=== block 1 ===
==> block_1/io_placement.png <==
Drawn at 2 px/um. Pins as bars across the die edge, other pins in grey.
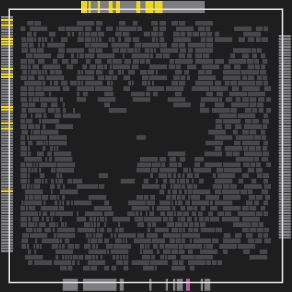
==> block_1/placement_by_type.png <==
Drawn at 3 px/um. Fill, decap, tap and diode cells in grey.
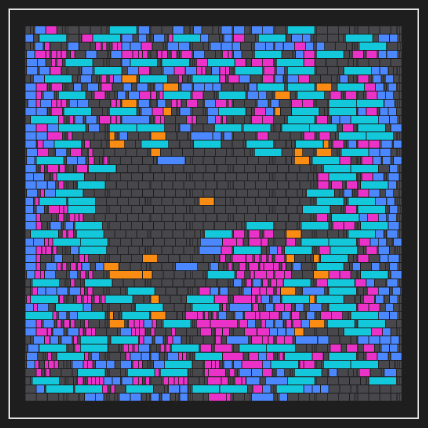
### src/rtl/mem_port_arbiter.sv
// Single-port memory arbiter between instruction fetch and load/store.
// Data wins by default; a starvation guard and a wait timeout bound latency.
module mem_port_arbiter #(
    parameter int ADDR_W       = 32,
    parameter int DATA_W       = 32,
    parameter int STARVE_LIMIT = 4,
    parameter int TIMEOUT      = 255
) (
    input  logic              clk,
    input  logic              rst_n,
    input  logic              if_req,
    input  logic [ADDR_W-1:0] if_addr,
    output logic              if_ack,
    output logic [DATA_W-1:0] if_rdata,
    input  logic              d_req,
    input  logic              d_we,
    input  logic [ADDR_W-1:0] d_addr,
    input  logic [DATA_W-1:0] d_wdata,
    output logic              d_ack,
    output logic [DATA_W-1:0] d_rdata,
    output logic              mem_req,
    output logic              mem_we,
    output logic [ADDR_W-1:0] mem_addr,
    output logic [DATA_W-1:0] mem_wdata,
    input  logic              mem_ready,
    input  logic [DATA_W-1:0] mem_rdata,
    output logic              stall_if,
    output logic              stall_mem,
    output logic              timeout_err
);
    localparam int            SW      = $clog2(STARVE_LIMIT + 2);
    localparam logic [SW-1:0] SLIM    = SW'(STARVE_LIMIT);
    localparam logic [7:0]    TO_LAST = 8'(TIMEOUT - 1);
    localparam logic          TO_EN   = (TIMEOUT != 0);

    typedef enum logic [1:0] {IDLE, BUSY_D, BUSY_I, DONE} state_t;

    state_t state_q, state_d;

    logic              mem_req_q, mem_req_d;
    logic              mem_we_q, mem_we_d;
    logic [ADDR_W-1:0] addr_q, addr_d;
    logic [DATA_W-1:0] wdata_q, wdata_d;
    logic [DATA_W-1:0] if_rdata_q, if_rdata_d;
    logic [DATA_W-1:0] d_rdata_q, d_rdata_d;
    logic              if_ack_q, if_ack_d;
    logic              d_ack_q, d_ack_d;
    logic              terr_q, terr_d;
    logic [SW-1:0]     starve_q, starve_d;
    logic [7:0]        wait_q, wait_d;

    logic pick_i;
    logic busy;
    logic live;
    logic fin_ok;
    logic fin_to;

    assign pick_i = if_req & (~d_req | (starve_q == SLIM));
    assign busy   = (state_q == BUSY_D) | (state_q == BUSY_I);
    assign live   = busy & mem_req_q;
    assign fin_ok = live & mem_ready;
    assign fin_to = live & ~mem_ready & TO_EN & (wait_q == TO_LAST);

    always_ff @(posedge clk or negedge rst_n) begin
        if (!rst_n) begin
            state_q <= IDLE;
        end else begin
            state_q <= state_d;
        end
    end

    always_comb begin
        state_d = state_q;
        unique case (state_q)
            IDLE: begin
                if (if_req | d_req) state_d = pick_i ? BUSY_I : BUSY_D;
            end
            BUSY_D, BUSY_I: begin
                if (fin_ok | fin_to) state_d = DONE;
            end
            DONE:    state_d = IDLE;
            default: state_d = IDLE;
        endcase
    end

    // Grant edge latches the winner; the following BUSY cycle launches mem_req.
    always_comb begin
        mem_req_d  = mem_req_q;
        mem_we_d   = mem_we_q;
        addr_d     = addr_q;
        wdata_d    = wdata_q;
        if_rdata_d = if_rdata_q;
        d_rdata_d  = d_rdata_q;
        if_ack_d   = 1'b0;
        d_ack_d    = 1'b0;
        terr_d     = 1'b0;
        starve_d   = starve_q;
        wait_d     = wait_q;
        unique case (state_q)
            IDLE: begin
                if (!if_req) starve_d = '0;
                if (if_req | d_req) begin
                    mem_we_d = ~pick_i & d_we;
                    addr_d   = pick_i ? if_addr : d_addr;
                    wdata_d  = pick_i ? '0 : d_wdata;
                    wait_d   = '0;
                    if (pick_i) begin
                        starve_d = '0;
                    end else if (if_req && starve_q != SLIM) begin
                        starve_d = starve_q + 1'b1;
                    end
                end
            end
            BUSY_D, BUSY_I: begin
                if (!mem_req_q) begin
                    mem_req_d = 1'b1;
                end else if (fin_ok | fin_to) begin
                    mem_req_d = 1'b0;
                    terr_d    = fin_to;
                    if (state_q == BUSY_I) begin
                        if_ack_d   = 1'b1;
                        if_rdata_d = fin_ok ? mem_rdata : '0;
                    end else begin
                        d_ack_d = 1'b1;
                        if (!mem_we_q) d_rdata_d = fin_ok ? mem_rdata : '0;
                    end
                end else begin
                    wait_d = wait_q + 8'd1;
                end
            end
            default: ;
        endcase
    end

    always_ff @(posedge clk or negedge rst_n) begin
        if (!rst_n) begin
            mem_req_q  <= 1'b0;
            mem_we_q   <= 1'b0;
            addr_q     <= '0;
            wdata_q    <= '0;
            if_rdata_q <= '0;
            d_rdata_q  <= '0;
            if_ack_q   <= 1'b0;
            d_ack_q    <= 1'b0;
            terr_q     <= 1'b0;
            starve_q   <= '0;
            wait_q     <= '0;
        end else begin
            mem_req_q  <= mem_req_d;
            mem_we_q   <= mem_we_d;
            addr_q     <= addr_d;
            wdata_q    <= wdata_d;
            if_rdata_q <= if_rdata_d;
            d_rdata_q  <= d_rdata_d;
            if_ack_q   <= if_ack_d;
            d_ack_q    <= d_ack_d;
            terr_q     <= terr_d;
            starve_q   <= starve_d;
            wait_q     <= wait_d;
        end
    end

    assign mem_req     = mem_req_q;
    assign mem_we      = mem_we_q;
    assign mem_addr    = addr_q;
    assign mem_wdata   = wdata_q;
    assign if_rdata    = if_rdata_q;
    assign d_rdata     = d_rdata_q;
    assign if_ack      = if_ack_q;
    assign d_ack       = d_ack_q;
    assign timeout_err = terr_q;
    assign stall_if    = if_req & ~if_ack_q;
    assign stall_mem   = d_req & ~d_ack_q;

endmodule

### config.mk
export PLATFORM = sky130hd
export DESIGN_NAME = mem_port_arbiter
export DESIGN_NICKNAME = d
export VERILOG_FILES = /design/src/rtl/mem_port_arbiter.sv
export SDC_FILE = /design/constraint.sdc
export NUM_CORES = 1
export LEC_CHECK = 0
export CORE_MARGIN = 5
export CORE_UTILIZATION = 39
export CTS_BUF_LIST = sky130_fd_sc_hd__clkbuf_8
export CTS_CLUSTER_SIZE = 24
export DETAILED_ROUTE_END_ITERATION = 12
export PLACE_DENSITY = 0.78
export SYNTH_ARGS = -nofsm -noshare
export SYNTH_HDL_FRONTEND = slang
export SYNTH_SLANG_ARGS = --single-unit
### constraint.sdc
create_clock -name clk -period 1.8 [get_ports clk]
set_input_delay 0.36 -clock clk [delete_from_list [all_inputs] [get_ports clk]]
set_output_delay 0.36 -clock clk [all_outputs]
set_load 0.05 [all_outputs]
==> impl_summary.log <==
[flow] final metrics
INFO  metric floorplanUtilization = 39.3%
INFO  metric status = complete, but fails checks
INFO  metric cts_sinks = 146
INFO  metric timing.max_cap.violations = 0
INFO  metric pg_clk = 2.38 mW
INFO  metric comb-power = 11.3 mW
INFO  metric post-synth-top-area-cell = sky130_fd_sc_hd__dfrtp_1
INFO  metric antenna-diode-count = 0
INFO  metric io_pins = 269
INFO  metric cp_slowest_stage_delay = 0.48 ns
INFO  metric grt_first_pass_wirelength = 28600 um
INFO  metric failed_checks = setup timing
INFO  metric fraction_of_the_mapped_netlist_area_in_simple_logic_gates = 10.4%
INFO  metric layout_top_cells_excl_fill_tap = sky130_fd_sc_hd__buf_4, sky130_fd_sc_hd__dfrtp_1, sky130_fd_sc_hd__clkdlybuf4s50_1, sky130_fd_sc_hd__nand2_1, sky130_fd_sc_hd__o21ai_0
INFO  metric grt_remaining_overflow = 0
INFO  metric track_usage = 19.5%
INFO  metric area_delta_synth_final = 53.7%
INFO  metric maxSlewViolCount = 0
INFO  metric top_logic_kind = AND-OR/OR-AND gates
INFO  metric timing.hold.ws = 0.364 ns
INFO  metric clock_insertion_delay_worst_skew = 0.44 ns
INFO  metric worst_setup_slack_for_register_to_register_paths = -0.05 ns
INFO  metric largest_net_degree_at_the_start_of_global_routing = 99
INFO  metric hold_class = input pin to asynchronous set/reset pin
INFO  metric fin_total_pwr = 19.2 mW
INFO  metric power.combinational.fraction = 58.6%
INFO  metric clock_tree.root_cell = sky130_fd_sc_hd__clkbuf_8
INFO  metric timing.critical_path.to_type = register
INFO  metric worstPathBufferInverterCount = 1
INFO  metric drt_pre_antenna_iters = 5
INFO  metric maxClockFrequency = 539 MHz
INFO  metric synth_area_in_compound_gates = 19.0%
INFO  metric clkSlewWorstSetupHoldPaths = 0.08 ns
INFO  metric synthesized_net_count = 689
INFO  metric setup_slack = -0.0537 ns
INFO  metric finalSetupViolCount = 1
INFO  metric floorplan.die_area = 18500 um^2
## Picture notes: block_1/io_placement.png
colour	port	pins	direction	edge
magenta	if_ack	1	output	bottom
yellow	mem_addr	32	output	19 top, 13 left
count of input and output buffers: 268
die span in y: 136 um
die span in x: 136 um

## Picture notes: block_1/placement_by_type.png
colour	class	cells	share of their area
magenta	combinational and other logic	354	26%
cyan	sequential cells	146	40%
blue	remaining buffers and delay cells	308	31%
orange	clock drivers and dummy loads	32	3.9%
flip-flop and latch share of the layout cell area: 38.5%
area of all placed cells without fillers: 9500 um^2
standard cell core area: 15700 um^2
utilization of the core after routing: 60.4%
Row Count: 46

[state kept, by name (all words and copies together) (netlist names)]
| register | count |
|---|---|
| mem_we | 1 |
| mem_addr | 32 |
| d_rdata | 32 |
| d_ack | 1 |
| starve_q | 3 |
| timeout_err | 1 |
| mem_req | 1 |
| if_ack | 1 |
| if_rdata | 32 |
| mem_wdata | 32 |
| wait_q | 8 |
| state_q | 2 |
[timing repair]
item | CTS | global route
endpoints found under the setup margin | 7 | 99
gates cloned | 0 | 2
hold endpoints to repair | 24 | 0
gates resized | 7 | 10
buffers inserted | 0 | 6
pin swaps | 0 | 4
hold buffers | 1 | 0
[metal layers]
layer	share of wire, %	vias up	wire length (um)	track usage [%]
met3	9.2	35	1720	6.22
met5	0	-	0	0
met2	49	269	9180	32.6
met4	2.4	0	449	7.45
met1	39	2646	7320	23.5
li1	-	2555	-	-
[area by class of cell]
class,instances,area (um^2),share of cell area [%]
multi-input cells,347,2360,24.9
repair buffers,308,2820,29.7
clock buffers,18,248,2.61
flip-flops and latches,146,3650,38.5
inverters,7,26.3,0.277
well taps,216,270,2.85
clock inverters,14,115,1.21

=== block 2 ===
==> block_2/clk_routes.png <==
Drawn at 6 px/um.
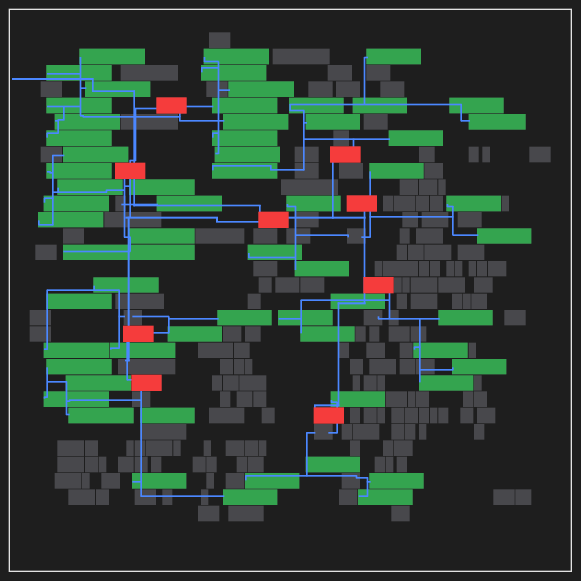
==> block_2/layer_met2.png <==
Drawn at 4 px/um.
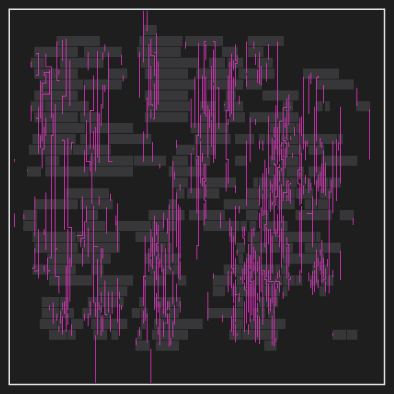
### src/rtl/rgb_uart_pkg.sv
// Shared definitions for the RGB-over-UART link: tx FSM encoding, frame shape, command byte fields.
package rgb_uart_pkg;

    typedef enum logic [1:0] {
        TX_IDLE  = 2'd0,
        TX_START = 2'd1,
        TX_DATA  = 2'd2,
        TX_STOP  = 2'd3
    } tx_state_e;

    localparam int DATA_BITS = 8;
    localparam int STOP_BITS = 1;

    // Command byte layout: bit 7 reserved (0), color[6:4], brightness[3:0]
    localparam int COLOR_MSB  = 6;
    localparam int COLOR_LSB  = 4;
    localparam int BRIGHT_MSB = 3;
    localparam int BRIGHT_LSB = 0;

    typedef struct packed {
        logic       rsvd;
        logic [2:0] color;
        logic [3:0] bright;
    } cmd_t;

    function automatic int frame_bits();
        return 1 + DATA_BITS + STOP_BITS;
    endfunction

    function automatic logic [7:0] make_cmd(input logic [2:0] color, input logic [3:0] bright);
        logic [7:0] b;
        b = '0;
        b[COLOR_MSB:COLOR_LSB]   = color;
        b[BRIGHT_MSB:BRIGHT_LSB] = bright;
        return b;
    endfunction

endpackage

### src/rtl/uart_tx_fifo.sv
// Synchronous FIFO with wrap-bit pointers; read data is valid combinationally while !empty.
// Latency: one cycle write-to-read; push is dropped when full, pop is ignored when empty.
module uart_tx_fifo #(
    parameter int WIDTH = 8,
    parameter int DEPTH = 4
) (
    input  logic             clk,
    input  logic             rst_n,
    input  logic             push,
    input  logic [WIDTH-1:0] push_dat,
    input  logic             pop,
    output logic [WIDTH-1:0] pop_dat,
    output logic             full,
    output logic             empty
);

    localparam int AW = $clog2(DEPTH);
    localparam int PW = AW + 1;

    logic [PW-1:0]    wr_ptr_q, wr_ptr_d;
    logic [PW-1:0]    rd_ptr_q, rd_ptr_d;
    logic [WIDTH-1:0] mem_q [DEPTH];
    logic             push_ok;
    logic             pop_ok;

    assign empty   = (wr_ptr_q == rd_ptr_q);
    assign full    = (wr_ptr_q[AW] != rd_ptr_q[AW]) && (wr_ptr_q[AW-1:0] == rd_ptr_q[AW-1:0]);
    assign push_ok = push && !full;
    assign pop_ok  = pop && !empty;
    assign pop_dat = mem_q[rd_ptr_q[AW-1:0]];

    always_comb begin
        wr_ptr_d = wr_ptr_q;
        rd_ptr_d = rd_ptr_q;
        if (push_ok) begin
            wr_ptr_d = wr_ptr_q + PW'(1);
        end
        if (pop_ok) begin
            rd_ptr_d = rd_ptr_q + PW'(1);
        end
    end

    always_ff @(posedge clk or negedge rst_n) begin
        if (!rst_n) begin
            wr_ptr_q <= '0;
            rd_ptr_q <= '0;
        end else begin
            wr_ptr_q <= wr_ptr_d;
            rd_ptr_q <= rd_ptr_d;
        end
    end

    // Storage needs no reset: entries are only read between matching push and pop.
    always_ff @(posedge clk) begin
        if (push_ok) begin
            mem_q[wr_ptr_q[AW-1:0]] <= push_dat;
        end
    end

endmodule

### src/rtl/uart_tx.sv
// 8N1 UART transmitter, LSB first, fed from a small FIFO through valid/ready.
// Latency: accept at E0, start bit from E1; tx_ready = !full, frames back-to-back while data queued.
module uart_tx
    import rgb_uart_pkg::*;
#(
    parameter int CLK_FREQ   = 50_000_000,
    parameter int BAUD       = 115200,
    parameter int FIFO_DEPTH = 4
) (
    input  logic       clk,
    input  logic       rst_n,
    input  logic [7:0] tx_data,
    input  logic       tx_valid,
    output logic       tx_ready,
    output logic       tx,
    output logic       busy
);

    localparam int CLKS_PER_BIT = CLK_FREQ / BAUD;
    localparam int CNT_W        = $clog2(CLKS_PER_BIT);
    localparam int IDX_W        = $clog2(DATA_BITS);

    tx_state_e              state_q, state_d;
    logic [CNT_W-1:0]       baud_cnt_q, baud_cnt_d;
    logic [IDX_W-1:0]       bit_idx_q, bit_idx_d;
    logic [DATA_BITS-1:0]   shift_q, shift_d;
    logic                   tx_q, tx_d;
    logic                   busy_q, busy_d;

    logic                   fifo_pop;
    logic [DATA_BITS-1:0]   fifo_dat;
    logic                   fifo_full;
    logic                   fifo_empty;
    logic                   cnt_last;

    uart_tx_fifo #(
        .WIDTH (DATA_BITS),
        .DEPTH (FIFO_DEPTH)
    ) u_fifo (
        .clk      (clk),
        .rst_n    (rst_n),
        .push     (tx_valid),
        .push_dat (tx_data),
        .pop      (fifo_pop),
        .pop_dat  (fifo_dat),
        .full     (fifo_full),
        .empty    (fifo_empty)
    );

    assign tx_ready = !fifo_full;
    assign tx       = tx_q;
    assign busy     = busy_q;
    assign cnt_last = (baud_cnt_q == CNT_W'(CLKS_PER_BIT - 1));

    always_comb begin
        state_d    = state_q;
        baud_cnt_d = baud_cnt_q;
        bit_idx_d  = bit_idx_q;
        shift_d    = shift_q;
        tx_d       = tx_q;
        fifo_pop   = 1'b0;
        busy_d     = (state_q != TX_IDLE) || !fifo_empty;

        if (state_q != TX_IDLE) begin
            baud_cnt_d = cnt_last ? '0 : baud_cnt_q + CNT_W'(1);
        end

        // tx_d always carries the level of the bit period that begins at the next edge
        case (state_q)
            TX_IDLE: begin
                tx_d = 1'b1;
                if (!fifo_empty) begin
                    fifo_pop   = 1'b1;
                    shift_d    = fifo_dat;
                    baud_cnt_d = '0;
                    state_d    = TX_START;
                    tx_d       = 1'b0;
                end
            end
            TX_START: begin
                if (cnt_last) begin
                    state_d   = TX_DATA;
                    bit_idx_d = '0;
                    tx_d      = shift_q[0];
                end
            end
            TX_DATA: begin
                if (cnt_last) begin
                    shift_d   = {1'b0, shift_q[DATA_BITS-1:1]};
                    bit_idx_d = bit_idx_q + IDX_W'(1);
                    if (bit_idx_q == IDX_W'(DATA_BITS - 1)) begin
                        state_d = TX_STOP;
                        tx_d    = 1'b1;
                    end else begin
                        tx_d    = shift_q[1];
                    end
                end
            end
            TX_STOP: begin
                if (cnt_last) begin
                    if (!fifo_empty) begin
                        fifo_pop = 1'b1;
                        shift_d  = fifo_dat;
                        state_d  = TX_START;
                        tx_d     = 1'b0;
                    end else begin
                        state_d  = TX_IDLE;
                        tx_d     = 1'b1;
                    end
                end
            end
            default: begin
                state_d = TX_IDLE;
                tx_d    = 1'b1;
            end
        endcase
    end

    always_ff @(posedge clk or negedge rst_n) begin
        if (!rst_n) begin
            state_q    <= TX_IDLE;
            baud_cnt_q <= '0;
            bit_idx_q  <= '0;
            shift_q    <= '0;
            tx_q       <= 1'b1;
            busy_q     <= 1'b0;
        end else begin
            state_q    <= state_d;
            baud_cnt_q <= baud_cnt_d;
            bit_idx_q  <= bit_idx_d;
            shift_q    <= shift_d;
            tx_q       <= tx_d;
            busy_q     <= busy_d;
        end
    end

endmodule

### config.mk
export PLATFORM = sky130hd
export DESIGN_NAME = uart_tx
export DESIGN_NICKNAME = d
export VERILOG_FILES = /design/src/rtl/rgb_uart_pkg.sv /design/src/rtl/uart_tx_fifo.sv /design/src/rtl/uart_tx.sv
export SDC_FILE = /design/constraint.sdc
export NUM_CORES = 1
export LEC_CHECK = 0
export CORE_MARGIN = 3
export CORE_UTILIZATION = 40
export DETAILED_ROUTE_END_ITERATION = 8
export PLACE_DENSITY_LB_ADDON = 0.05
export REMOVE_ABC_BUFFERS = 1
export SYNTH_ARGS = -nofsm -noshare
export SYNTH_HDL_FRONTEND = slang
export SYNTH_HIERARCHICAL = 1
export SYNTH_SLANG_ARGS = --single-unit
### constraint.sdc
create_clock -name clk -period 2.8 [get_ports clk]
set_input_delay 0.28 -clock clk [delete_from_list [all_inputs] [get_ports clk]]
set_output_delay 0.28 -clock clk [all_outputs]
set_load 0.02 [all_outputs]
==> impl_summary.log <==
[flow] final metrics
INFO  metric setup_repair_after_global_routing_missed_its_margin = false
INFO  metric drt_pre_antenna_iters = 4
INFO  metric critical_path.slowest_cell = sky130_fd_sc_hd__clkdlybuf4s50_1
INFO  metric critical_path.startpoint_type = register
INFO  metric status = completed
INFO  metric dr.max_layer_used = met4
INFO  metric grtUsageMet3 = 3.54%
INFO  metric clock_tree.root_cell = sky130_fd_sc_hd__clkbuf_8
INFO  metric grt_pass1_vias = 1935
INFO  metric max_slew_margin = 61.6%
INFO  metric global_route.usage.met1 = 17.3%
INFO  metric synthDominantCellAreaShare = 31.4%
INFO  metric area_delta_synth_final = 13.8%
INFO  metric worst_setup_slack_for_register_to_register_paths = 0.60 ns
INFO  metric ctsHtreeMaxLevel = 3
INFO  metric ff2ff_path_depth = 7
INFO  metric floorplan.die_area = 8730 um^2
INFO  metric numCtsBuffers = 9
INFO  metric timing.critical_path.arrival = 2.05 ns
INFO  metric crit_type = register to primary output
INFO  metric critical_path.top_delay_family = buffers and inverters
INFO  metric timing.final.hold_violations = 0
INFO  metric synth_flops = 62
INFO  metric ys.flop_type = sky130_fd_sc_hd__edfxtp_1
INFO  metric tritoncts = built
INFO  metric die_width = 93.4 um
INFO  metric route.detailed.drc = 0
INFO  metric post-synth-top-area-cell = sky130_fd_sc_hd__edfxtp_1
INFO  metric asyncSetResetFlopFracSynth = 48.4%
INFO  metric pwr_density_cell = 1080 nW/um^2
INFO  metric synth.area.mux_share = 12.8%
INFO  metric hold_class = input pin to asynchronous set/reset pin
INFO  metric grt_remaining_overflow = 0
INFO  metric clkSlewWorstSetupHoldPaths = 0.07 ns
INFO  metric grt_first_pass_wirelength = 9380 um
INFO  metric post_cts_buffers = 0
INFO  metric postCtsResizedCells = 0
INFO  metric yosysSeqAreaShare = 56.0%
INFO  metric floorplanUtilization = 41.7%
INFO  metric layout_top_cell = sky130_fd_sc_hd__edfxtp_1
INFO  metric layout_top_cells_excl_fill_tap = sky130_fd_sc_hd__edfxtp_1, sky130_fd_sc_hd__dfrtp_1, sky130_fd_sc_hd__mux2_2, sky130_fd_sc_hd__ha_1
INFO  metric post-synth-top-count-cell = sky130_fd_sc_hd__edfxtp_1
About block_2/clk_routes.png:
[blue] clock wires | length: 745 um
[green] flip-flops | count: 62
[red] clock drivers | count: 9
routed clock nets	10
clock latency on the worst-skew pair: 0.34 ns
clock network fraction of design power: 18.7%
power consumed by the clock network: 0.705 mW
largest clock skew in the final design: 0.00842 ns

About block_2/layer_met2.png:
share of all routed wire	51%
main direction	vertical
met2 capacity usage during global routing: 23.5%
overall via count from detail_route: 1847
Detailed Route WL: 5490 um

[how the worst max path moves through the flow]
| stage | start | depth (start not counted) | slack (ns) | to |
|---|---|---|---|---|
| after global placement | baud_cnt_q[2] | 7 | 0.72 | u_fifo/rd_ptr_q[1] |
| final | u_fifo/wr_ptr_q[0] | 5 | 0.47 | tx_ready |
| after detailed placement | baud_cnt_q[2] | 7 | 0.62 | u_fifo/rd_ptr_q[1] |
| after CTS | u_fifo/wr_ptr_q[0] | 5 | 0.45 | tx_ready |
| after floorplan | baud_cnt_q[2] | 7 | 0.57 | u_fifo/rd_ptr_q[1] |
| after global routing | u_fifo/wr_ptr_q[0] | 5 | 0.34 | tx_ready |
[cell type report]
cell class | count | area [um^2]
clock inverter | 7 | 56.3
timing repair buffer | 19 | 175
clock buffer | 9 | 124
tap | 99 | 124
fill | 649 | 3850
sequential | 62 | 1710
inverter | 13 | 48.8
multi-input combinational | 140 | 1240
[power breakdown]
part | internal, mW | switching [mW]
logic | 0.750 | 0.865
registers | 1.24 | 0.199
clock network | 0.331 | 0.374

=== block 3 ===
==> block_3/placement_by_type.png <==
Drawn at 6 px/um. Fill, decap, tap and diode cells in grey.
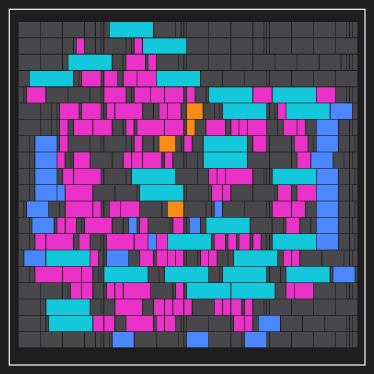
==> block_3/io_placement.png <==
Drawn at 4 px/um. Pins as bars across the die edge, other pins in grey.
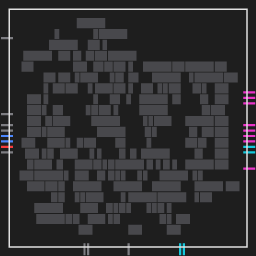
File: config.mk
export PLATFORM = sky130hd
export DESIGN_NAME = mux_channel_scanner_flat
export DESIGN_NICKNAME = d
export VERILOG_FILES = /design/src/rtl/mux_channel_scanner_if.sv /design/src/rtl/mux_channel_scanner.sv /design/src/flat_wrapper.sv
export SDC_FILE = /design/constraint.sdc
export NUM_CORES = 1
export LEC_CHECK = 0
export ABC_CLOCK_PERIOD_IN_PS = 2700
export CAP_MARGIN = 20
export CORE_UTILIZATION = 40
export DETAILED_ROUTE_END_ITERATION = 10
export GPL_TIMING_DRIVEN = 0
export PLACE_DENSITY_LB_ADDON = 0.25
export RECOVER_POWER = 100
export SYNTH_ARGS = -nofsm -noshare
export SYNTH_HDL_FRONTEND = slang
export SYNTH_SLANG_ARGS = --single-unit
File: constraint.sdc
create_clock -name clk -period 2.7 [get_ports clk]
set_clock_uncertainty 0.1 [all_clocks]
set_input_delay 0.54 -clock clk [delete_from_list [all_inputs] [get_ports clk]]
set_output_delay 0.54 -clock clk [all_outputs]
set_load 0.02 [all_outputs]
File: src/rtl/mux_channel_scanner_if.sv
// Signal bundle between the channel scanner and its environment: the mux-side
// select/return pair, the scan controls and the frame result. The master
// modport drives the scanner, and the slave modport is the scanner itself.
// Handshake: frame_valid is a one-cycle pulse with no ready. The consumer
// must capture frame in the cycle frame_valid is high. frame then holds its
// value until the next pulse.
interface mux_channel_scanner_if;
  logic       start;
  logic       cont;
  logic       y;
  logic [1:0] s;
  logic       busy;
  logic [3:0] frame;
  logic       frame_valid;
  logic [7:0] frame_count;
  logic [1:0] state;

  modport master (
    output start, cont, y,
    input  s, busy, frame, frame_valid, frame_count, state
  );

  modport slave (
    input  start, cont, y,
    output s, busy, frame, frame_valid, frame_count, state
  );
endinterface

File: src/rtl/mux_channel_scanner.sv
// Scans a 4-to-1 mux through channels 0..3. On each channel it waits DWELL
// settle cycles and then samples y. The four samples are published as one
// frame with a single-cycle frame_valid pulse. The FSM state is exported on
// bus.state for observation.
module mux_channel_scanner #(
  parameter int DWELL = 4
) (
  input logic                  clk,
  input logic                  rst,
  mux_channel_scanner_if.slave bus
);

  typedef enum logic [1:0] {
    IDLE   = 2'd0,
    SETTLE = 2'd1,
    SAMPLE = 2'd2,
    DONE   = 2'd3
  } state_t;

  localparam logic [7:0] DWELL_LAST = 8'(DWELL - 1);

  state_t     state, state_next;
  logic [1:0] ch, ch_next;
  logic [7:0] dwell_cnt, dwell_cnt_next;
  logic [2:0] shadow, shadow_next;
  logic [3:0] frame, frame_next;
  logic [7:0] frame_count, frame_count_next;

  // State and datapath registers; reset overrides everything
  always_ff @(posedge clk) begin
    if (rst) begin
      state       <= IDLE;
      ch          <= 2'd0;
      dwell_cnt   <= 8'd0;
      shadow      <= 3'd0;
      frame       <= 4'd0;
      frame_count <= 8'd0;
    end else begin
      state       <= state_next;
      ch          <= ch_next;
      dwell_cnt   <= dwell_cnt_next;
      shadow      <= shadow_next;
      frame       <= frame_next;
      frame_count <= frame_count_next;
    end
  end

  // Next-state and datapath update; frame and shadow change only in SAMPLE
  always_comb begin
    state_next       = state;
    ch_next          = ch;
    dwell_cnt_next   = dwell_cnt;
    shadow_next      = shadow;
    frame_next       = frame;
    frame_count_next = frame_count;
    case (state)
      IDLE: begin
        ch_next        = 2'd0;
        dwell_cnt_next = 8'd0;
        if (bus.start) state_next = SETTLE;
      end
      SETTLE: begin
        dwell_cnt_next = dwell_cnt + 8'd1;
        if (dwell_cnt == DWELL_LAST) state_next = SAMPLE;
      end
      SAMPLE: begin
        if (ch != 2'd3) begin
          shadow_next[ch] = bus.y;
          ch_next         = ch + 2'd1;
          dwell_cnt_next  = 8'd0;
          state_next      = SETTLE;
        end else begin
          // The whole frame is committed at once, so it is never partially updated
          frame_next       = {bus.y, shadow};
          frame_count_next = frame_count + 8'd1;
          state_next       = DONE;
        end
      end
      DONE: begin
        ch_next        = 2'd0;
        dwell_cnt_next = 8'd0;
        state_next     = bus.cont ? SETTLE : IDLE;
      end
      default: state_next = IDLE;
    endcase
  end

  // Outputs are decoded from registers only, so no input reaches an output combinationally
  assign bus.s           = ch;
  assign bus.busy        = (state != IDLE);
  assign bus.frame_valid = (state == DONE);
  assign bus.frame       = frame;
  assign bus.frame_count = frame_count;
  assign bus.state       = state;

endmodule

File: src/flat_wrapper.sv
// flat-port wrapper written by rule: the top's interface ports become plain ports
module mux_channel_scanner_flat 
#(
  parameter int DWELL = 4
)
  (clk, rst, bus_start, bus_cont, bus_y, bus_s, bus_busy, bus_frame, bus_frame_valid, bus_frame_count, bus_state);
  mux_channel_scanner_if bus_i ();
  input logic clk;
  input logic rst;
  input wire logic [$bits(bus_i.start)-1:0] bus_start;
  input wire logic [$bits(bus_i.cont)-1:0] bus_cont;
  input wire logic [$bits(bus_i.y)-1:0] bus_y;
  output wire logic [$bits(bus_i.s)-1:0] bus_s;
  output wire logic [$bits(bus_i.busy)-1:0] bus_busy;
  output wire logic [$bits(bus_i.frame)-1:0] bus_frame;
  output wire logic [$bits(bus_i.frame_valid)-1:0] bus_frame_valid;
  output wire logic [$bits(bus_i.frame_count)-1:0] bus_frame_count;
  output wire logic [$bits(bus_i.state)-1:0] bus_state;
  assign bus_i.start = bus_start;
  assign bus_i.cont = bus_cont;
  assign bus_i.y = bus_y;
  assign bus_s = bus_i.s;
  assign bus_busy = bus_i.busy;
  assign bus_frame = bus_i.frame;
  assign bus_frame_valid = bus_i.frame_valid;
  assign bus_frame_count = bus_i.frame_count;
  assign bus_state = bus_i.state;
  mux_channel_scanner #(.DWELL(DWELL)) u_core (.clk(clk), .rst(rst), .bus(bus_i));
endmodule
==> impl_summary.log <==
[flow] final metrics
INFO  metric post_cts_buffers = 0
INFO  metric maxClockFrequency = 396 MHz
INFO  metric cp_slowest_stage_delay = 0.67 ns
INFO  metric vias = 1053
INFO  metric startpoint = u_core.bus.state[0]
INFO  metric detail_route.wirelength.met1 = 1240 um
INFO  metric setup_tns = 0 ns
INFO  metric dr_wl_met3 = 77 um
INFO  metric met2_capacity_usage_during_global_routing = 28.2%
INFO  metric ir_drop = 0.000394 V
INFO  metric grt_first_pass_wirelength = 4550 um
INFO  metric critical_path.startpoint_type = register
INFO  metric ctsHtreeMaxLevel = 1
INFO  metric floorplan.die_area = 3490 um^2
INFO  metric grt-busiest-layer = met2
INFO  metric clock_insertion_delay_worst_skew = 0.31 ns
INFO  metric ff2ff_path_depth = 7
INFO  metric status = completed
INFO  metric ys_chip_area = 1300 um^2
Notes on block_3/placement_by_type.png above:
colour	class	cells	share of their area
blue	remaining buffers and delay cells	27	16%
magenta	combinational and other logic	115	47%
cyan	sequential cells	27	35%
orange	clock drivers and dummy loads	4	1.7%
utilization of the core after routing: 51.4%
standard cell core area: 3080 um^2
area of all placed cells without fillers: 1580 um^2
flip-flop and latch share of the layout cell area: 34.2%
Row Count: 20

Notes on block_3/io_placement.png above:
colour	port	pins	direction	edge
red	bus_cont	1	input	left
cyan	bus_frame	4	output	2 right, 2 bottom
blue	bus_state	2	output	left
magenta	bus_frame_count	8	output	right
count of input and output buffers: 22
die span in x: 59.0 um
die span in y: 59.0 um

## worst min-delay path by stage
stage                        startpoint             endpoint  slack, ns  cells past startpoint
detailed placement     u_core.shadow[1]  u_core.bus.frame[1]       0.35                      2
CTS                    u_core.shadow[1]  u_core.bus.frame[1]       0.37                      2
floorplan              u_core.shadow[0]  u_core.bus.frame[0]       0.33                      2
finish                 u_core.shadow[1]  u_core.bus.frame[1]       0.36                      2
global route           u_core.shadow[1]  u_core.bus.frame[1]       0.39                      2
global placement    u_core.bus.frame[2]  u_core.bus.frame[2]       0.34                      2
## final cells by class
class,count,area share (%)
multi-input combinational,109,44.1
tap,44,3.48
buffer,5,1.27
timing repair buffer,22,13.9
inverter,6,1.42
sequential,27,34.2
clock buffer,4,1.66
## cell families after synthesis
family,synth area share [%]
adders and majority gates,12.5
and+or+nand+nor,22.1
DFF,41.5
xor gates and xnor gates,9.42
buffers and inverters,3.27
AOI/OAI and AO/OA,11.2
## report_power, final
group | switching (mW) | total (mW) | internal, mW
Combinational | 0.188 | 0.317 | 0.129
Sequential | 0.0421 | 0.470 | 0.428
Clock | 0.109 | 0.167 | 0.0577

=== block 4 ===
==> block_4/clk_routes.png <==
Drawn at 8 px/um.
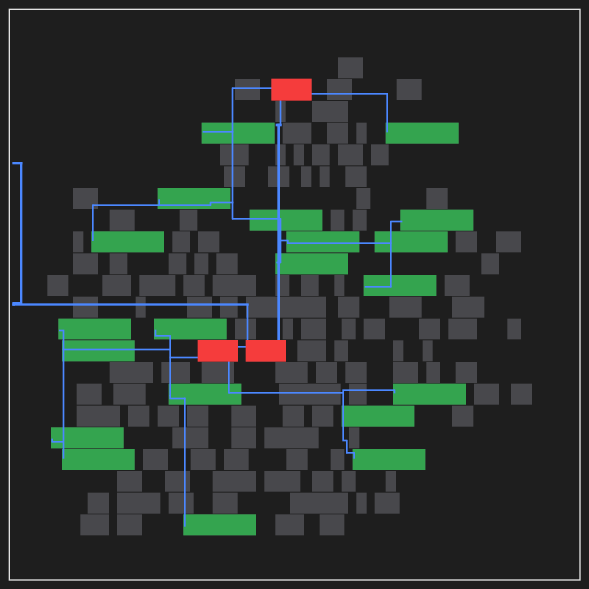
==> block_4/layer_met2.png <==
Drawn at 6 px/um.
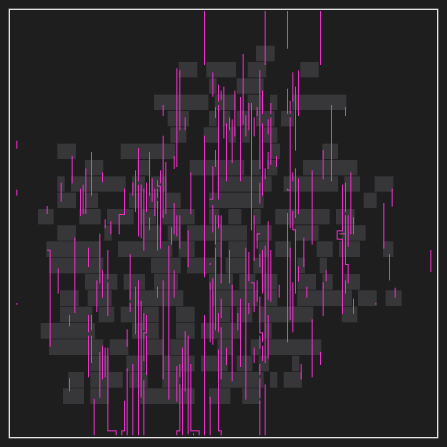
==> src/rtl/rom_msg_reader_pkg.sv <==
// Shared types and constants for the ROM message reader.
package rom_msg_reader_pkg;

    typedef enum logic [1:0] {IDLE, FETCH, SEND, DONE} state_t;

    localparam logic [7:0] TERM_CHAR_DEF = 8'h00;
    localparam logic [7:0] ASCII_SPACE   = 8'h20;
    localparam logic [7:0] ASCII_NUL     = 8'h00;

endpackage

==> src/rtl/rom_msg_reader_if.sv <==
// ROM fetch port plus valid/ready byte stream toward the character sink.
interface rom_msg_reader_if #(
    parameter int ADDR_W = 4,
    parameter int DATA_W = 8
);
    logic [ADDR_W-1:0] rom_addr;
    logic [DATA_W-1:0] rom_data;
    logic [DATA_W-1:0] tx_data;
    logic              tx_valid;
    logic              tx_ready;

    modport master (output rom_addr, tx_data, tx_valid, input rom_data, tx_ready);
    modport slave  (input rom_addr, tx_data, tx_valid, output rom_data, tx_ready);
endinterface

==> src/rtl/rom_msg_reader.sv <==
// Streams a terminator-ended message from a combinational ROM, one byte per transfer.
// ROM_MSG_READER_LOOP_EN adds a stop input and repeats the message until stop is seen in DONE.
module rom_msg_reader
    import rom_msg_reader_pkg::*;
#(
    parameter int                 ADDR_W    = 4,
    parameter int                 DATA_W    = 8,
    parameter logic [DATA_W-1:0]  TERM_CHAR = DATA_W'(TERM_CHAR_DEF)
) (
    input  logic              clk,
    input  logic              rst_n,
    input  logic              start,
`ifdef ROM_MSG_READER_LOOP_EN
    input  logic              stop,
`endif
    rom_msg_reader_if.master  bus,
    output logic              busy,
    output logic              done,
    output logic [ADDR_W:0]   char_count
);

    state_t             state, state_nxt;
    logic [ADDR_W-1:0]  addr_q, addr_nxt;
    logic [DATA_W-1:0]  data_q, data_nxt;
    logic               valid_q, valid_nxt;
    logic [ADDR_W:0]    count_q, count_nxt;

    always_ff @(posedge clk or negedge rst_n) begin
        if (!rst_n) begin
            state   <= IDLE;
            addr_q  <= '0;
            data_q  <= '0;
            valid_q <= 1'b0;
            count_q <= '0;
        end else begin
            state   <= state_nxt;
            addr_q  <= addr_nxt;
            data_q  <= data_nxt;
            valid_q <= valid_nxt;
            count_q <= count_nxt;
        end
    end

    always_comb begin
        state_nxt = state;
        addr_nxt  = addr_q;
        data_nxt  = data_q;
        valid_nxt = valid_q;
        count_nxt = count_q;
        case (state)
            IDLE: begin
                if (start) begin
                    addr_nxt  = '0;
                    count_nxt = '0;
                    state_nxt = FETCH;
                end
            end
            FETCH: begin
                if (bus.rom_data == TERM_CHAR) begin
                    state_nxt = DONE;
                end else begin
                    data_nxt  = bus.rom_data;
                    valid_nxt = 1'b1;
                    state_nxt = SEND;
                end
            end
            SEND: begin
                if (valid_q && bus.tx_ready) begin
                    valid_nxt = 1'b0;
                    count_nxt = count_q + 1'b1;
                    // Last ROM slot ends the message; the address never wraps.
                    if (&addr_q) begin
                        state_nxt = DONE;
                    end else begin
                        addr_nxt  = addr_q + 1'b1;
                        state_nxt = FETCH;
                    end
                end
            end
            DONE: begin
`ifdef ROM_MSG_READER_LOOP_EN
                if (!stop) begin
                    addr_nxt  = '0;
                    count_nxt = '0;
                    state_nxt = FETCH;
                end else begin
                    state_nxt = IDLE;
                end
`else
                state_nxt = IDLE;
`endif
            end
            default: state_nxt = IDLE;
        endcase
    end

    assign bus.rom_addr = addr_q;
    assign bus.tx_data  = data_q;
    assign bus.tx_valid = valid_q;
    assign busy         = (state != IDLE);
    assign done         = (state == DONE);
    assign char_count   = count_q;

endmodule

==> src/flat_wrapper.sv <==
// flat-port wrapper written by rule: the top's interface ports become plain ports
module rom_msg_reader_flat import rom_msg_reader_pkg::*;
#(
    parameter int                 ADDR_W    = 4,
    parameter int                 DATA_W    = 8,
    parameter logic [DATA_W-1:0]  TERM_CHAR = DATA_W'(TERM_CHAR_DEF)
)
  (clk, rst_n, start, busy, done, char_count, bus_rom_addr, bus_tx_data, bus_tx_valid, bus_rom_data, bus_tx_ready);
  rom_msg_reader_if #(.ADDR_W(ADDR_W), .DATA_W(DATA_W)) bus_i ();
  input  logic clk;
  input  logic rst_n;
  input  logic start;
  output logic busy;
  output logic done;
  output logic [ADDR_W:0] char_count;
  output wire logic [$bits(bus_i.rom_addr)-1:0] bus_rom_addr;
  output wire logic [$bits(bus_i.tx_data)-1:0] bus_tx_data;
  output wire logic [$bits(bus_i.tx_valid)-1:0] bus_tx_valid;
  input wire logic [$bits(bus_i.rom_data)-1:0] bus_rom_data;
  input wire logic [$bits(bus_i.tx_ready)-1:0] bus_tx_ready;
  assign bus_rom_addr = bus_i.rom_addr;
  assign bus_tx_data = bus_i.tx_data;
  assign bus_tx_valid = bus_i.tx_valid;
  assign bus_i.rom_data = bus_rom_data;
  assign bus_i.tx_ready = bus_tx_ready;
  rom_msg_reader #(.ADDR_W(ADDR_W), .DATA_W(DATA_W), .TERM_CHAR(TERM_CHAR)) u_core (.clk(clk), .rst_n(rst_n), .start(start), .bus(bus_i), .busy(busy), .done(done), .char_count(char_count));
endmodule
==> config.mk <==
export PLATFORM = sky130hd
export DESIGN_NAME = rom_msg_reader_flat
export DESIGN_NICKNAME = d
export VERILOG_FILES = /design/src/rtl/rom_msg_reader_pkg.sv /design/src/rtl/rom_msg_reader_if.sv /design/src/rtl/rom_msg_reader.sv /design/src/flat_wrapper.sv
export SDC_FILE = /design/constraint.sdc
export NUM_CORES = 1
export LEC_CHECK = 0
export CAP_MARGIN = 20
export CELL_PAD_IN_SITES_DETAIL_PLACEMENT = 1
export CELL_PAD_IN_SITES_GLOBAL_PLACEMENT = 2
export CORE_MARGIN = 4
export CORE_UTILIZATION = 25
export CTS_CLUSTER_DIAMETER = 120
export DETAILED_ROUTE_END_ITERATION = 10
export PLACE_DENSITY = 0.78
export SLEW_MARGIN = 20
export SYNTH_ARGS = -nofsm -noshare
export SYNTH_HDL_FRONTEND = slang
export SYNTH_SLANG_ARGS = --single-unit
==> constraint.sdc <==
create_clock -name clk -period 1.7 [get_ports clk]
set_input_delay 0.51 -clock clk [delete_from_list [all_inputs] [get_ports clk]]
set_output_delay 0.51 -clock clk [all_outputs]
set_load 0.03 [all_outputs]
==> impl_summary.log <==
[flow] final metrics
INFO  metric status = completed
INFO  metric power.combinational.fraction = 57.7%
INFO  metric drive_gt1_share = 32.9%
INFO  metric pwr-share-seq = 29.8%
INFO  metric worstPathBufferInverterCount = 3
INFO  metric setup_slack = 0.0328 ns
INFO  metric holdBufCountCts = 0
INFO  metric critical_path.slowest_cell = sky130_fd_sc_hd__clkdlybuf4s50_1
INFO  metric post-synth-top-area-cell = sky130_fd_sc_hd__dfrtp_1
INFO  metric post-route-util = 42.0%
INFO  metric cp_slowest_stage_delay = 0.50 ns
INFO  metric yosysCellCount = 88
INFO  metric cts_sinks = 20
INFO  metric timing.hold.ws = 0.513 ns
INFO  metric ys.flop_type = sky130_fd_sc_hd__dfrtp_1
INFO  metric tritoncts = built
INFO  metric viasPerCell = 4.70
INFO  metric synth_area_in_compound_gates = 13.4%
INFO  metric antenna-diode-count = 0
INFO  metric timing.critical_path.arrival = 1.81 ns
INFO  metric timing.critical_path.to_type = register
INFO  metric global_route.usage.met1 = 15.8%
INFO  metric post-synth-top-count-cell = sky130_fd_sc_hd__dfrtp_1
INFO  metric ys_chip_area = 997 um^2
INFO  metric hold_depth = 1
INFO  metric reg2reg_from = u_core.state[1]
INFO  metric startpoint = bus_rom_data[4]
INFO  metric dpl-instance-area = 1480 um^2
INFO  metric route.detailed.drc = 0
INFO  metric yosys_warnings = 0
INFO  metric pre_cts_slack = -0.385 ns
INFO  metric fraction_of_the_mapped_netlist_area_in_simple_logic_gates = 18.7%
INFO  metric timing.final.hold_violations = 0
INFO  metric final_antenna_net_count = 0
INFO  metric grt_remaining_overflow = 0
INFO  metric maxClockFrequency = 600 MHz
INFO  metric drt_pre_antenna_iters = 2
INFO  metric dr.max_layer_used = met4
INFO  metric dp_hpwl = 2020 um
INFO  metric port_buffers = 31
INFO  metric finalSetupViolCount = 0
INFO  metric vias = 884
INFO  metric synthesized_net_count = 102
Notes on block_4/clk_routes.png above:
[blue] clock wires | length: 308 um
[green] flip-flops | count: 20
[red] clock drivers | count: 3
routed clock nets	4
clock network fraction of design power: 12.5%
power consumed by the clock network: 0.313 mW
largest clock skew in the final design: 0.00165 ns
clock latency on the worst-skew pair: 0.26 ns

Notes on block_4/layer_met2.png above:
nets with wire on the layer	144
main direction	vertical
share of all routed wire	49%
wire length on this layer	1370 um
longest straight run	25.7 um
Detailed Route WL: 2790 um
met2 capacity usage during global routing: 19.6%

[final cells by class]
type | count | area (um^2)
flip-flops and latches | 20 | 500
fillers | 424 | 2170
multi-input cells | 60 | 504
well taps | 48 | 60.1
repair buffers | 52 | 448
inverters | 5 | 18.8
clock buffers | 3 | 41.3
[worst min-delay path by stage]
stage                          startpoint                      to  slack [ns]
floorplan                           rst_n  u_core.bus.rom_addr[0]        0.21
global placement     u_core.char_count[3]    u_core.char_count[3]        0.49
detailed placement  u_core.bus.tx_data[5]   u_core.bus.tx_data[5]        0.50
CTS                 u_core.bus.tx_data[5]   u_core.bus.tx_data[5]        0.52
global route        u_core.bus.tx_data[2]   u_core.bus.tx_data[2]        0.54
finish              u_core.bus.tx_data[6]   u_core.bus.tx_data[6]        0.51
[power groups by stage]
stage / sequential, mW / clock, mW / combinational (mW)
detailed placement: 0.760 / 0 / 1.44
finish: 0.745 / 0.313 / 1.44
floorplan: 1.06 / 0 / 0.520
global placement: 0.749 / 0 / 1.41
CTS: 0.748 / 0.329 / 1.46
global route: 0.779 / 0.345 / 1.55
[repair_timing]
item / in CTS / in global routing
setup buffers: 3 / 0
resized: 35 / 4
endpoints found under the setup margin: 30 / 11
pin swaps: 3 / 1

=== block 5 ===
$ cat config.mk
export PLATFORM = sky130hd
export DESIGN_NAME = oram_requester
export DESIGN_NICKNAME = d
export VERILOG_FILES = /design/src/rtl/oram_requester.sv
export SDC_FILE = /design/constraint.sdc
export NUM_CORES = 1
export LEC_CHECK = 0
export CAP_MARGIN = 0
export CORE_UTILIZATION = 37
export CTS_BUF_LIST = sky130_fd_sc_hd__clkbuf_4
export DETAILED_ROUTE_END_ITERATION = 16
export PLACE_DENSITY_LB_ADDON = 0.12
export RECOVER_POWER = 25
export SLEW_MARGIN = 20
export SYNTH_ARGS = -nofsm -noshare
export SYNTH_HDL_FRONTEND = slang
export SYNTH_SLANG_ARGS = --single-unit
$ cat constraint.sdc
create_clock -name clk -period 1.4 [get_ports clk]
set_input_delay 0.21 -clock clk [delete_from_list [all_inputs] [get_ports clk]]
set_output_delay 0.21 -clock clk [all_outputs]
set_load 0.1 [all_outputs]
$ cat src/rtl/oram_requester.sv
// Host-side requester for an ORAM core: accepts one command, strobes it into the ORAM,
// waits for completion and presents the response. Optional wait timeout: ORAM_REQ_TIMEOUT_EN.
//
//  state | meaning
//  IDLE  | cmd_ready high, waiting for a host command
//  ISSUE | one-cycle input_ready strobe towards the ORAM
//  WAIT  | waiting for output_ready (or the timeout, when compiled in)
//  RESP  | rsp_valid held until the host takes the response
module oram_requester #(
    parameter int A              = 8,
    parameter int D              = 6,
    parameter int TIMEOUT_CYCLES = 1024
) (
    input  logic             clk,
    input  logic             rst_n,
    input  logic             cmd_valid,
    output logic             cmd_ready,
    input  logic             cmd_rw,
    input  logic [D-1:0]     cmd_block,
    input  logic [8*A-1:0]   cmd_wdata,
    output logic             rsp_valid,
    input  logic             rsp_ready,
    output logic [8*A-1:0]   rsp_rdata,
    output logic             rsp_error,
    output logic [D-1:0]     rw_block_number,
    output logic [8*A-1:0]   w_value,
    output logic             rw_indicator,
    output logic             input_ready,
    input  logic [8*A-1:0]   r_value,
    input  logic             output_ready
);

    typedef enum logic [1:0] {
        IDLE  = 2'd0,
        ISSUE = 2'd1,
        WAIT  = 2'd2,
        RESP  = 2'd3
    } state_t;

    state_t state_q;
    state_t state_d;
    logic   accept;
    logic   complete;
    logic   timed_out;

`ifdef ORAM_REQ_TIMEOUT_EN
    localparam int CW = $clog2(TIMEOUT_CYCLES) + 1;
    localparam logic [CW-1:0] TC_LAST = CW'(TIMEOUT_CYCLES - 1);

    logic [CW-1:0] to_cnt_q;
    logic          rsp_error_q;
`endif

    always_ff @(posedge clk) begin
        if (!rst_n) begin
            state_q <= IDLE;
        end else begin
            state_q <= state_d;
        end
    end

    always_comb begin
        state_d   = state_q;
        accept    = 1'b0;
        complete  = 1'b0;
        timed_out = 1'b0;
        case (state_q)
            IDLE: begin
                if (cmd_valid) begin
                    accept  = 1'b1;
                    state_d = ISSUE;
                end
            end
            ISSUE: begin
                state_d = WAIT;
            end
            WAIT: begin
                // completion wins over a timeout landing in the same cycle
                if (output_ready) begin
                    complete = 1'b1;
                    state_d  = RESP;
                end
`ifdef ORAM_REQ_TIMEOUT_EN
                else if (to_cnt_q == TC_LAST) begin
                    timed_out = 1'b1;
                    state_d   = RESP;
                end
`endif
            end
            RESP: begin
                if (rsp_ready) begin
                    state_d = IDLE;
                end
            end
            default: begin
                state_d = IDLE;
            end
        endcase
    end

    always_ff @(posedge clk) begin
        if (!rst_n) begin
            rw_block_number <= '0;
            w_value         <= '0;
            rw_indicator    <= 1'b0;
            rsp_rdata       <= '0;
        end else begin
            if (accept) begin
                rw_block_number <= cmd_block;
                w_value         <= cmd_wdata;
                rw_indicator    <= cmd_rw;
            end
            if (complete) begin
                rsp_rdata <= rw_indicator ? '0 : r_value;
            end else if (timed_out) begin
                rsp_rdata <= '0;
            end
        end
    end

`ifdef ORAM_REQ_TIMEOUT_EN
    always_ff @(posedge clk) begin
        if (!rst_n) begin
            to_cnt_q    <= '0;
            rsp_error_q <= 1'b0;
        end else begin
            if (state_q == ISSUE) begin
                to_cnt_q <= '0;
            end else if (state_q == WAIT) begin
                to_cnt_q <= to_cnt_q + 1'b1;
            end
            if (complete) begin
                rsp_error_q <= 1'b0;
            end else if (timed_out) begin
                rsp_error_q <= 1'b1;
            end
        end
    end

    assign rsp_error = rsp_error_q;
`else
    assign rsp_error = 1'b0;
`endif

    // cmd_ready is gated by rst_n so it reads 0 for the whole reset window
    assign cmd_ready   = rst_n && (state_q == IDLE);
    assign input_ready = (state_q == ISSUE);
    assign rsp_valid   = (state_q == RESP);

endmodule

==> block_5/placement_by_type.png <==
Drawn at 3 px/um. Fill, decap, tap and diode cells in grey.
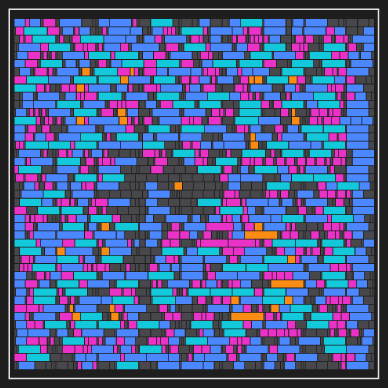
colour	class	cells	share of their area
orange	clock drivers and dummy loads	30	2.6%
magenta	combinational and other logic	427	26%
blue	remaining buffers and delay cells	315	45%
cyan	sequential cells	137	27%
flip-flop and latch share of the layout cell area: 26.2%
Row Count: 43
utilization of the core after routing: 75.9%
standard cell core area: 14000 um^2
area of all placed cells without fillers: 10700 um^2

==> block_5/layer_met2.png <==
Drawn at 3 px/um.
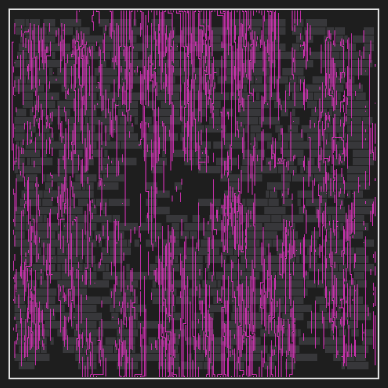
main direction	vertical
nets with wire on the layer	913
longest straight run	51.0 um
wire length on this layer	9650 um
met2 capacity usage during global routing: 41.5%
overall via count from detail_route: 5382
Detailed Route WL: 18700 um

==> block_5/io_placement.png <==
Drawn at 2 px/um. Pins as bars across the die edge, other pins in grey.
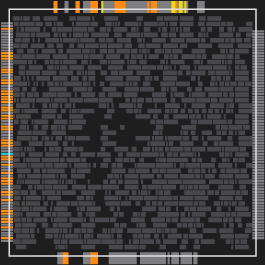
colour	port	pins	direction	edge
cyan	rst_n	1	input	left
yellow	rw_block_number	6	output	top
orange	w_value	64	output	38 left, 19 top, 7 bottom
die span in x: 123 um
count of input and output buffers: 277
die span in y: 123 um

==> impl_summary.log <==
[flow] final metrics
INFO  metric status = complete, but fails checks
INFO  metric failed_checks = setup timing
INFO  metric viasPerCell = 4.94
INFO  metric grt_pass1_vias = 5309
INFO  metric finalSetupViolCount = 62
INFO  metric p_clk_share = 13.8%
INFO  metric synth_flops = 137
INFO  metric timing.clock.skew = 0.0109 ns
INFO  metric pre_cts_slack = -0.177 ns
INFO  metric pwr_density_cell = 1760 nW/um^2
INFO  metric pg_clk = 2.59 mW
INFO  metric floorplan.die_area = 15000 um^2
INFO  metric power.combinational.fraction = 58.7%
INFO  metric hold_class = input pin to register
INFO  metric yosysSeqAreaShare = 51.0%
INFO  metric setup_slack = -0.225 ns
INFO  metric total_switching_power = 8.69 mW
INFO  metric asyncSetResetFlopFracSynth = 0%
INFO  metric ff2ff_path_depth = 6
INFO  metric post-synth-top-area-cell = sky130_fd_sc_hd__dfxtp_1
[area by class of cell]
cell class	count	area, um^2
Clock inverter	11	131
Tap cell	180	225
Fill cell	918	3390
Inverter	5	18.8
Timing Repair Buffer	315	4660
Clock buffer	19	143
Multi-Input combinational cell	422	2680
Sequential cell	137	2790
Antenna cell	1	2.50
[routing by layer]
metal / vias to the layer above / GRT usage [%] / routed length (um)
li1: 2590 / - / -
met2: 211 / 41.5 / 9650
met1: 2555 / 23.9 / 6800
met5: - / 0 / 0
met3: 26 / 10.9 / 1860
met4: 0 / 8.99 / 379
[kinds of logic after synthesis]
logic type | count (synthesis) | share of synthesized area, %
flip-flops | 137 | 51.0
other | 1 | 0.0697
multiplexers | 2 | 0.372
AND/OR/NAND/NOR | 278 | 24.0
buffers and inverters | 56 | 4.53
AND-OR/OR-AND | 137 | 19.1
adder cells (fa/ha/maj) | 4 | 0.930
[per-stage QoR]
step	instance area [um^2]	std cells
3_3_place_gp	9820	1042
4_1_cts	10300	1079
2_1_floorplan	5400	615
3_5_place_dp	9820	1042
6_report	10700	1090
5_1_grt	10700	1090
[state kept, by name, summed over array words and instances (netlist names)]
signal	count
rw_indicator	1
state_q	2
rsp_rdata	64
rw_block_number	6
w_value	64

=== block 6 ===
==> block_6/placement_by_type.png <==
Drawn at 6 px/um. Fill, decap, tap and diode cells in grey.
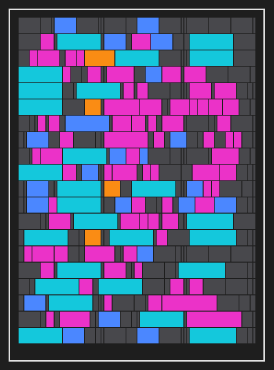
`src/rtl/serie_paralelo_rx.sv`:
```
// ============================================================================
// Module      : serie_paralelo_rx
// Description : Serial-to-parallel receiver that hunts for comma alignment
//               and recovers MSB-first bytes. The optional delivered-byte
//               counter is enabled by defining RX_BYTE_CNT_EN.
// Revision    : 1.0 - initial release
// ============================================================================
`default_nettype none

module serie_paralelo_rx #(
    parameter logic [7:0]  COMMA   = 8'hBC,
    parameter int unsigned N_COMMA = 4,
    parameter int unsigned CNT_W   = 16
) (
    input  logic             clk_8f,
    input  logic             reset,
    input  logic             data_inS,
    output logic [7:0]       data_outP,
    output logic             valid_out,
    output logic             active
`ifdef RX_BYTE_CNT_EN
    ,
    output logic [CNT_W-1:0] byte_count
`endif
);

    localparam logic [1:0] c_st_hunt   = 2'd0;
    localparam logic [1:0] c_st_align  = 2'd1;
    localparam logic [1:0] c_st_active = 2'd2;
    localparam logic [3:0] c_n_comma   = 4'(N_COMMA);

    logic [7:0] r_sr;
    logic [2:0] r_bit_cnt;
    logic [3:0] r_comma_cnt;
    logic [1:0] r_state;

    logic [7:0] w_sr_n;
    logic       w_comma;
    logic       w_boundary;

    // Comparisons use the window including the bit sampled on this edge.
    assign w_sr_n     = {r_sr[6:0], data_inS};
    assign w_comma    = (w_sr_n == COMMA);
    assign w_boundary = (r_bit_cnt == 3'd7);

    always_ff @(posedge clk_8f) begin
        if (reset) begin
            r_sr        <= 8'h00;
            r_bit_cnt   <= 3'd0;
            r_comma_cnt <= 4'd0;
            r_state     <= c_st_hunt;
            data_outP   <= 8'h00;
            valid_out   <= 1'b0;
            active      <= 1'b0;
`ifdef RX_BYTE_CNT_EN
            byte_count  <= '0;
`endif
        end else begin
            r_sr      <= w_sr_n;
            r_bit_cnt <= r_bit_cnt + 3'd1;
            case (r_state)
                c_st_hunt: begin
                    // A match fixes the byte phase: next boundary is 8 edges on.
                    if (w_comma) begin
                        r_bit_cnt   <= 3'd0;
                        r_comma_cnt <= 4'd1;
                        if (N_COMMA == 1) begin
                            r_state <= c_st_active;
                            active  <= 1'b1;
                        end else begin
                            r_state <= c_st_align;
                        end
                    end
                end
                c_st_align: begin
                    if (w_boundary) begin
                        if (w_comma) begin
                            r_comma_cnt <= r_comma_cnt + 4'd1;
                            if (r_comma_cnt + 4'd1 == c_n_comma) begin
                                r_state <= c_st_active;
                                active  <= 1'b1;
                            end
                        end else begin
                            r_state     <= c_st_hunt;
                            r_comma_cnt <= 4'd0;
                        end
                    end
                end
                c_st_active: begin
                    // Commas clear valid but leave the last data byte visible.
                    if (w_boundary) begin
                        if (w_comma) begin
                            valid_out <= 1'b0;
                        end else begin
                            data_outP <= w_sr_n;
                            valid_out <= 1'b1;
`ifdef RX_BYTE_CNT_EN
                            byte_count <= byte_count + 1'b1;
`endif
                        end
                    end
                end
                default: begin
                    r_state <= c_st_hunt;
                end
            endcase
        end
    end

endmodule

`default_nettype wire

```
`config.mk`:
```
export PLATFORM = sky130hd
export DESIGN_NAME = serie_paralelo_rx
export DESIGN_NICKNAME = d
export VERILOG_FILES = /design/src/rtl/serie_paralelo_rx.sv
export SDC_FILE = /design/constraint.sdc
export NUM_CORES = 1
export LEC_CHECK = 0
export ABC_CLOCK_PERIOD_IN_PS = 1600
export CAP_MARGIN = 20
export CORE_ASPECT_RATIO = 1.4
export CORE_UTILIZATION = 47
export DETAILED_ROUTE_END_ITERATION = 12
export PLACE_DENSITY_LB_ADDON = 0.12
export RECOVER_POWER = 100
export SLEW_MARGIN = 20
export SYNTH_ARGS = -nofsm -noshare
export SYNTH_HDL_FRONTEND = slang
export SYNTH_SLANG_ARGS = --single-unit
```
`constraint.sdc`:
```
create_clock -name clk_8f -period 1.6 [get_ports clk_8f]
set_input_delay 0.16 -clock clk_8f [delete_from_list [all_inputs] [get_ports clk_8f]]
set_output_delay 0.16 -clock clk_8f [all_outputs]
set_load 0.01 [all_outputs]
```
==> impl_summary.log <==
[flow] final metrics
INFO  metric timing.critical_path.to_type = register
INFO  metric rr_endpoint = r_comma_cnt[2]
INFO  metric drive_gt1_share = 19.7%
INFO  metric syn_inst = 103
INFO  metric timing.critical_path.arrival = 1.76 ns
INFO  metric numCtsBuffers = 3
INFO  metric cts_sinks = 26
INFO  metric final.period_utilization = 96.3%
INFO  metric io_pins = 13
INFO  metric fillers = 192
INFO  metric track_usage = 18.1%
INFO  metric reg2reg_from = r_bit_cnt[0]
INFO  metric ctsHtreeMaxLevel = 1
INFO  metric flip_flop_count_of_the_largest_register_after_layout = 8
INFO  metric worst_setup_slack_for_register_to_register_paths = 0.06 ns
INFO  metric tritoncts = built
INFO  metric grt_first_pass_wirelength = 3460 um
INFO  metric clkSlewWorstSetupHoldPaths = 0.13 ns
INFO  metric dp_hpwl = 1490 um
INFO  metric setup_repair_after_global_routing_missed_its_margin = true
INFO  metric final_net_count = 135
INFO  metric setup_tns = 0 ns
INFO  metric synth.cell_area = 1070 um^2
INFO  metric status = completed
About block_6/placement_by_type.png:
colour	class	cells	share of their area
blue	remaining buffers and delay cells	22	15%
orange	clock drivers and dummy loads	4	2.7%
magenta	combinational and other logic	75	42%
cyan	sequential cells	26	40%
Row Count: 20
area of all placed cells without fillers: 1360 um^2
standard cell core area: 2150 um^2

[cell usage after synthesis, drive strengths merged (2+ instances only)]
cell type,count
o21ai,2
nand2,3
ha,4
nor2b,10
inv,4
mux2i,6
and3b,2
dfxtp,26
and4b,2
nor3,2
nand3b,2
a21oi,5
and2,4
clkbuf,2
nor2,13
nand3,3
[cell families (layout without fill, tap and decap cells)]
logic type                 count (synthesis)  in the layout  share of synthesized area, %
buffers and inverters                      6             30                          2.11
AOI/OAI and AO/OA                         16             16                          11.9
DFF                                       26             26                          48.8
adders and majority gates                  4              4                          4.70
and+or+nand+nor                           45             45                          26.9
muxes                                      6              6                          5.63
[power breakdown]
part,switching (mW),internal (mW)
Combinational,0.0181,0.0201
Clock,0.182,0.139
Sequential,0.00785,0.658
Total,0.208,0.818
[routing by layer]
layer	global-route usage, %	vias up	share of wire (%)
li1	-	410	-
met4	8.48	0	2.0
met1	20.6	380	45
met3	3.37	5	2.6
met5	0	-	0
met2	32.3	9	51
[worst reg2reg max path, delay by kind of cell (launching register included)]
family,cells,cell delay [ns]
compound gates,1,0.33
fa+ha+maj,2,0.29
simple gates,3,0.43
flops,1,0.38

=== block 7 ===
==> block_7/clocks.png <==
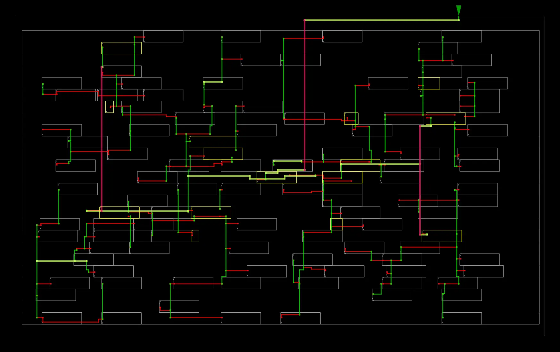
==> block_7/placement_by_type.png <==
Drawn at 4 px/um. Fill, decap, tap and diode cells in grey.
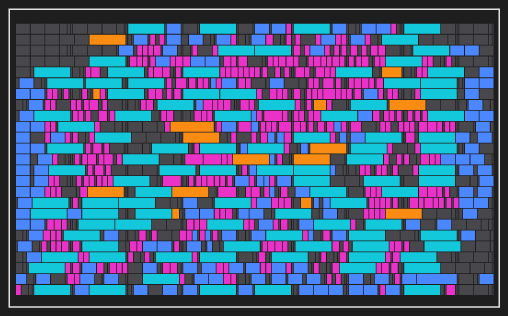
**config.mk**
```make
export PLATFORM = sky130hd
export DESIGN_NAME = mem_word_master
export DESIGN_NICKNAME = d
export VERILOG_FILES = /design/src/rtl/mem_word_master.sv
export SDC_FILE = /design/constraint.sdc
export NUM_CORES = 1
export LEC_CHECK = 0
export ABC_AREA = 1
export ABC_CLOCK_PERIOD_IN_PS = 6100
export CORE_ASPECT_RATIO = 0.6
export CORE_UTILIZATION = 48
export DETAILED_ROUTE_END_ITERATION = 6
export GPL_TIMING_DRIVEN = 0
export MAX_ROUTING_LAYER = met4
export PLACE_DENSITY = 0.87
export SYNTH_ARGS = -nofsm -noshare
export SYNTH_HDL_FRONTEND = slang
export SYNTH_SLANG_ARGS = --single-unit
```
**constraint.sdc**
```tcl
create_clock -name clk -period 6.1 [get_ports clk]
set_input_delay 0.915 -clock clk [delete_from_list [all_inputs] [get_ports clk]]
set_output_delay 0.915 -clock clk [all_outputs]
set_load 0.02 [all_outputs]
```
**src/rtl/mem_word_master.sv**
```systemverilog
// mem_word_master: splits one 32-bit CPU load/store into two 16-bit memory
// accesses, low half at base and high half at base+1 (little-endian).
// Define MEM_ALIGN_CHECK_EN to reject odd base addresses: the access then
// completes at once with err=1 and no memory strobes.
// Ports:
//   clk, rst                  clock, asynchronous active-high reset
//   req, we, addr, wdata      request from the datapath (sampled in IDLE)
//   busy, done, rdata, err    status and assembled load word to the datapath
//   mem_read, mem_write,
//   address, write_data       halfword memory interface (all registered)
//   read_data                 combinational memory read data
module mem_word_master #(
  parameter int unsigned ADDR_W = 13,
  parameter int unsigned HALF_W = 16
) (
  input  logic                clk,
  input  logic                rst,
  input  logic                req,
  input  logic                we,
  input  logic [ADDR_W-1:0]   addr,
  input  logic [2*HALF_W-1:0] wdata,
  output logic                busy,
  output logic                done,
  output logic [2*HALF_W-1:0] rdata,
  output logic                err,
  output logic                mem_read,
  output logic                mem_write,
  output logic [ADDR_W-1:0]   address,
  output logic [HALF_W-1:0]   write_data,
  input  logic [HALF_W-1:0]   read_data
);

  localparam int unsigned WORD_W = 2 * HALF_W;

  typedef enum logic [1:0] {
    S_IDLE = 2'd0,
    S_LO   = 2'd1,
    S_HI   = 2'd2,
    S_DONE = 2'd3
  } state_t;

  state_t              state_q, state_d;
  logic                we_q, we_d;
  logic [ADDR_W-1:0]   base_q, base_d;
  logic [WORD_W-1:0]   wdata_q, wdata_d;
  logic                busy_q, busy_d;
  logic                done_q, done_d;
  logic                err_q, err_d;
  logic                mem_read_q, mem_read_d;
  logic                mem_write_q, mem_write_d;
  logic [ADDR_W-1:0]   address_q, address_d;
  logic [HALF_W-1:0]   write_data_q, write_data_d;
  logic [WORD_W-1:0]   rdata_q, rdata_d;
  logic                misaligned_c;

`ifdef MEM_ALIGN_CHECK_EN
  assign misaligned_c = addr[0];
`else
  assign misaligned_c = 1'b0;
`endif

  // Next state plus next value of every output; outputs are the flopped
  // decode of the state being entered, so they line up with the state.
  always_comb begin
    state_d      = state_q;
    we_d         = we_q;
    base_d       = base_q;
    wdata_d      = wdata_q;
    busy_d       = 1'b0;
    done_d       = 1'b0;
    err_d        = 1'b0;
    mem_read_d   = 1'b0;
    mem_write_d  = 1'b0;
    address_d    = address_q;
    write_data_d = write_data_q;
    rdata_d      = rdata_q;

    case (state_q)
      S_IDLE: begin
        if (req) begin
          we_d    = we;
          base_d  = addr;
          wdata_d = wdata;
          busy_d  = 1'b1;
          if (misaligned_c) begin
            state_d = S_DONE;
            done_d  = 1'b1;
            err_d   = 1'b1;
          end else begin
            state_d      = S_LO;
            address_d    = addr;
            mem_read_d   = ~we;
            mem_write_d  = we;
            write_data_d = wdata[HALF_W-1:0];
          end
        end
      end
      S_LO: begin
        state_d      = S_HI;
        busy_d       = 1'b1;
        mem_read_d   = ~we_q;
        mem_write_d  = we_q;
        // base+1 wraps at the top of the halfword space
        address_d    = base_q + ADDR_W'(1);
        write_data_d = wdata_q[WORD_W-1:HALF_W];
        if (!we_q) rdata_d[HALF_W-1:0] = read_data;
      end
      S_HI: begin
        state_d = S_DONE;
        busy_d  = 1'b1;
        done_d  = 1'b1;
        if (!we_q) rdata_d[WORD_W-1:HALF_W] = read_data;
      end
      S_DONE: begin
        state_d = S_IDLE;
      end
      default: begin
        state_d = S_IDLE;
      end
    endcase
  end

  // State and registered outputs; reset aborts any access in flight.
  always_ff @(posedge clk or posedge rst) begin
    if (rst) begin
      state_q      <= S_IDLE;
      we_q         <= 1'b0;
      base_q       <= '0;
      wdata_q      <= '0;
      busy_q       <= 1'b0;
      done_q       <= 1'b0;
      err_q        <= 1'b0;
      mem_read_q   <= 1'b0;
      mem_write_q  <= 1'b0;
      address_q    <= '0;
      write_data_q <= '0;
      rdata_q      <= '0;
    end else begin
      state_q      <= state_d;
      we_q         <= we_d;
      base_q       <= base_d;
      wdata_q      <= wdata_d;
      busy_q       <= busy_d;
      done_q       <= done_d;
      err_q        <= err_d;
      mem_read_q   <= mem_read_d;
      mem_write_q  <= mem_write_d;
      address_q    <= address_d;
      write_data_q <= write_data_d;
      rdata_q      <= rdata_d;
    end
  end

  assign busy       = busy_q;
  assign done       = done_q;
  assign rdata      = rdata_q;
  assign err        = err_q;
  assign mem_read   = mem_read_q;
  assign mem_write  = mem_write_q;
  assign address    = address_q;
  assign write_data = write_data_q;

endmodule
```
==> impl_summary.log <==
[flow] final metrics
INFO  metric fin_total_pwr = 3.36 mW
INFO  metric met2_capacity_usage_during_global_routing = 43.1%
INFO  metric clockBufferCount = 10
INFO  metric synth_flops = 97
INFO  metric holdBufCountCts = 0
INFO  metric warnings = 29
INFO  metric die-height = 74.1 um
INFO  metric crit_type = register to primary output
INFO  metric reg2reg_from = state_q[0]
INFO  metric postCtsResizedCells = 0
INFO  metric ys.flop_type = sky130_fd_sc_hd__dfrtp_1
INFO  metric layout_top_cell = sky130_fd_sc_hd__nand2_1
INFO  metric synth.cell_area = 4150 um^2
INFO  metric timing.critical_path.arrival = 1.37 ns
INFO  metric ff2ff_path_depth = 6
INFO  metric num-multi-input-gates = 330
INFO  metric worst_pin_slew = 0.546 ns
INFO  metric ctsHtreeMaxLevel = 3
INFO  metric maxClockFrequency = 438 MHz
INFO  metric status = completed
INFO  metric post-synth-top-count-cell = sky130_fd_sc_hd__nand2_1
INFO  metric yosysUniqueCellTypes = 20
INFO  metric flip_flop_count_of_the_largest_register_after_layout = 32
INFO  metric timing.max_cap.violations = 0
INFO  metric critical_path.startpoint_type = register
INFO  metric largest_net_degree_at_the_start_of_global_routing = 61
INFO  metric pwr_density_cell = 569 nW/um^2
INFO  metric final_antenna_net_count = 0
INFO  metric dr.max_layer_used = met4
INFO  metric post_cts_buffers = 0
INFO  metric syn_inst = 493
INFO  metric antenna-diode-count = 0
INFO  metric worstPathBufferInverterCount = 1
Notes on block_7/clocks.png above:
# clock sinks: 97
number of flip-flops and latches: 97
power consumed by the clock network: 0.560 mW
Num CTS Buffers: 9
largest clock skew in the final design: 0.00473 ns

Notes on block_7/placement_by_type.png above:
colour	class	cells	share of their area
blue	remaining buffers and delay cells	154	25%
cyan	sequential cells	97	42%
orange	clock drivers and dummy loads	15	5.1%
magenta	combinational and other logic	372	28%
utilization of the core after routing: 72.6%
area of all placed cells without fillers: 5910 um^2
Row Count: 25
standard cell core area: 8130 um^2
flip-flop and latch share of the layout cell area: 41.1%

==> where the power goes <==
group	leakage (nW)	total, mW	internal (mW)	switching [mW]
Clock	0.144	0.560	0.326	0.234
Combinational	1.48	1.63	0.672	0.953
Sequential	1.17	1.17	0.965	0.209
==> cell families (layout without fill, tap and decap cells) <==
logic type      Yosys count  count (layout)
compound gates           84              84
other cells               1               1
flops                    97              97
xor+xnor                  1               1
simple gates            239             239
buf+inv                  66             211
fa+ha+maj                 5               5
==> metrics by stage <==
| step | cells | area (um^2) | utilization, % |
|---|---|---|---|
| finish | 746 | 5910 | 72.6 |
| global route | 746 | 5910 | 72.6 |
| CTS | 746 | 5910 | 72.6 |
| detailed placement | 731 | 5610 | 69.0 |
| global placement | 730 | 5580 | 68.6 |
| floorplan | 493 | 4150 | - |
==> worst min-delay path by stage <==
stage	cells after the start	slack (ns)	endpoint	from
after floorplan	2	0.45	wdata_q[16]	wdata_q[16]
after global routing	2	0.50	wdata_q[27]	wdata_q[27]
after detailed placement	2	0.46	address[8]	address[8]
final	2	0.48	address[11]	address[11]
after global placement	2	0.46	wdata_q[29]	wdata_q[29]
after CTS	2	0.48	address[7]	address[7]

=== block 8 ===
==> block_8/layer_met2.png <==
Drawn at 6 px/um.
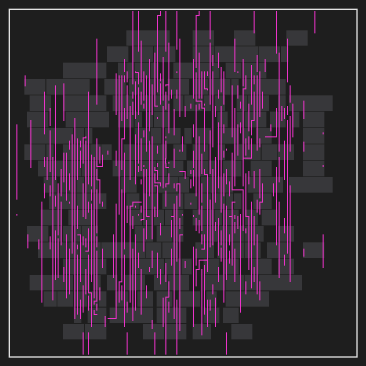
## src/rtl/burst_shift_reg.sv

```systemverilog
// Universal shift register: one hold/load/shift/rotate/sar step per clock in idle,
// or a counted burst of identical shift steps launched by start, with busy/done handshake.
module burst_shift_reg #(
  parameter int unsigned WIDTH = 8,
  parameter int unsigned CNT_W = $clog2(WIDTH + 1)
) (
  input  logic             clk,
  input  logic             reset,
  input  logic [2:0]       mode,
  input  logic             start,
  input  logic [CNT_W-1:0] amount,
  input  logic [WIDTH-1:0] data_in,
  input  logic             serial_in,
  output logic [WIDTH-1:0] data_out,
  output logic             serial_out,
  output logic             busy,
  output logic             done
);

  localparam logic [2:0] ModeLoad = 3'd1;
  localparam logic [2:0] ModeShl  = 3'd2;
  localparam logic [2:0] ModeShr  = 3'd3;
  localparam logic [2:0] ModeRotl = 3'd4;
  localparam logic [2:0] ModeRotr = 3'd5;
  localparam logic [2:0] ModeSar  = 3'd6;

  localparam logic [0:0] StIdle = 1'b0;
  localparam logic [0:0] StRun  = 1'b1;

  localparam logic [CNT_W-1:0] CntOne = CNT_W'(1);

  logic [0:0]       state_q, state_d;
  logic [WIDTH-1:0] q_q, q_d;
  logic             sout_q, sout_d;
  logic [2:0]       op_q, op_d;
  logic [CNT_W-1:0] cnt_q, cnt_d;
  logic             done_q, done_d;

  logic [2:0]       op_sel;
  logic             op_is_shift;
  logic [WIDTH-1:0] step_val;
  logic             step_bit;

  // Step datapath shared by idle single steps and burst steps.
  always_comb begin
    op_sel      = (state_q == StRun) ? op_q : mode;
    op_is_shift = (op_sel >= ModeShl) && (op_sel <= ModeSar);
    step_val    = q_q;
    step_bit    = sout_q;
    case (op_sel)
      ModeShl: begin
        step_val = {q_q[WIDTH-2:0], serial_in};
        step_bit = q_q[WIDTH-1];
      end
      ModeShr: begin
        step_val = {serial_in, q_q[WIDTH-1:1]};
        step_bit = q_q[0];
      end
      ModeRotl: begin
        step_val = {q_q[WIDTH-2:0], q_q[WIDTH-1]};
        step_bit = q_q[WIDTH-1];
      end
      ModeRotr: begin
        step_val = {q_q[0], q_q[WIDTH-1:1]};
        step_bit = q_q[0];
      end
      ModeSar: begin
        step_val = {q_q[WIDTH-1], q_q[WIDTH-1:1]};
        step_bit = q_q[0];
      end
      default: begin
        step_val = q_q;
        step_bit = sout_q;
      end
    endcase
  end

  always_comb begin
    state_d = state_q;
    q_d     = q_q;
    sout_d  = sout_q;
    op_d    = op_q;
    cnt_d   = cnt_q;
    done_d  = 1'b0;
    if (state_q == StRun) begin
      q_d    = step_val;
      sout_d = step_bit;
      cnt_d  = cnt_q - CntOne;
      if (cnt_q == CntOne) begin
        state_d = StIdle;
        done_d  = 1'b1;
      end
    end else if (start && op_is_shift) begin
      // Accept edge only latches the burst; the first step happens on the next edge.
      op_d  = mode;
      cnt_d = amount;
      if (amount != '0) begin
        state_d = StRun;
      end else begin
        done_d = 1'b1;
      end
    end else if (mode == ModeLoad) begin
      q_d = data_in;
    end else if (op_is_shift) begin
      q_d    = step_val;
      sout_d = step_bit;
    end
  end

  always_ff @(posedge clk) begin
    if (!reset) begin
      state_q <= StIdle;
      q_q     <= '0;
      sout_q  <= 1'b0;
      op_q    <= '0;
      cnt_q   <= '0;
      done_q  <= 1'b0;
    end else begin
      state_q <= state_d;
      q_q     <= q_d;
      sout_q  <= sout_d;
      op_q    <= op_d;
      cnt_q   <= cnt_d;
      done_q  <= done_d;
    end
  end

  assign data_out   = q_q;
  assign serial_out = sout_q;
  assign busy       = (state_q == StRun);
  assign done       = done_q;

endmodule

```

## config.mk

```make
export PLATFORM = sky130hd
export DESIGN_NAME = burst_shift_reg
export DESIGN_NICKNAME = d
export VERILOG_FILES = /design/src/rtl/burst_shift_reg.sv
export SDC_FILE = /design/constraint.sdc
export NUM_CORES = 1
export LEC_CHECK = 0
export ABC_CLOCK_PERIOD_IN_PS = 2000
export CAP_MARGIN = 5
export CORE_MARGIN = 2
export CORE_UTILIZATION = 45
export CTS_CLUSTER_SIZE = 25
export DETAILED_ROUTE_END_ITERATION = 10
export HOLD_SLACK_MARGIN = 0.06
export PLACE_DENSITY = 0.85
export SLEW_MARGIN = 20
export SYNTH_ARGS = -nofsm -noshare
export SYNTH_HDL_FRONTEND = slang
export SYNTH_SLANG_ARGS = --single-unit
```

## constraint.sdc

```tcl
create_clock -name clk -period 2 [get_ports clk]
set_input_delay 0.2 -clock clk [delete_from_list [all_inputs] [get_ports clk]]
set_output_delay 0.2 -clock clk [all_outputs]
set_load 0.01 [all_outputs]
```

==> impl_summary.log <==
[flow] final metrics
INFO  metric layout.buffer.nonclock.area_share = 23.8%
INFO  metric yosysSeqAreaShare = 27.8%
INFO  metric clkSlewWorstSetupHoldPaths = 0.12 ns
INFO  metric track_usage = 22.2%
INFO  metric top_logic_kind = simple AND/OR/NAND/NOR gates
INFO  metric finalWeightedCongestion = 0.906
INFO  metric global_route.usage.met1 = 29.1%
INFO  metric ir_drop = 0.000416 V
INFO  metric maxPowerGroup = sequential cells
INFO  metric synth_area_in_compound_gates = 26.1%
INFO  metric status = completed
INFO  metric total_switching_power = 0.331 mW
INFO  metric max_slew_margin = 75.4%
INFO  metric maxClockFrequency = 536 MHz
INFO  metric port_buffers = 29
INFO  metric route.detailed.wl_per_inst = 15.7 um
INFO  metric dpl-instance-area = 1690 um^2
INFO  metric flip_flop_and_latch_share_of_the_layout_cell_area = 20.9%
INFO  metric grt_first_pass_wirelength = 5860 um
INFO  metric synthesized_net_count = 188
INFO  metric layout.clock.cell_area_share = 2.10%
INFO  metric adder_cell_fraction_of_synth_area = 1.93%
INFO  metric synth.area.mux_share = 10.1%
INFO  metric cts_sinks = 18
INFO  metric post-synth-top-count-cell = sky130_fd_sc_hd__nand2_1
INFO  metric hold_depth = 3
INFO  metric power.leakage = 0.643 nW
INFO  metric grt_pass1_vias = 1281
INFO  metric timing.critical_path.to_type = register
INFO  metric inv_count = 3
INFO  metric pg_clk = 0.237 mW
## Picture notes: block_8/layer_met2.png
longest straight run	33.3 um
nets with wire on the layer	195
main direction	vertical
Detailed Route WL: 3680 um
overall via count from detail_route: 1427
met2 capacity usage during global routing: 38.5%

-- tightest hold or removal path: cells and delay by family --
family / cells / cell delay (ns)
buffers and inverters: 1 / 0.40
AND-OR/OR-AND: 1 / 0.08
AND/OR/NAND/NOR: 1 / 0.10
-- cell usage in the layout, fill, tap and decap left out, types with 5 or more instances in the layout --
| cell | n |
|---|---|
| sky130_fd_sc_hd__dfxtp_1 | 18 |
| sky130_fd_sc_hd__o31ai_1 | 7 |
| sky130_fd_sc_hd__nor2_1 | 13 |
| sky130_fd_sc_hd__a21oi_1 | 12 |
| sky130_fd_sc_hd__clkdlybuf4s50_1 | 29 |
| sky130_fd_sc_hd__nor2b_1 | 5 |
| sky130_fd_sc_hd__nand2_1 | 21 |
| sky130_fd_sc_hd__nand3_1 | 7 |
| sky130_fd_sc_hd__o21ai_0 | 9 |
| sky130_fd_sc_hd__a211oi_1 | 7 |
| sky130_fd_sc_hd__mux2i_1 | 12 |
| sky130_fd_sc_hd__buf_4 | 16 |
-- flip-flops by register name, summed over array words and instances (netlist names) --
| register | cells |
|---|---|
| data_out | 8 |
| cnt_q | 4 |
| op_q | 3 |
| busy | 1 |
| done | 1 |
| serial_out | 1 |

=== block 9 ===
[src/rtl/bus_fabric.sv]
// -----------------------------------------------------------------------------
// bus_fabric
//   Single-master to NSLAVES-slave bus fabric. Each request is address-decoded
//   on the 4-bit page number m_addr[15:12]. The address must also lie in the
//   low 64 KiB. The fabric drives a one-hot chip select to the decoded slave
//   and waits for that slave's ready. It then returns the response to the
//   master as a one-cycle m_ready pulse. The first failing transfer is
//   recorded in a sticky error-capture register.
//
//   Optional feature macro: BUS_FABRIC_TIMEOUT_EN
//     defined   -> ACCESS is bounded by a wait counter. When the limit is
//                  reached the transfer ends with an error.
//     undefined -> no counter. ACCESS waits indefinitely for the slave.
//
// Parameters
//   WIDTH     data/address width (must be > 16)
//   NSLAVES   number of slave ports (1..16)
//   SLV_BASE  per-slave page match value, slave i at [4i+3:4i]
//   SLV_MASK  per-slave page compare mask, slave i at [4i+3:4i]
//   TIMEOUT   ACCESS cycle limit before a bus error (1..255)
//
// Ports
//   clk, reset          clock, synchronous active-high reset
//   m_req/m_wen/m_addr/m_dout   master request side
//   m_din/m_ready/m_err         master response (registered)
//   s_cs/s_wen/s_addr/s_dout    slave request side (registered)
//   s_din/s_ready               slave responses, slave i data at WIDTH*i
//   err_flag/err_addr/err_wen   sticky first-error capture
//   err_clr                     clears err_flag
//
// state  | meaning
// IDLE   | waiting for m_req; latches request and decode result
// ACCESS | chip select asserted, waiting for selected slave ready / timeout
// DONE   | one-cycle m_ready pulse with m_err/m_din valid
// -----------------------------------------------------------------------------
module bus_fabric #(
  parameter int          WIDTH    = 32,
  parameter int          NSLAVES  = 8,
  parameter logic [63:0] SLV_BASE = 64'h0000_0000_FEDC_0000,
  parameter logic [63:0] SLV_MASK = 64'hFFFF_FFFF_FFFF_FFFF,
  parameter int          TIMEOUT  = 15
) (
  input  logic                     clk,
  input  logic                     reset,
  input  logic                     m_req,
  input  logic                     m_wen,
  input  logic [WIDTH-1:0]         m_addr,
  input  logic [WIDTH-1:0]         m_dout,
  output logic [WIDTH-1:0]         m_din,
  output logic                     m_ready,
  output logic                     m_err,
  output logic [NSLAVES-1:0]       s_cs,
  output logic                     s_wen,
  output logic [WIDTH-1:0]         s_addr,
  output logic [WIDTH-1:0]         s_dout,
  input  logic [NSLAVES*WIDTH-1:0] s_din,
  input  logic [NSLAVES-1:0]       s_ready,
  output logic                     err_flag,
  output logic [WIDTH-1:0]         err_addr,
  output logic                     err_wen,
  input  logic                     err_clr
);

  localparam int SEL_W = (NSLAVES > 1) ? $clog2(NSLAVES) : 1;

  if (TIMEOUT < 1 || TIMEOUT > 255 || NSLAVES < 1 || NSLAVES > 16 || WIDTH <= 16)
  begin : g_bad_params
    $error("bus_fabric: parameter out of range");
  end

  typedef enum logic [1:0] {
    IDLE   = 2'd0,
    ACCESS = 2'd1,
    DONE   = 2'd2
  } state_t;

  state_t             state_q;
  logic [SEL_W-1:0]   sel_q;
  logic [NSLAVES-1:0] s_cs_q;
  logic               s_wen_q;
  logic [WIDTH-1:0]   s_addr_q;
  logic [WIDTH-1:0]   s_dout_q;
  logic [WIDTH-1:0]   m_din_q;
  logic               m_ready_q;
  logic               m_err_q;
  logic               err_flag_q;
  logic [WIDTH-1:0]   err_addr_q;
  logic               err_wen_q;

  // Address decode: a loop running from the top index down lets the lowest
  // matching slave overwrite any higher match.
  logic             hit_d;
  logic [SEL_W-1:0] sel_d;
  logic             upper_zero;

  assign upper_zero = (m_addr[WIDTH-1:16] == '0);

  always_comb begin
    hit_d = 1'b0;
    sel_d = '0;
    for (int i = NSLAVES - 1; i >= 0; i--) begin
      if (upper_zero &&
          ((m_addr[15:12] & SLV_MASK[4*i +: 4]) ==
           (SLV_BASE[4*i +: 4] & SLV_MASK[4*i +: 4]))) begin
        hit_d = 1'b1;
        sel_d = SEL_W'(i);
      end
    end
  end

  // Response mux for the latched slave index.
  logic             sel_ready;
  logic [WIDTH-1:0] sel_data;

  always_comb begin
    sel_ready = 1'b0;
    sel_data  = '0;
    for (int i = 0; i < NSLAVES; i++) begin
      if (sel_q == SEL_W'(i)) begin
        sel_ready = s_ready[i];
        sel_data  = s_din[WIDTH*i +: WIDTH];
      end
    end
  end

  logic timeout_hit;

`ifdef BUS_FABRIC_TIMEOUT_EN
  logic [7:0] wait_cnt_q;

  // The count starts at 0 on the first ACCESS cycle. Firing at TIMEOUT-1
  // therefore keeps the chip select up for exactly TIMEOUT cycles.
  assign timeout_hit = (wait_cnt_q == 8'(TIMEOUT - 1));

  always_ff @(posedge clk) begin
    if (reset) begin
      wait_cnt_q <= '0;
    end else if (state_q == IDLE) begin
      wait_cnt_q <= '0;
    end else if (state_q == ACCESS && !sel_ready) begin
      wait_cnt_q <= wait_cnt_q + 8'd1;
    end
  end
`else
  assign timeout_hit = 1'b0;
`endif

  always_ff @(posedge clk) begin
    if (reset) begin
      state_q    <= IDLE;
      sel_q      <= '0;
      s_cs_q     <= '0;
      s_wen_q    <= 1'b0;
      s_addr_q   <= '0;
      s_dout_q   <= '0;
      m_din_q    <= '0;
      m_ready_q  <= 1'b0;
      m_err_q    <= 1'b0;
      err_flag_q <= 1'b0;
      err_addr_q <= '0;
      err_wen_q  <= 1'b0;
    end else begin
      m_ready_q <= 1'b0;

      case (state_q)
        IDLE: begin
          if (m_req) begin
            s_addr_q <= m_addr;
            s_wen_q  <= m_wen;
            s_dout_q <= m_dout;
            sel_q    <= sel_d;
            if (hit_d) begin
              s_cs_q  <= NSLAVES'(1) << sel_d;
              state_q <= ACCESS;
            end else begin
              state_q   <= DONE;
              m_ready_q <= 1'b1;
              m_err_q   <= 1'b1;
              m_din_q   <= '0;
            end
          end
        end

        ACCESS: begin
          if (sel_ready) begin
            state_q   <= DONE;
            s_cs_q    <= '0;
            m_ready_q <= 1'b1;
            m_err_q   <= 1'b0;
            m_din_q   <= s_wen_q ? '0 : sel_data;
          end else if (timeout_hit) begin
            state_q   <= DONE;
            s_cs_q    <= '0;
            m_ready_q <= 1'b1;
            m_err_q   <= 1'b1;
            m_din_q   <= '0;
          end
        end

        DONE: begin
          state_q <= IDLE;
          m_err_q <= 1'b0;
        end

        default: begin
          state_q <= IDLE;
          s_cs_q  <= '0;
        end
      endcase

      // A new error always sets the flag, even over err_clr. Only the first
      // error is recorded, so an existing capture is never overwritten.
      if (state_q == DONE && m_err_q) begin
        err_flag_q <= 1'b1;
        if (!err_flag_q) begin
          err_addr_q <= s_addr_q;
          err_wen_q  <= s_wen_q;
        end
      end else if (err_clr) begin
        err_flag_q <= 1'b0;
      end
    end
  end

  assign m_din    = m_din_q;
  assign m_ready  = m_ready_q;
  assign m_err    = m_err_q;
  assign s_cs     = s_cs_q;
  assign s_wen    = s_wen_q;
  assign s_addr   = s_addr_q;
  assign s_dout   = s_dout_q;
  assign err_flag = err_flag_q;
  assign err_addr = err_addr_q;
  assign err_wen  = err_wen_q;

endmodule

[config.mk]
export PLATFORM = sky130hd
export DESIGN_NAME = bus_fabric
export DESIGN_NICKNAME = d
export VERILOG_FILES = /design/src/rtl/bus_fabric.sv
export SDC_FILE = /design/constraint.sdc
export NUM_CORES = 1
export LEC_CHECK = 0
export CAP_MARGIN = 10
export CORE_AREA = 2 2 186 188
export DETAILED_ROUTE_END_ITERATION = 16
export DIE_AREA = 0 0 188 190
export SYNTH_ARGS = -nofsm -noshare
export SYNTH_HDL_FRONTEND = slang
export SYNTH_SLANG_ARGS = --single-unit
[constraint.sdc]
create_clock -name clk -period 2.7 [get_ports clk]
set_clock_uncertainty 0.1 [all_clocks]
set_input_delay 0.81 -clock clk [delete_from_list [all_inputs] [get_ports clk]]
set_output_delay 0.81 -clock clk [all_outputs]
set_load 0.05 [all_outputs]
==> block_9/layer_met2.png <==
Drawn at 2 px/um.
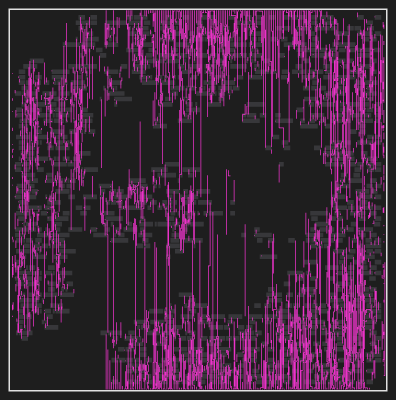
wire length on this layer	15700 um
nets with wire on the layer	1293
longest straight run	85.2 um
main direction	vertical
overall via count from detail_route: 7356
met2 capacity usage during global routing: 30.1%

==> block_9/clocks.png <==
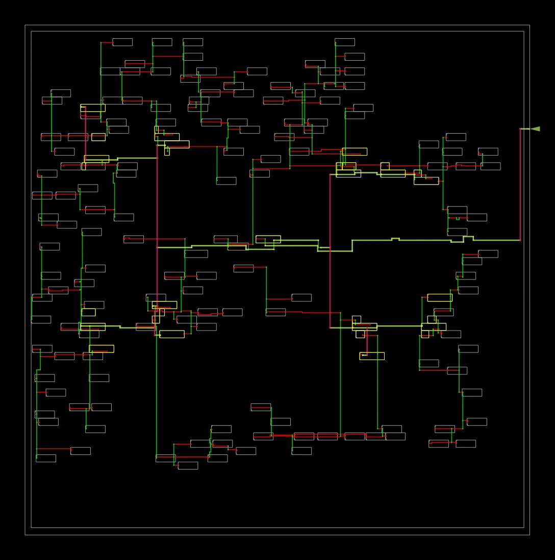
Num CTS Buffers: 17
# clock sinks: 146
number of flip-flops and latches: 146

==> block_9/io_placement.png <==
Drawn at 1.5 px/um. Pins as bars across the die edge, other pins in grey.
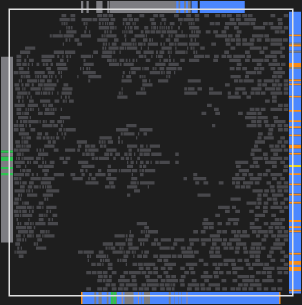
colour	port	pins	direction	edge
blue	s_din	256	input	109 bottom, 107 right, 40 top
green	s_cs	8	output	5 left, 3 bottom
yellow	m_ready	1	output	right
orange	m_din	32	output	27 right, 5 bottom
die span in x: 188 um
count of input and output buffers: 473
die span in y: 190 um

==> impl_summary.log <==
[flow] final metrics
INFO  metric drive_gt1_share = 11.6%
INFO  metric largest_net_degree_at_the_start_of_global_routing = 62
INFO  metric layout_top_cells_excl_fill_tap = sky130_fd_sc_hd__clkdlybuf4s50_1, sky130_fd_sc_hd__nand2_1, sky130_fd_sc_hd__dfxtp_1, sky130_fd_sc_hd__a21oi_1, sky130_fd_sc_hd__mux4_2
INFO  metric yosysSeqAreaShare = 41.6%
INFO  metric dp_hpwl = 25400 um
INFO  metric layout.buffer.nonclock.area_share = 38.8%
INFO  metric yosysCellCount = 711
INFO  metric synthDominantCellAreaShare = 41.6%
INFO  metric drt_first_iter_violations = 275
INFO  metric layout.cells.largest_class = buffers
INFO  metric maxPowerGroup = sequential cells
INFO  metric layout.clock.cell_area_share = 4.24%
INFO  metric top_cells_by_count_synth = sky130_fd_sc_hd__nand2_1, sky130_fd_sc_hd__dfxtp_1, sky130_fd_sc_hd__a21oi_1
INFO  metric clkSlewWorstSetupHoldPaths = 0.07 ns
INFO  metric status = completed
-- worst paths after layout --
check | cells past startpoint | slack, ns | to | start
max | 1 | 0.11 | s_wen | s_wen
min | 2 | 0.35 | s_dout[22] | s_dout[22]
max reg2reg | 7 | 0.40 | m_din[4] | sel_q[1]
min reg2reg | 2 | 0.35 | s_dout[22] | s_dout[22]
-- cell families after synthesis --
kind of cell,after synthesis,synth area share (%)
fa+ha+maj,4,0.713
simple gates,249,15.1
flops,146,41.6
mux,104,26.4
buf+inv,67,3.90
compound gates,141,12.3
-- worst reg2reg max path, cell delays in order, from the launching register on --
cell,delay [ns]
sky130_fd_sc_hd__dfxtp_4,0.42
sky130_fd_sc_hd__nand2b_1,0.18
sky130_fd_sc_hd__mux4_2,0.55
sky130_fd_sc_hd__a32oi_4,0.31
sky130_fd_sc_hd__buf_4,0.17
sky130_fd_sc_hd__nand4_2,0.12
sky130_fd_sc_hd__buf_12,0.19
sky130_fd_sc_hd__o2bb2ai_1,0.18
-- what timing repair did --
action	CTS	global route
setup buffers	0	3
gates resized	0	0
setup endpoints to repair	0	5

=== block 10 ===
==> src/rtl/muldiv_seq_if.sv <==
// Handshake and result bundle for the muldiv_seq sequential multiply/divide unit.
// The requester drives through master; the sequencer receives through slave.
interface muldiv_seq_if #(
    parameter int N = 4
);
    logic           START;
    logic           OP;
    logic [N-1:0]   A;
    logic [N-1:0]   B;
    logic           BUSY;
    logic           DONE;
    logic [2*N-1:0] Y;
    logic           DBZ;

    modport master (
        output START,
        output OP,
        output A,
        output B,
        input  BUSY,
        input  DONE,
        input  Y,
        input  DBZ
    );

    modport slave (
        input  START,
        input  OP,
        input  A,
        input  B,
        output BUSY,
        output DONE,
        output Y,
        output DBZ
    );
endinterface

==> src/rtl/muldiv_seq.sv <==
// Multi-cycle unsigned shift-add multiplier / restoring divider, one step per clock.
// Define MULDIV_DIV_EN to build the divide datapath; otherwise every operation multiplies.
module muldiv_seq #(
    parameter int N = 4
) (
    input  logic          CLK,
    input  logic          N_RESET,
    muldiv_seq_if.slave   bus
);

    localparam int CW = $clog2(N + 1);
    localparam logic [CW-1:0] COUNT_INIT = CW'(N);

    typedef enum logic [1:0] {
        S_IDLE,
        S_RUN,
        S_DONE
    } state_t;

    state_t          state;
    logic [CW-1:0]   count;
    logic            busy_q;
    logic            done_q;
    logic [2*N-1:0]  y_q;
    logic            dbz_q;

    logic [2*N-1:0]  acc;
    logic [2*N-1:0]  mcand;
    logic [N-1:0]    mplier;
    logic [2*N-1:0]  acc_next;

`ifdef MULDIV_DIV_EN
    logic            op_div;
    logic [N-1:0]    divisor;
    logic [N:0]      rem;
    logic [N-1:0]    quo;
    logic [N:0]      rem_shifted;
    logic [N+1:0]    trial;
    logic            q_bit;
    logic [N:0]      rem_next;
    logic [N-1:0]    quo_next;
`endif

    // One multiply step: conditionally add the shifted multiplicand.
    always_comb begin
        acc_next = acc;
        if (mplier[0]) begin
            acc_next = acc + mcand;
        end
    end

`ifdef MULDIV_DIV_EN
    // One restoring-divide step: the dividend shifts out of quo's MSB into the
    // partial remainder while quotient bits shift in at quo's LSB.
    always_comb begin
        rem_shifted = (rem << 1) | {{N{1'b0}}, quo[N-1]};
        trial       = {1'b0, rem_shifted} - {2'b00, divisor};
        q_bit       = ~trial[N+1];
        rem_next    = rem_shifted;
        if (q_bit) begin
            rem_next = trial[N:0];
        end
        quo_next    = {quo[N-2:0], q_bit};
    end
`endif

    always_ff @(posedge CLK or negedge N_RESET) begin
        if (!N_RESET) begin
            state   <= S_IDLE;
            count   <= '0;
            busy_q  <= 1'b0;
            done_q  <= 1'b0;
            y_q     <= '0;
            dbz_q   <= 1'b0;
            acc     <= '0;
            mcand   <= '0;
            mplier  <= '0;
`ifdef MULDIV_DIV_EN
            op_div  <= 1'b0;
            divisor <= '0;
            rem     <= '0;
            quo     <= '0;
`endif
        end else begin
            case (state)
                S_IDLE: begin
                    if (bus.START) begin
                        state   <= S_RUN;
                        count   <= COUNT_INIT;
                        busy_q  <= 1'b1;
                        acc     <= '0;
                        mcand   <= {{N{1'b0}}, bus.A};
                        mplier  <= bus.B;
`ifdef MULDIV_DIV_EN
                        op_div  <= bus.OP;
                        divisor <= bus.B;
                        rem     <= '0;
                        quo     <= bus.A;
`endif
                    end
                end

                // The extra RUN cycle at count==0 registers the finished result.
                S_RUN: begin
                    if (count == '0) begin
                        state  <= S_DONE;
                        done_q <= 1'b1;
`ifdef MULDIV_DIV_EN
                        if (op_div) begin
                            y_q   <= {rem[N-1:0], quo};
                            dbz_q <= (divisor == '0);
                        end else begin
                            y_q   <= acc;
                            dbz_q <= 1'b0;
                        end
`else
                        y_q    <= acc;
                        dbz_q  <= 1'b0;
`endif
                    end else begin
                        count  <= count - 1'b1;
                        acc    <= acc_next;
                        mcand  <= mcand << 1;
                        mplier <= mplier >> 1;
`ifdef MULDIV_DIV_EN
                        rem    <= rem_next;
                        quo    <= quo_next;
`endif
                    end
                end

                S_DONE: begin
                    state  <= S_IDLE;
                    done_q <= 1'b0;
                    busy_q <= 1'b0;
                end

                default: begin
                    state  <= S_IDLE;
                    done_q <= 1'b0;
                    busy_q <= 1'b0;
                end
            endcase
        end
    end

    assign bus.BUSY = busy_q;
    assign bus.DONE = done_q;
    assign bus.Y    = y_q;
    assign bus.DBZ  = dbz_q;

endmodule

==> src/flat_wrapper.sv <==
// flat-port wrapper written by rule: the top's interface ports become plain ports
module muldiv_seq_flat 
#(
    parameter int N = 4
)
  (CLK, N_RESET, bus_START, bus_OP, bus_A, bus_B, bus_BUSY, bus_DONE, bus_Y, bus_DBZ);
  muldiv_seq_if #(.N(N)) bus_i ();
  input  logic CLK;
  input  logic N_RESET;
  input wire logic [$bits(bus_i.START)-1:0] bus_START;
  input wire logic [$bits(bus_i.OP)-1:0] bus_OP;
  input wire logic [$bits(bus_i.A)-1:0] bus_A;
  input wire logic [$bits(bus_i.B)-1:0] bus_B;
  output wire logic [$bits(bus_i.BUSY)-1:0] bus_BUSY;
  output wire logic [$bits(bus_i.DONE)-1:0] bus_DONE;
  output wire logic [$bits(bus_i.Y)-1:0] bus_Y;
  output wire logic [$bits(bus_i.DBZ)-1:0] bus_DBZ;
  assign bus_i.START = bus_START;
  assign bus_i.OP = bus_OP;
  assign bus_i.A = bus_A;
  assign bus_i.B = bus_B;
  assign bus_BUSY = bus_i.BUSY;
  assign bus_DONE = bus_i.DONE;
  assign bus_Y = bus_i.Y;
  assign bus_DBZ = bus_i.DBZ;
  muldiv_seq #(.N(N)) u_core (.CLK(CLK), .N_RESET(N_RESET), .bus(bus_i));
endmodule
==> config.mk <==
export PLATFORM = sky130hd
export DESIGN_NAME = muldiv_seq_flat
export DESIGN_NICKNAME = d
export VERILOG_FILES = /design/src/rtl/muldiv_seq_if.sv /design/src/rtl/muldiv_seq.sv /design/src/flat_wrapper.sv
export SDC_FILE = /design/constraint.sdc
export NUM_CORES = 1
export LEC_CHECK = 0
export CAP_MARGIN = 30
export CORE_ASPECT_RATIO = 0.5
export CORE_MARGIN = 2
export CORE_UTILIZATION = 58
export DETAILED_ROUTE_END_ITERATION = 12
export GPL_TIMING_DRIVEN = 0
export PLACE_DENSITY = 0.83
export SLEW_MARGIN = 10
export SYNTH_ARGS = -nofsm -noshare
export SYNTH_HDL_FRONTEND = slang
export SYNTH_SLANG_ARGS = --single-unit
==> constraint.sdc <==
create_clock -name CLK -period 3.2 [get_ports CLK]
set_input_delay 0.32 -clock CLK [delete_from_list [all_inputs] [get_ports CLK]]
set_output_delay 0.32 -clock CLK [all_outputs]
set_load 0.02 [all_outputs]
==> block_10/clocks.png <==
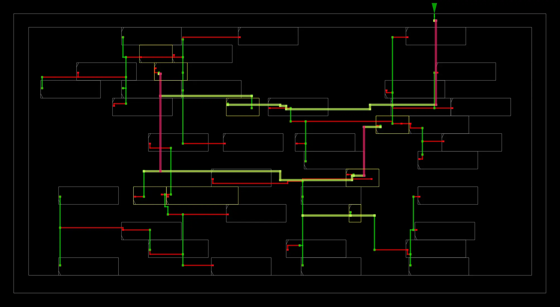
Layout clock buffers: 6
number of flip-flops and latches: 35
# clock sinks: 35
Num CTS Buffers: 5
power consumed by the clock network: 0.410 mW

==> block_10/layer_met2.png <==
Drawn at 6 px/um.
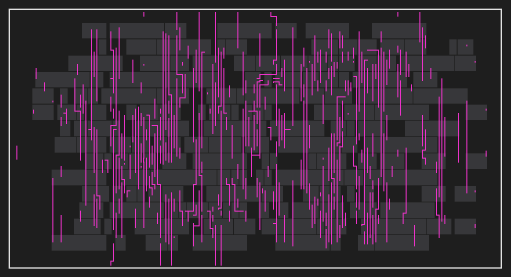
longest straight run	27.4 um
wire length on this layer	1600 um
nets with wire on the layer	177
share of all routed wire	47%
main direction	vertical
Detailed Route WL: 3390 um
met2 capacity usage during global routing: 35.3%
overall via count from detail_route: 1307

## registers in the layout, summed over array words and instances (netlist names)
| signal | flops |
|---|---|
| u_core.acc | 8 |
| u_core.bus.Y | 8 |
| u_core.mcand | 8 |
| u_core.mplier | 4 |
| u_core.count | 3 |
| u_core.state | 2 |
| u_core.bus.BUSY | 1 |
| u_core.bus.DONE | 1 |
## worst paths after layout
path                       cells after the start              end  slack (ns)             from
hold reg to reg                                2  u_core.count[1]        0.49  u_core.count[1]
setup reg to reg                               7    u_core.acc[6]        1.09  u_core.mcand[0]
hold / removal                                 1  u_core.count[1]        0.09          N_RESET
max in group asynchronous                      1  u_core.mcand[0]        2.62          N_RESET
setup / recovery                               7    u_core.acc[6]        1.09  u_core.mcand[0]
min in group CLK                               2  u_core.count[1]        0.49  u_core.count[1]
## metrics by stage
| stage | total power [mW] | cells | area [um^2] | hold WS (ns) |
|---|---|---|---|---|
| global placement | 1.91 | 223 | 2000 | 0.463 |
| detailed placement | 1.96 | 223 | 2000 | 0.436 |
| finish | 2.38 | 231 | 2120 | 0.0943 |
| CTS | 2.38 | 231 | 2120 | 0.134 |
| floorplan | 1.63 | 163 | 1750 | 0.0244 |
| global route | 2.56 | 231 | 2120 | 0.160 |
==> impl_summary.log <==
[flow] final metrics
INFO  metric yosysSeqAreaShare = 49.9%
INFO  metric post-route-util = 71.9%
INFO  metric synth_flops = 35
INFO  metric clock_insertion_delay_worst_skew = 0.29 ns
INFO  metric tritoncts = built
INFO  metric comb_area_share = 37.4%
INFO  metric total_switching_power = 0.946 mW
INFO  metric syn_avg_cell_area = 10.8 um^2
INFO  metric p_clk_share = 17.2%
INFO  metric placeableCoreArea = 2940 um^2
INFO  metric fraction_of_the_mapped_netlist_area_in_simple_logic_gates = 15.0%
INFO  metric pre_cts_slack = 1.13 ns
INFO  metric largest_net_degree_at_the_start_of_global_routing = 36
INFO  metric yosys_warnings = 0
INFO  metric hold_class = input pin to asynchronous set/reset pin
INFO  metric synthDominantCellAreaShare = 49.9%
INFO  metric fillers = 205
INFO  metric area_delta_synth_final = 20.7%
INFO  metric asyncSetResetFlopFracSynth = 100%
INFO  metric port_buffers = 20
INFO  metric synth.area.mux_share = 5.14%
INFO  metric ys.flop_type = sky130_fd_sc_hd__dfrtp_1
INFO  metric internal_power = 1.43 mW
INFO  metric antenna-diode-count = 0
INFO  metric holdBufCountCts = 0
INFO  metric drt_pre_antenna_iters = 4
INFO  metric num-multi-input-gates = 114
INFO  metric status = completed
INFO  metric setup_repair_after_global_routing_missed_its_margin = false
INFO  metric yosysCellCount = 163
INFO  metric postCtsResizedCells = 0
INFO  metric synth.cell_area = 1750 um^2
INFO  metric grt_antenna_before_repair = 0
INFO  metric maxClockFrequency = 473 MHz
INFO  metric pwr-share-seq = 32.6%
INFO  metric final_antenna_net_count = 0
INFO  metric dp_hpwl = 2350 um
INFO  metric layout_top_cell = sky130_fd_sc_hd__dfrtp_1

=== block 11 ===
==> config.mk <==
export PLATFORM = sky130hd
export DESIGN_NAME = vga_char_scanner_flat
export DESIGN_NICKNAME = d
export VERILOG_FILES = /design/src/rtl/vga_char_scanner_if.sv /design/src/rtl/vga_char_scanner.sv /design/src/flat_wrapper.sv
export SDC_FILE = /design/constraint.sdc
export NUM_CORES = 1
export LEC_CHECK = 0
export ABC_AREA = 1
export ABC_CLOCK_PERIOD_IN_PS = 1300
export CORE_ASPECT_RATIO = 0.7
export CORE_UTILIZATION = 35
export CTS_BUF_LIST = sky130_fd_sc_hd__clkbuf_2 sky130_fd_sc_hd__clkbuf_4 sky130_fd_sc_hd__clkbuf_8
export CTS_CLUSTER_DIAMETER = 200
export DETAILED_ROUTE_END_ITERATION = 6
export PLACE_DENSITY = 0.65
export RECOVER_POWER = 100
export SETUP_SLACK_MARGIN = 0.1
export SLEW_MARGIN = 20
export SYNTH_ARGS = -nofsm -noshare
export SYNTH_HDL_FRONTEND = slang
export SYNTH_SLANG_ARGS = --single-unit
==> constraint.sdc <==
create_clock -name clk -period 1.3 [get_ports clk]
set_input_delay 0.13 -clock clk [delete_from_list [all_inputs] [get_ports clk]]
set_output_delay 0.13 -clock clk [all_outputs]
set_load 0.03 [all_outputs]
==> src/rtl/vga_char_scanner_if.sv <==
// Read bus from the VGA scanner into the character buffer.
// Address leaves combinationally; lit comes back one cycle later.
interface vga_char_scanner_if;
  logic [6:0] hchar;
  logic [5:0] vchar;
  logic [2:0] hoffset;
  logic [2:0] voffset;
  logic       lit;

  modport master (
    output hchar,
    output vchar,
    output hoffset,
    output voffset,
    input  lit
  );

  modport slave (
    input  hchar,
    input  vchar,
    input  hoffset,
    input  voffset,
    output lit
  );
endinterface

==> src/rtl/vga_char_scanner.sv <==
// VGA raster scanner: 8x8 cell addressing out, lit pixel in,
// sync and colour realigned through a two-stage pipeline.
module vga_char_scanner #(
  parameter int          H_VISIBLE = 640,
  parameter int          H_FRONT   = 16,
  parameter int          H_SYNC    = 96,
  parameter int          H_BACK    = 48,
  parameter int          V_VISIBLE = 480,
  parameter int          V_FRONT   = 10,
  parameter int          V_SYNC    = 2,
  parameter int          V_BACK    = 33,
  parameter logic [11:0] FG_COLOR  = 12'hFFF,
  parameter logic [11:0] BG_COLOR  = 12'h000
) (
  input  logic               clk,
  input  logic               rst,
  vga_char_scanner_if.master read,
  output logic               vga_hsync,
  output logic               vga_vsync,
  output logic [3:0]         vga_r,
  output logic [3:0]         vga_g,
  output logic [3:0]         vga_b,
  output logic               frame_start
);

  localparam int H_TOTAL =
    H_VISIBLE + H_FRONT + H_SYNC + H_BACK;
  localparam int V_TOTAL =
    V_VISIBLE + V_FRONT + V_SYNC + V_BACK;

  localparam logic [9:0] H_VIS  = 10'(H_VISIBLE);
  localparam logic [9:0] H_SS   = 10'(H_VISIBLE + H_FRONT);
  localparam logic [9:0] H_SE   =
    10'(H_VISIBLE + H_FRONT + H_SYNC);
  localparam logic [9:0] H_LAST = 10'(H_TOTAL - 1);

  localparam logic [9:0] V_VIS  = 10'(V_VISIBLE);
  localparam logic [9:0] V_SS   = 10'(V_VISIBLE + V_FRONT);
  localparam logic [9:0] V_SE   =
    10'(V_VISIBLE + V_FRONT + V_SYNC);
  localparam logic [9:0] V_LAST = 10'(V_TOTAL - 1);

  logic [9:0]  h_cnt;
  logic [9:0]  v_cnt;
  logic        h_last;
  logic        v_last;
  logic        frame_seen;

  logic        active;
  logic        hs;
  logic        vs;
  logic        origin;

  logic        active_d1;
  logic        hs_d1;
  logic        vs_d1;
  logic        origin_d1;

  logic [11:0] rgb;

  assign h_last = (h_cnt == H_LAST);
  assign v_last = (v_cnt == V_LAST);

  always_ff @(posedge clk) begin
    if (rst) begin
      h_cnt      <= '0;
      v_cnt      <= '0;
      frame_seen <= 1'b0;
    end else if (h_last) begin
      h_cnt <= '0;
      if (v_last) begin
        v_cnt      <= '0;
        frame_seen <= 1'b1;
      end else begin
        v_cnt <= v_cnt + 10'd1;
      end
    end else begin
      h_cnt <= h_cnt + 10'd1;
    end
  end

  // origin only counts once a full frame has wrapped
  always_comb begin
    active = (h_cnt < H_VIS) && (v_cnt < V_VIS);
    hs     = !((h_cnt >= H_SS) && (h_cnt < H_SE));
    vs     = !((v_cnt >= V_SS) && (v_cnt < V_SE));
    origin = (h_cnt == '0) && (v_cnt == '0)
             && frame_seen;
  end

  always_comb begin
    read.hchar   = '1;
    read.vchar   = '1;
    read.hoffset = '1;
    read.voffset = '1;
    if (active) begin
      read.hchar   = h_cnt[9:3];
      read.hoffset = h_cnt[2:0];
      read.vchar   = v_cnt[8:3];
      read.voffset = v_cnt[2:0];
    end
  end

  always_ff @(posedge clk) begin
    if (rst) begin
      active_d1 <= 1'b0;
      hs_d1     <= 1'b1;
      vs_d1     <= 1'b1;
      origin_d1 <= 1'b0;
    end else begin
      active_d1 <= active;
      hs_d1     <= hs;
      vs_d1     <= vs;
      origin_d1 <= origin;
    end
  end

  // lit is only meaningful for visible pixels
  always_ff @(posedge clk) begin
    if (rst) begin
      vga_hsync   <= 1'b1;
      vga_vsync   <= 1'b1;
      rgb         <= '0;
      frame_start <= 1'b0;
    end else begin
      vga_hsync   <= hs_d1;
      vga_vsync   <= vs_d1;
      frame_start <= origin_d1;
      if (!active_d1) begin
        rgb <= '0;
      end else if (read.lit) begin
        rgb <= FG_COLOR;
      end else begin
        rgb <= BG_COLOR;
      end
    end
  end

  assign vga_r = rgb[11:8];
  assign vga_g = rgb[7:4];
  assign vga_b = rgb[3:0];

endmodule

==> src/flat_wrapper.sv <==
// flat-port wrapper written by rule: the top's interface ports become plain ports
module vga_char_scanner_flat 
#(
  parameter int          H_VISIBLE = 640,
  parameter int          H_FRONT   = 16,
  parameter int          H_SYNC    = 96,
  parameter int          H_BACK    = 48,
  parameter int          V_VISIBLE = 480,
  parameter int          V_FRONT   = 10,
  parameter int          V_SYNC    = 2,
  parameter int          V_BACK    = 33,
  parameter logic [11:0] FG_COLOR  = 12'hFFF,
  parameter logic [11:0] BG_COLOR  = 12'h000
)
  (clk, rst, vga_hsync, vga_vsync, vga_r, vga_g, vga_b, frame_start, read_hchar, read_vchar, read_hoffset, read_voffset, read_lit);
  vga_char_scanner_if read_i ();
  input  logic clk;
  input  logic rst;
  output logic vga_hsync;
  output logic vga_vsync;
  output logic [3:0] vga_r;
  output logic [3:0] vga_g;
  output logic [3:0] vga_b;
  output logic frame_start;
  output wire logic [$bits(read_i.hchar)-1:0] read_hchar;
  output wire logic [$bits(read_i.vchar)-1:0] read_vchar;
  output wire logic [$bits(read_i.hoffset)-1:0] read_hoffset;
  output wire logic [$bits(read_i.voffset)-1:0] read_voffset;
  input wire logic [$bits(read_i.lit)-1:0] read_lit;
  assign read_hchar = read_i.hchar;
  assign read_vchar = read_i.vchar;
  assign read_hoffset = read_i.hoffset;
  assign read_voffset = read_i.voffset;
  assign read_i.lit = read_lit;
  vga_char_scanner #(.H_VISIBLE(H_VISIBLE), .H_FRONT(H_FRONT), .H_SYNC(H_SYNC), .H_BACK(H_BACK), .V_VISIBLE(V_VISIBLE), .V_FRONT(V_FRONT), .V_SYNC(V_SYNC), .V_BACK(V_BACK), .FG_COLOR(FG_COLOR), .BG_COLOR(BG_COLOR)) u_core (.clk(clk), .rst(rst), .read(read_i), .vga_hsync(vga_hsync), .vga_vsync(vga_vsync), .vga_r(vga_r), .vga_g(vga_g), .vga_b(vga_b), .frame_start(frame_start));
endmodule
==> block_11/clk_routes.png <==
Drawn at 6 px/um.
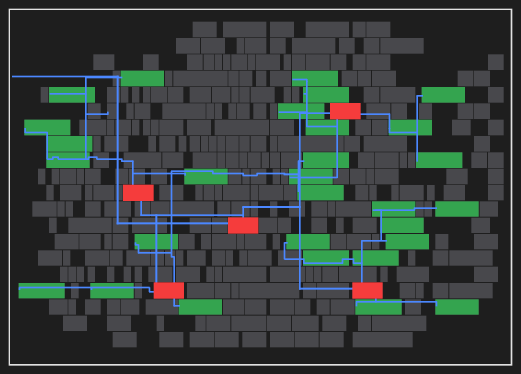
[green] flip-flops | count: 29
[red] clock drivers | count: 5
[blue] clock wires | length: 449 um
routed clock nets	6
power consumed by the clock network: 0.753 mW
largest clock skew in the final design: 0.00722 ns
clock latency on the worst-skew pair: 0.29 ns
clock network fraction of design power: 39.4%

==> block_11/placement_by_type.png <==
Drawn at 4 px/um. Fill, decap, tap and diode cells in grey.
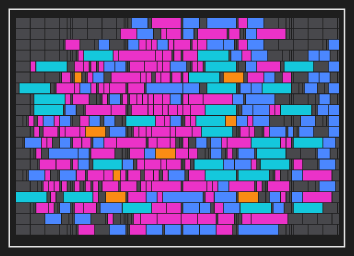
colour	class	cells	share of their area
blue	remaining buffers and delay cells	100	32%
orange	clock drivers and dummy loads	8	2.8%
magenta	combinational and other logic	190	46%
cyan	sequential cells	29	19%
Row Count: 20
standard cell core area: 4400 um^2

==> impl_summary.log <==
[flow] final metrics
INFO  metric comb-power = 0.246 mW
INFO  metric syn_inst = 235
INFO  metric cp_slowest_stage_delay = 0.33 ns
INFO  metric timing.max_cap.violations = 0
INFO  metric numCtsBuffers = 5
INFO  metric setup_slack = -0.333 ns
INFO  metric startpoint = u_core.v_cnt[7]
INFO  metric non_clock_buffer_count = 100
INFO  metric setup_repair_after_global_routing_missed_its_margin = true
INFO  metric pwr_density_cell = 611 nW/um^2
INFO  metric fillers = 302
INFO  metric grtUsageMet3 = 6.96%
INFO  metric clockBufferCount = 6
INFO  metric ff2ff_path_depth = 10
INFO  metric worst_setup_slack_for_register_to_register_paths = -0.09 ns
INFO  metric critical_path.startpoint_type = register
INFO  metric status = complete, but fails checks
INFO  metric synth_area_in_compound_gates = 4.31%
INFO  metric failed_checks = setup timing
INFO  metric drt_pre_antenna_iters = 4
INFO  metric ir_drop = 0.000594 V
INFO  metric critical_path_depth_in_cells = 7
INFO  metric postCtsResizedCells = 118
INFO  metric rr_endpoint = u_core.v_cnt[8]
INFO  metric yosys_warnings = 0
INFO  metric drive_gt1_share = 63.9%
INFO  metric drt_first_iter_violations = 105
INFO  metric route.detailed.drc = 0
INFO  metric worst_pin_slew = 0.437 ns
INFO  metric finalWeightedCongestion = 0.853
INFO  metric finalSetupViolCount = 41
INFO  metric synth.area.mux_share = 0%
[through the flow]
step	cell area, um^2	worst slack (ns)	total power, mW
CTS	2920	-0.271	1.89
detailed placement	2400	-0.344	1.12
global placement	2400	-0.315	1.12
global route	3130	-0.374	1.98
finish	3130	-0.333	1.91
floorplan	1820	0.00182	1.06
[synth_stat cells (all sizes together)]
library cell | instances | area share (%)
a211o | 1 | 0.54
a21oi | 9 | 3.2
buf | 15 | 7.1
clkbuf | 1 | 0.23
dfxtp | 29 | 36
ha | 4 | 3.1
inv | 34 | 8.0
nand2 | 65 | 15
nand3 | 19 | 6.8
nand4 | 6 | 2.3
nor2 | 37 | 10
nor3 | 4 | 1.9
nor3b | 2 | 1.2
nor4 | 2 | 0.77
o21ai | 1 | 0.54
or2 | 2 | 0.77
xor2 | 4 | 2.2
[flip-flops by register name (all words and copies together), names as in the netlist]
name                count
u_core.active_d1        1
u_core.frame_seen       1
u_core.frame_start      1
u_core.h_cnt           10
u_core.hs_d1            1
u_core.origin_d1        1
u_core.rgb              1
u_core.v_cnt           10
u_core.vga_hsync        1
u_core.vga_vsync        1
u_core.vs_d1            1


## Gallery

Clock routing.
panel A
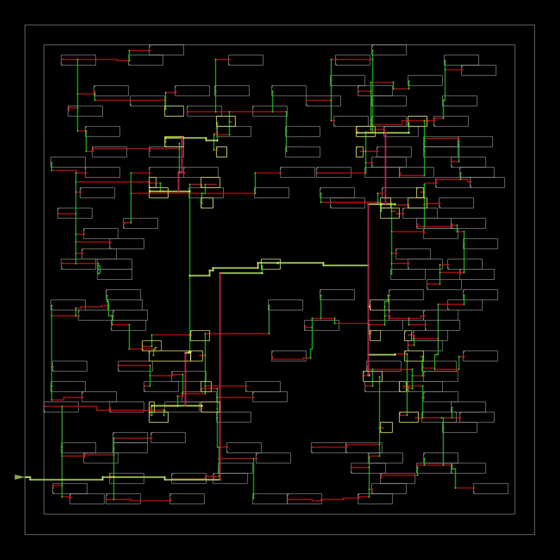
panel B
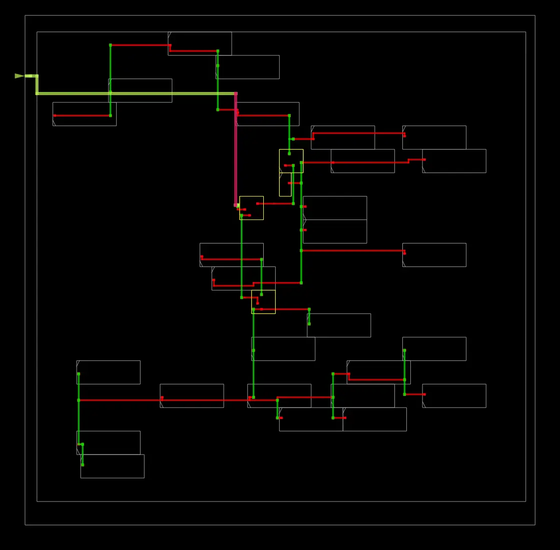
panel C
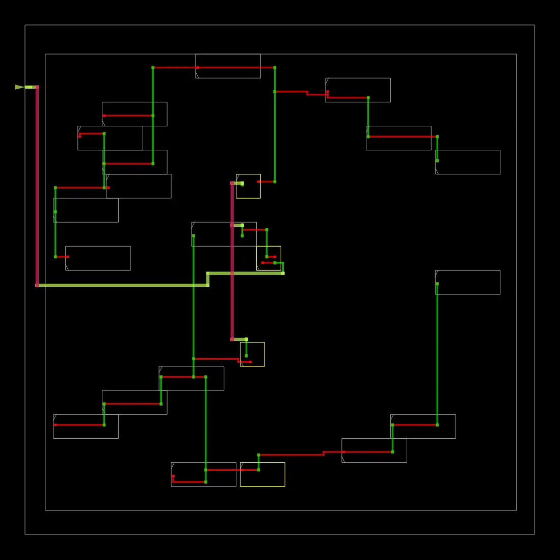
panel D
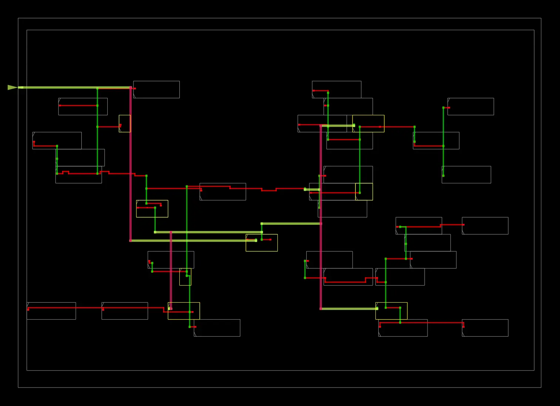
panel E
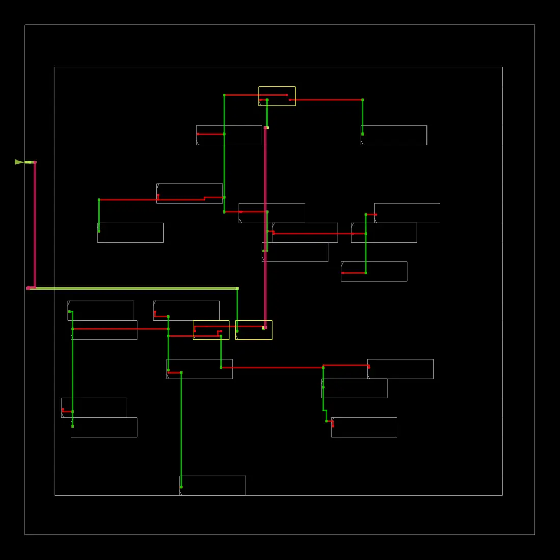
panel F
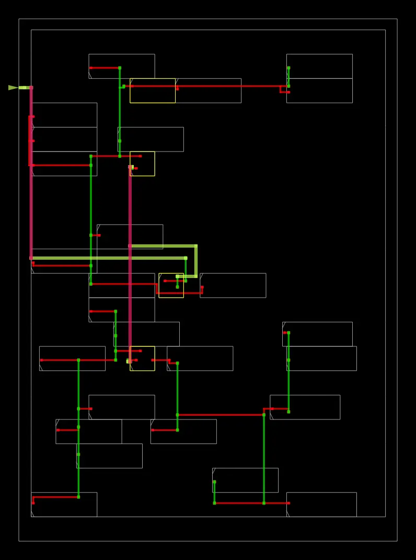
- most sequential cells: panel A
- most clock buffers: panel A
block 11 -> panel D
block 8 -> panel C
block 4 -> panel E
block 3 -> panel B
block 6 -> panel F
block 1 -> panel A


==> layout pictures side by side <==
M2 wires.
picture 1
Drawn at 3 px/um.
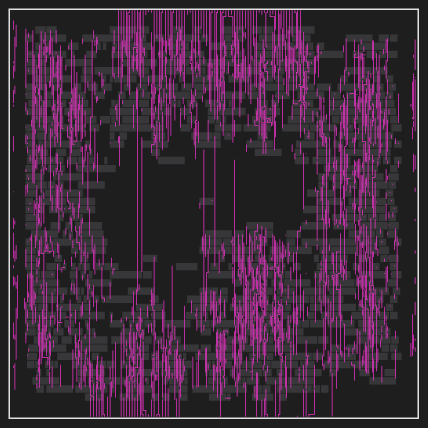
picture 2
Drawn at 6 px/um.
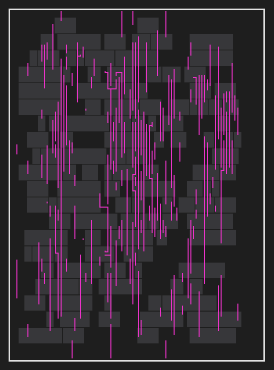
picture 3
Drawn at 6 px/um.
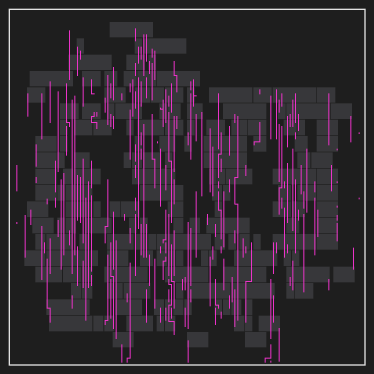
picture 4
Drawn at 4 px/um.
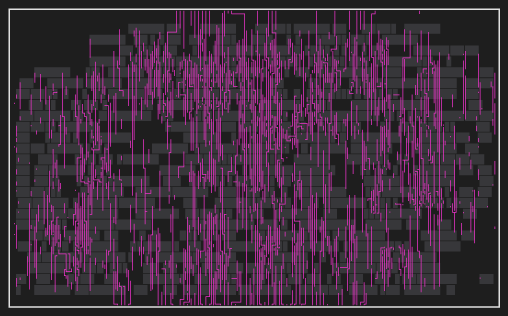
picture 5
Drawn at 4 px/um.
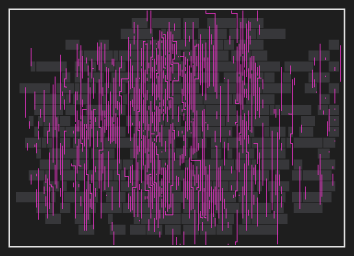
- block 7 = picture 4
- block 11 = picture 5
- block 1 = picture 1
- block 6 = picture 2
- block 3 = picture 3
- largest die: picture 1
- smallest die: picture 2

Key to picture 5:
longest straight run	29.9 um
nets with wire on the layer	292
share of all routed wire	47%
main direction	vertical
wire length on this layer	2760 um

Power is estimated from default activity; no workload was simulated.
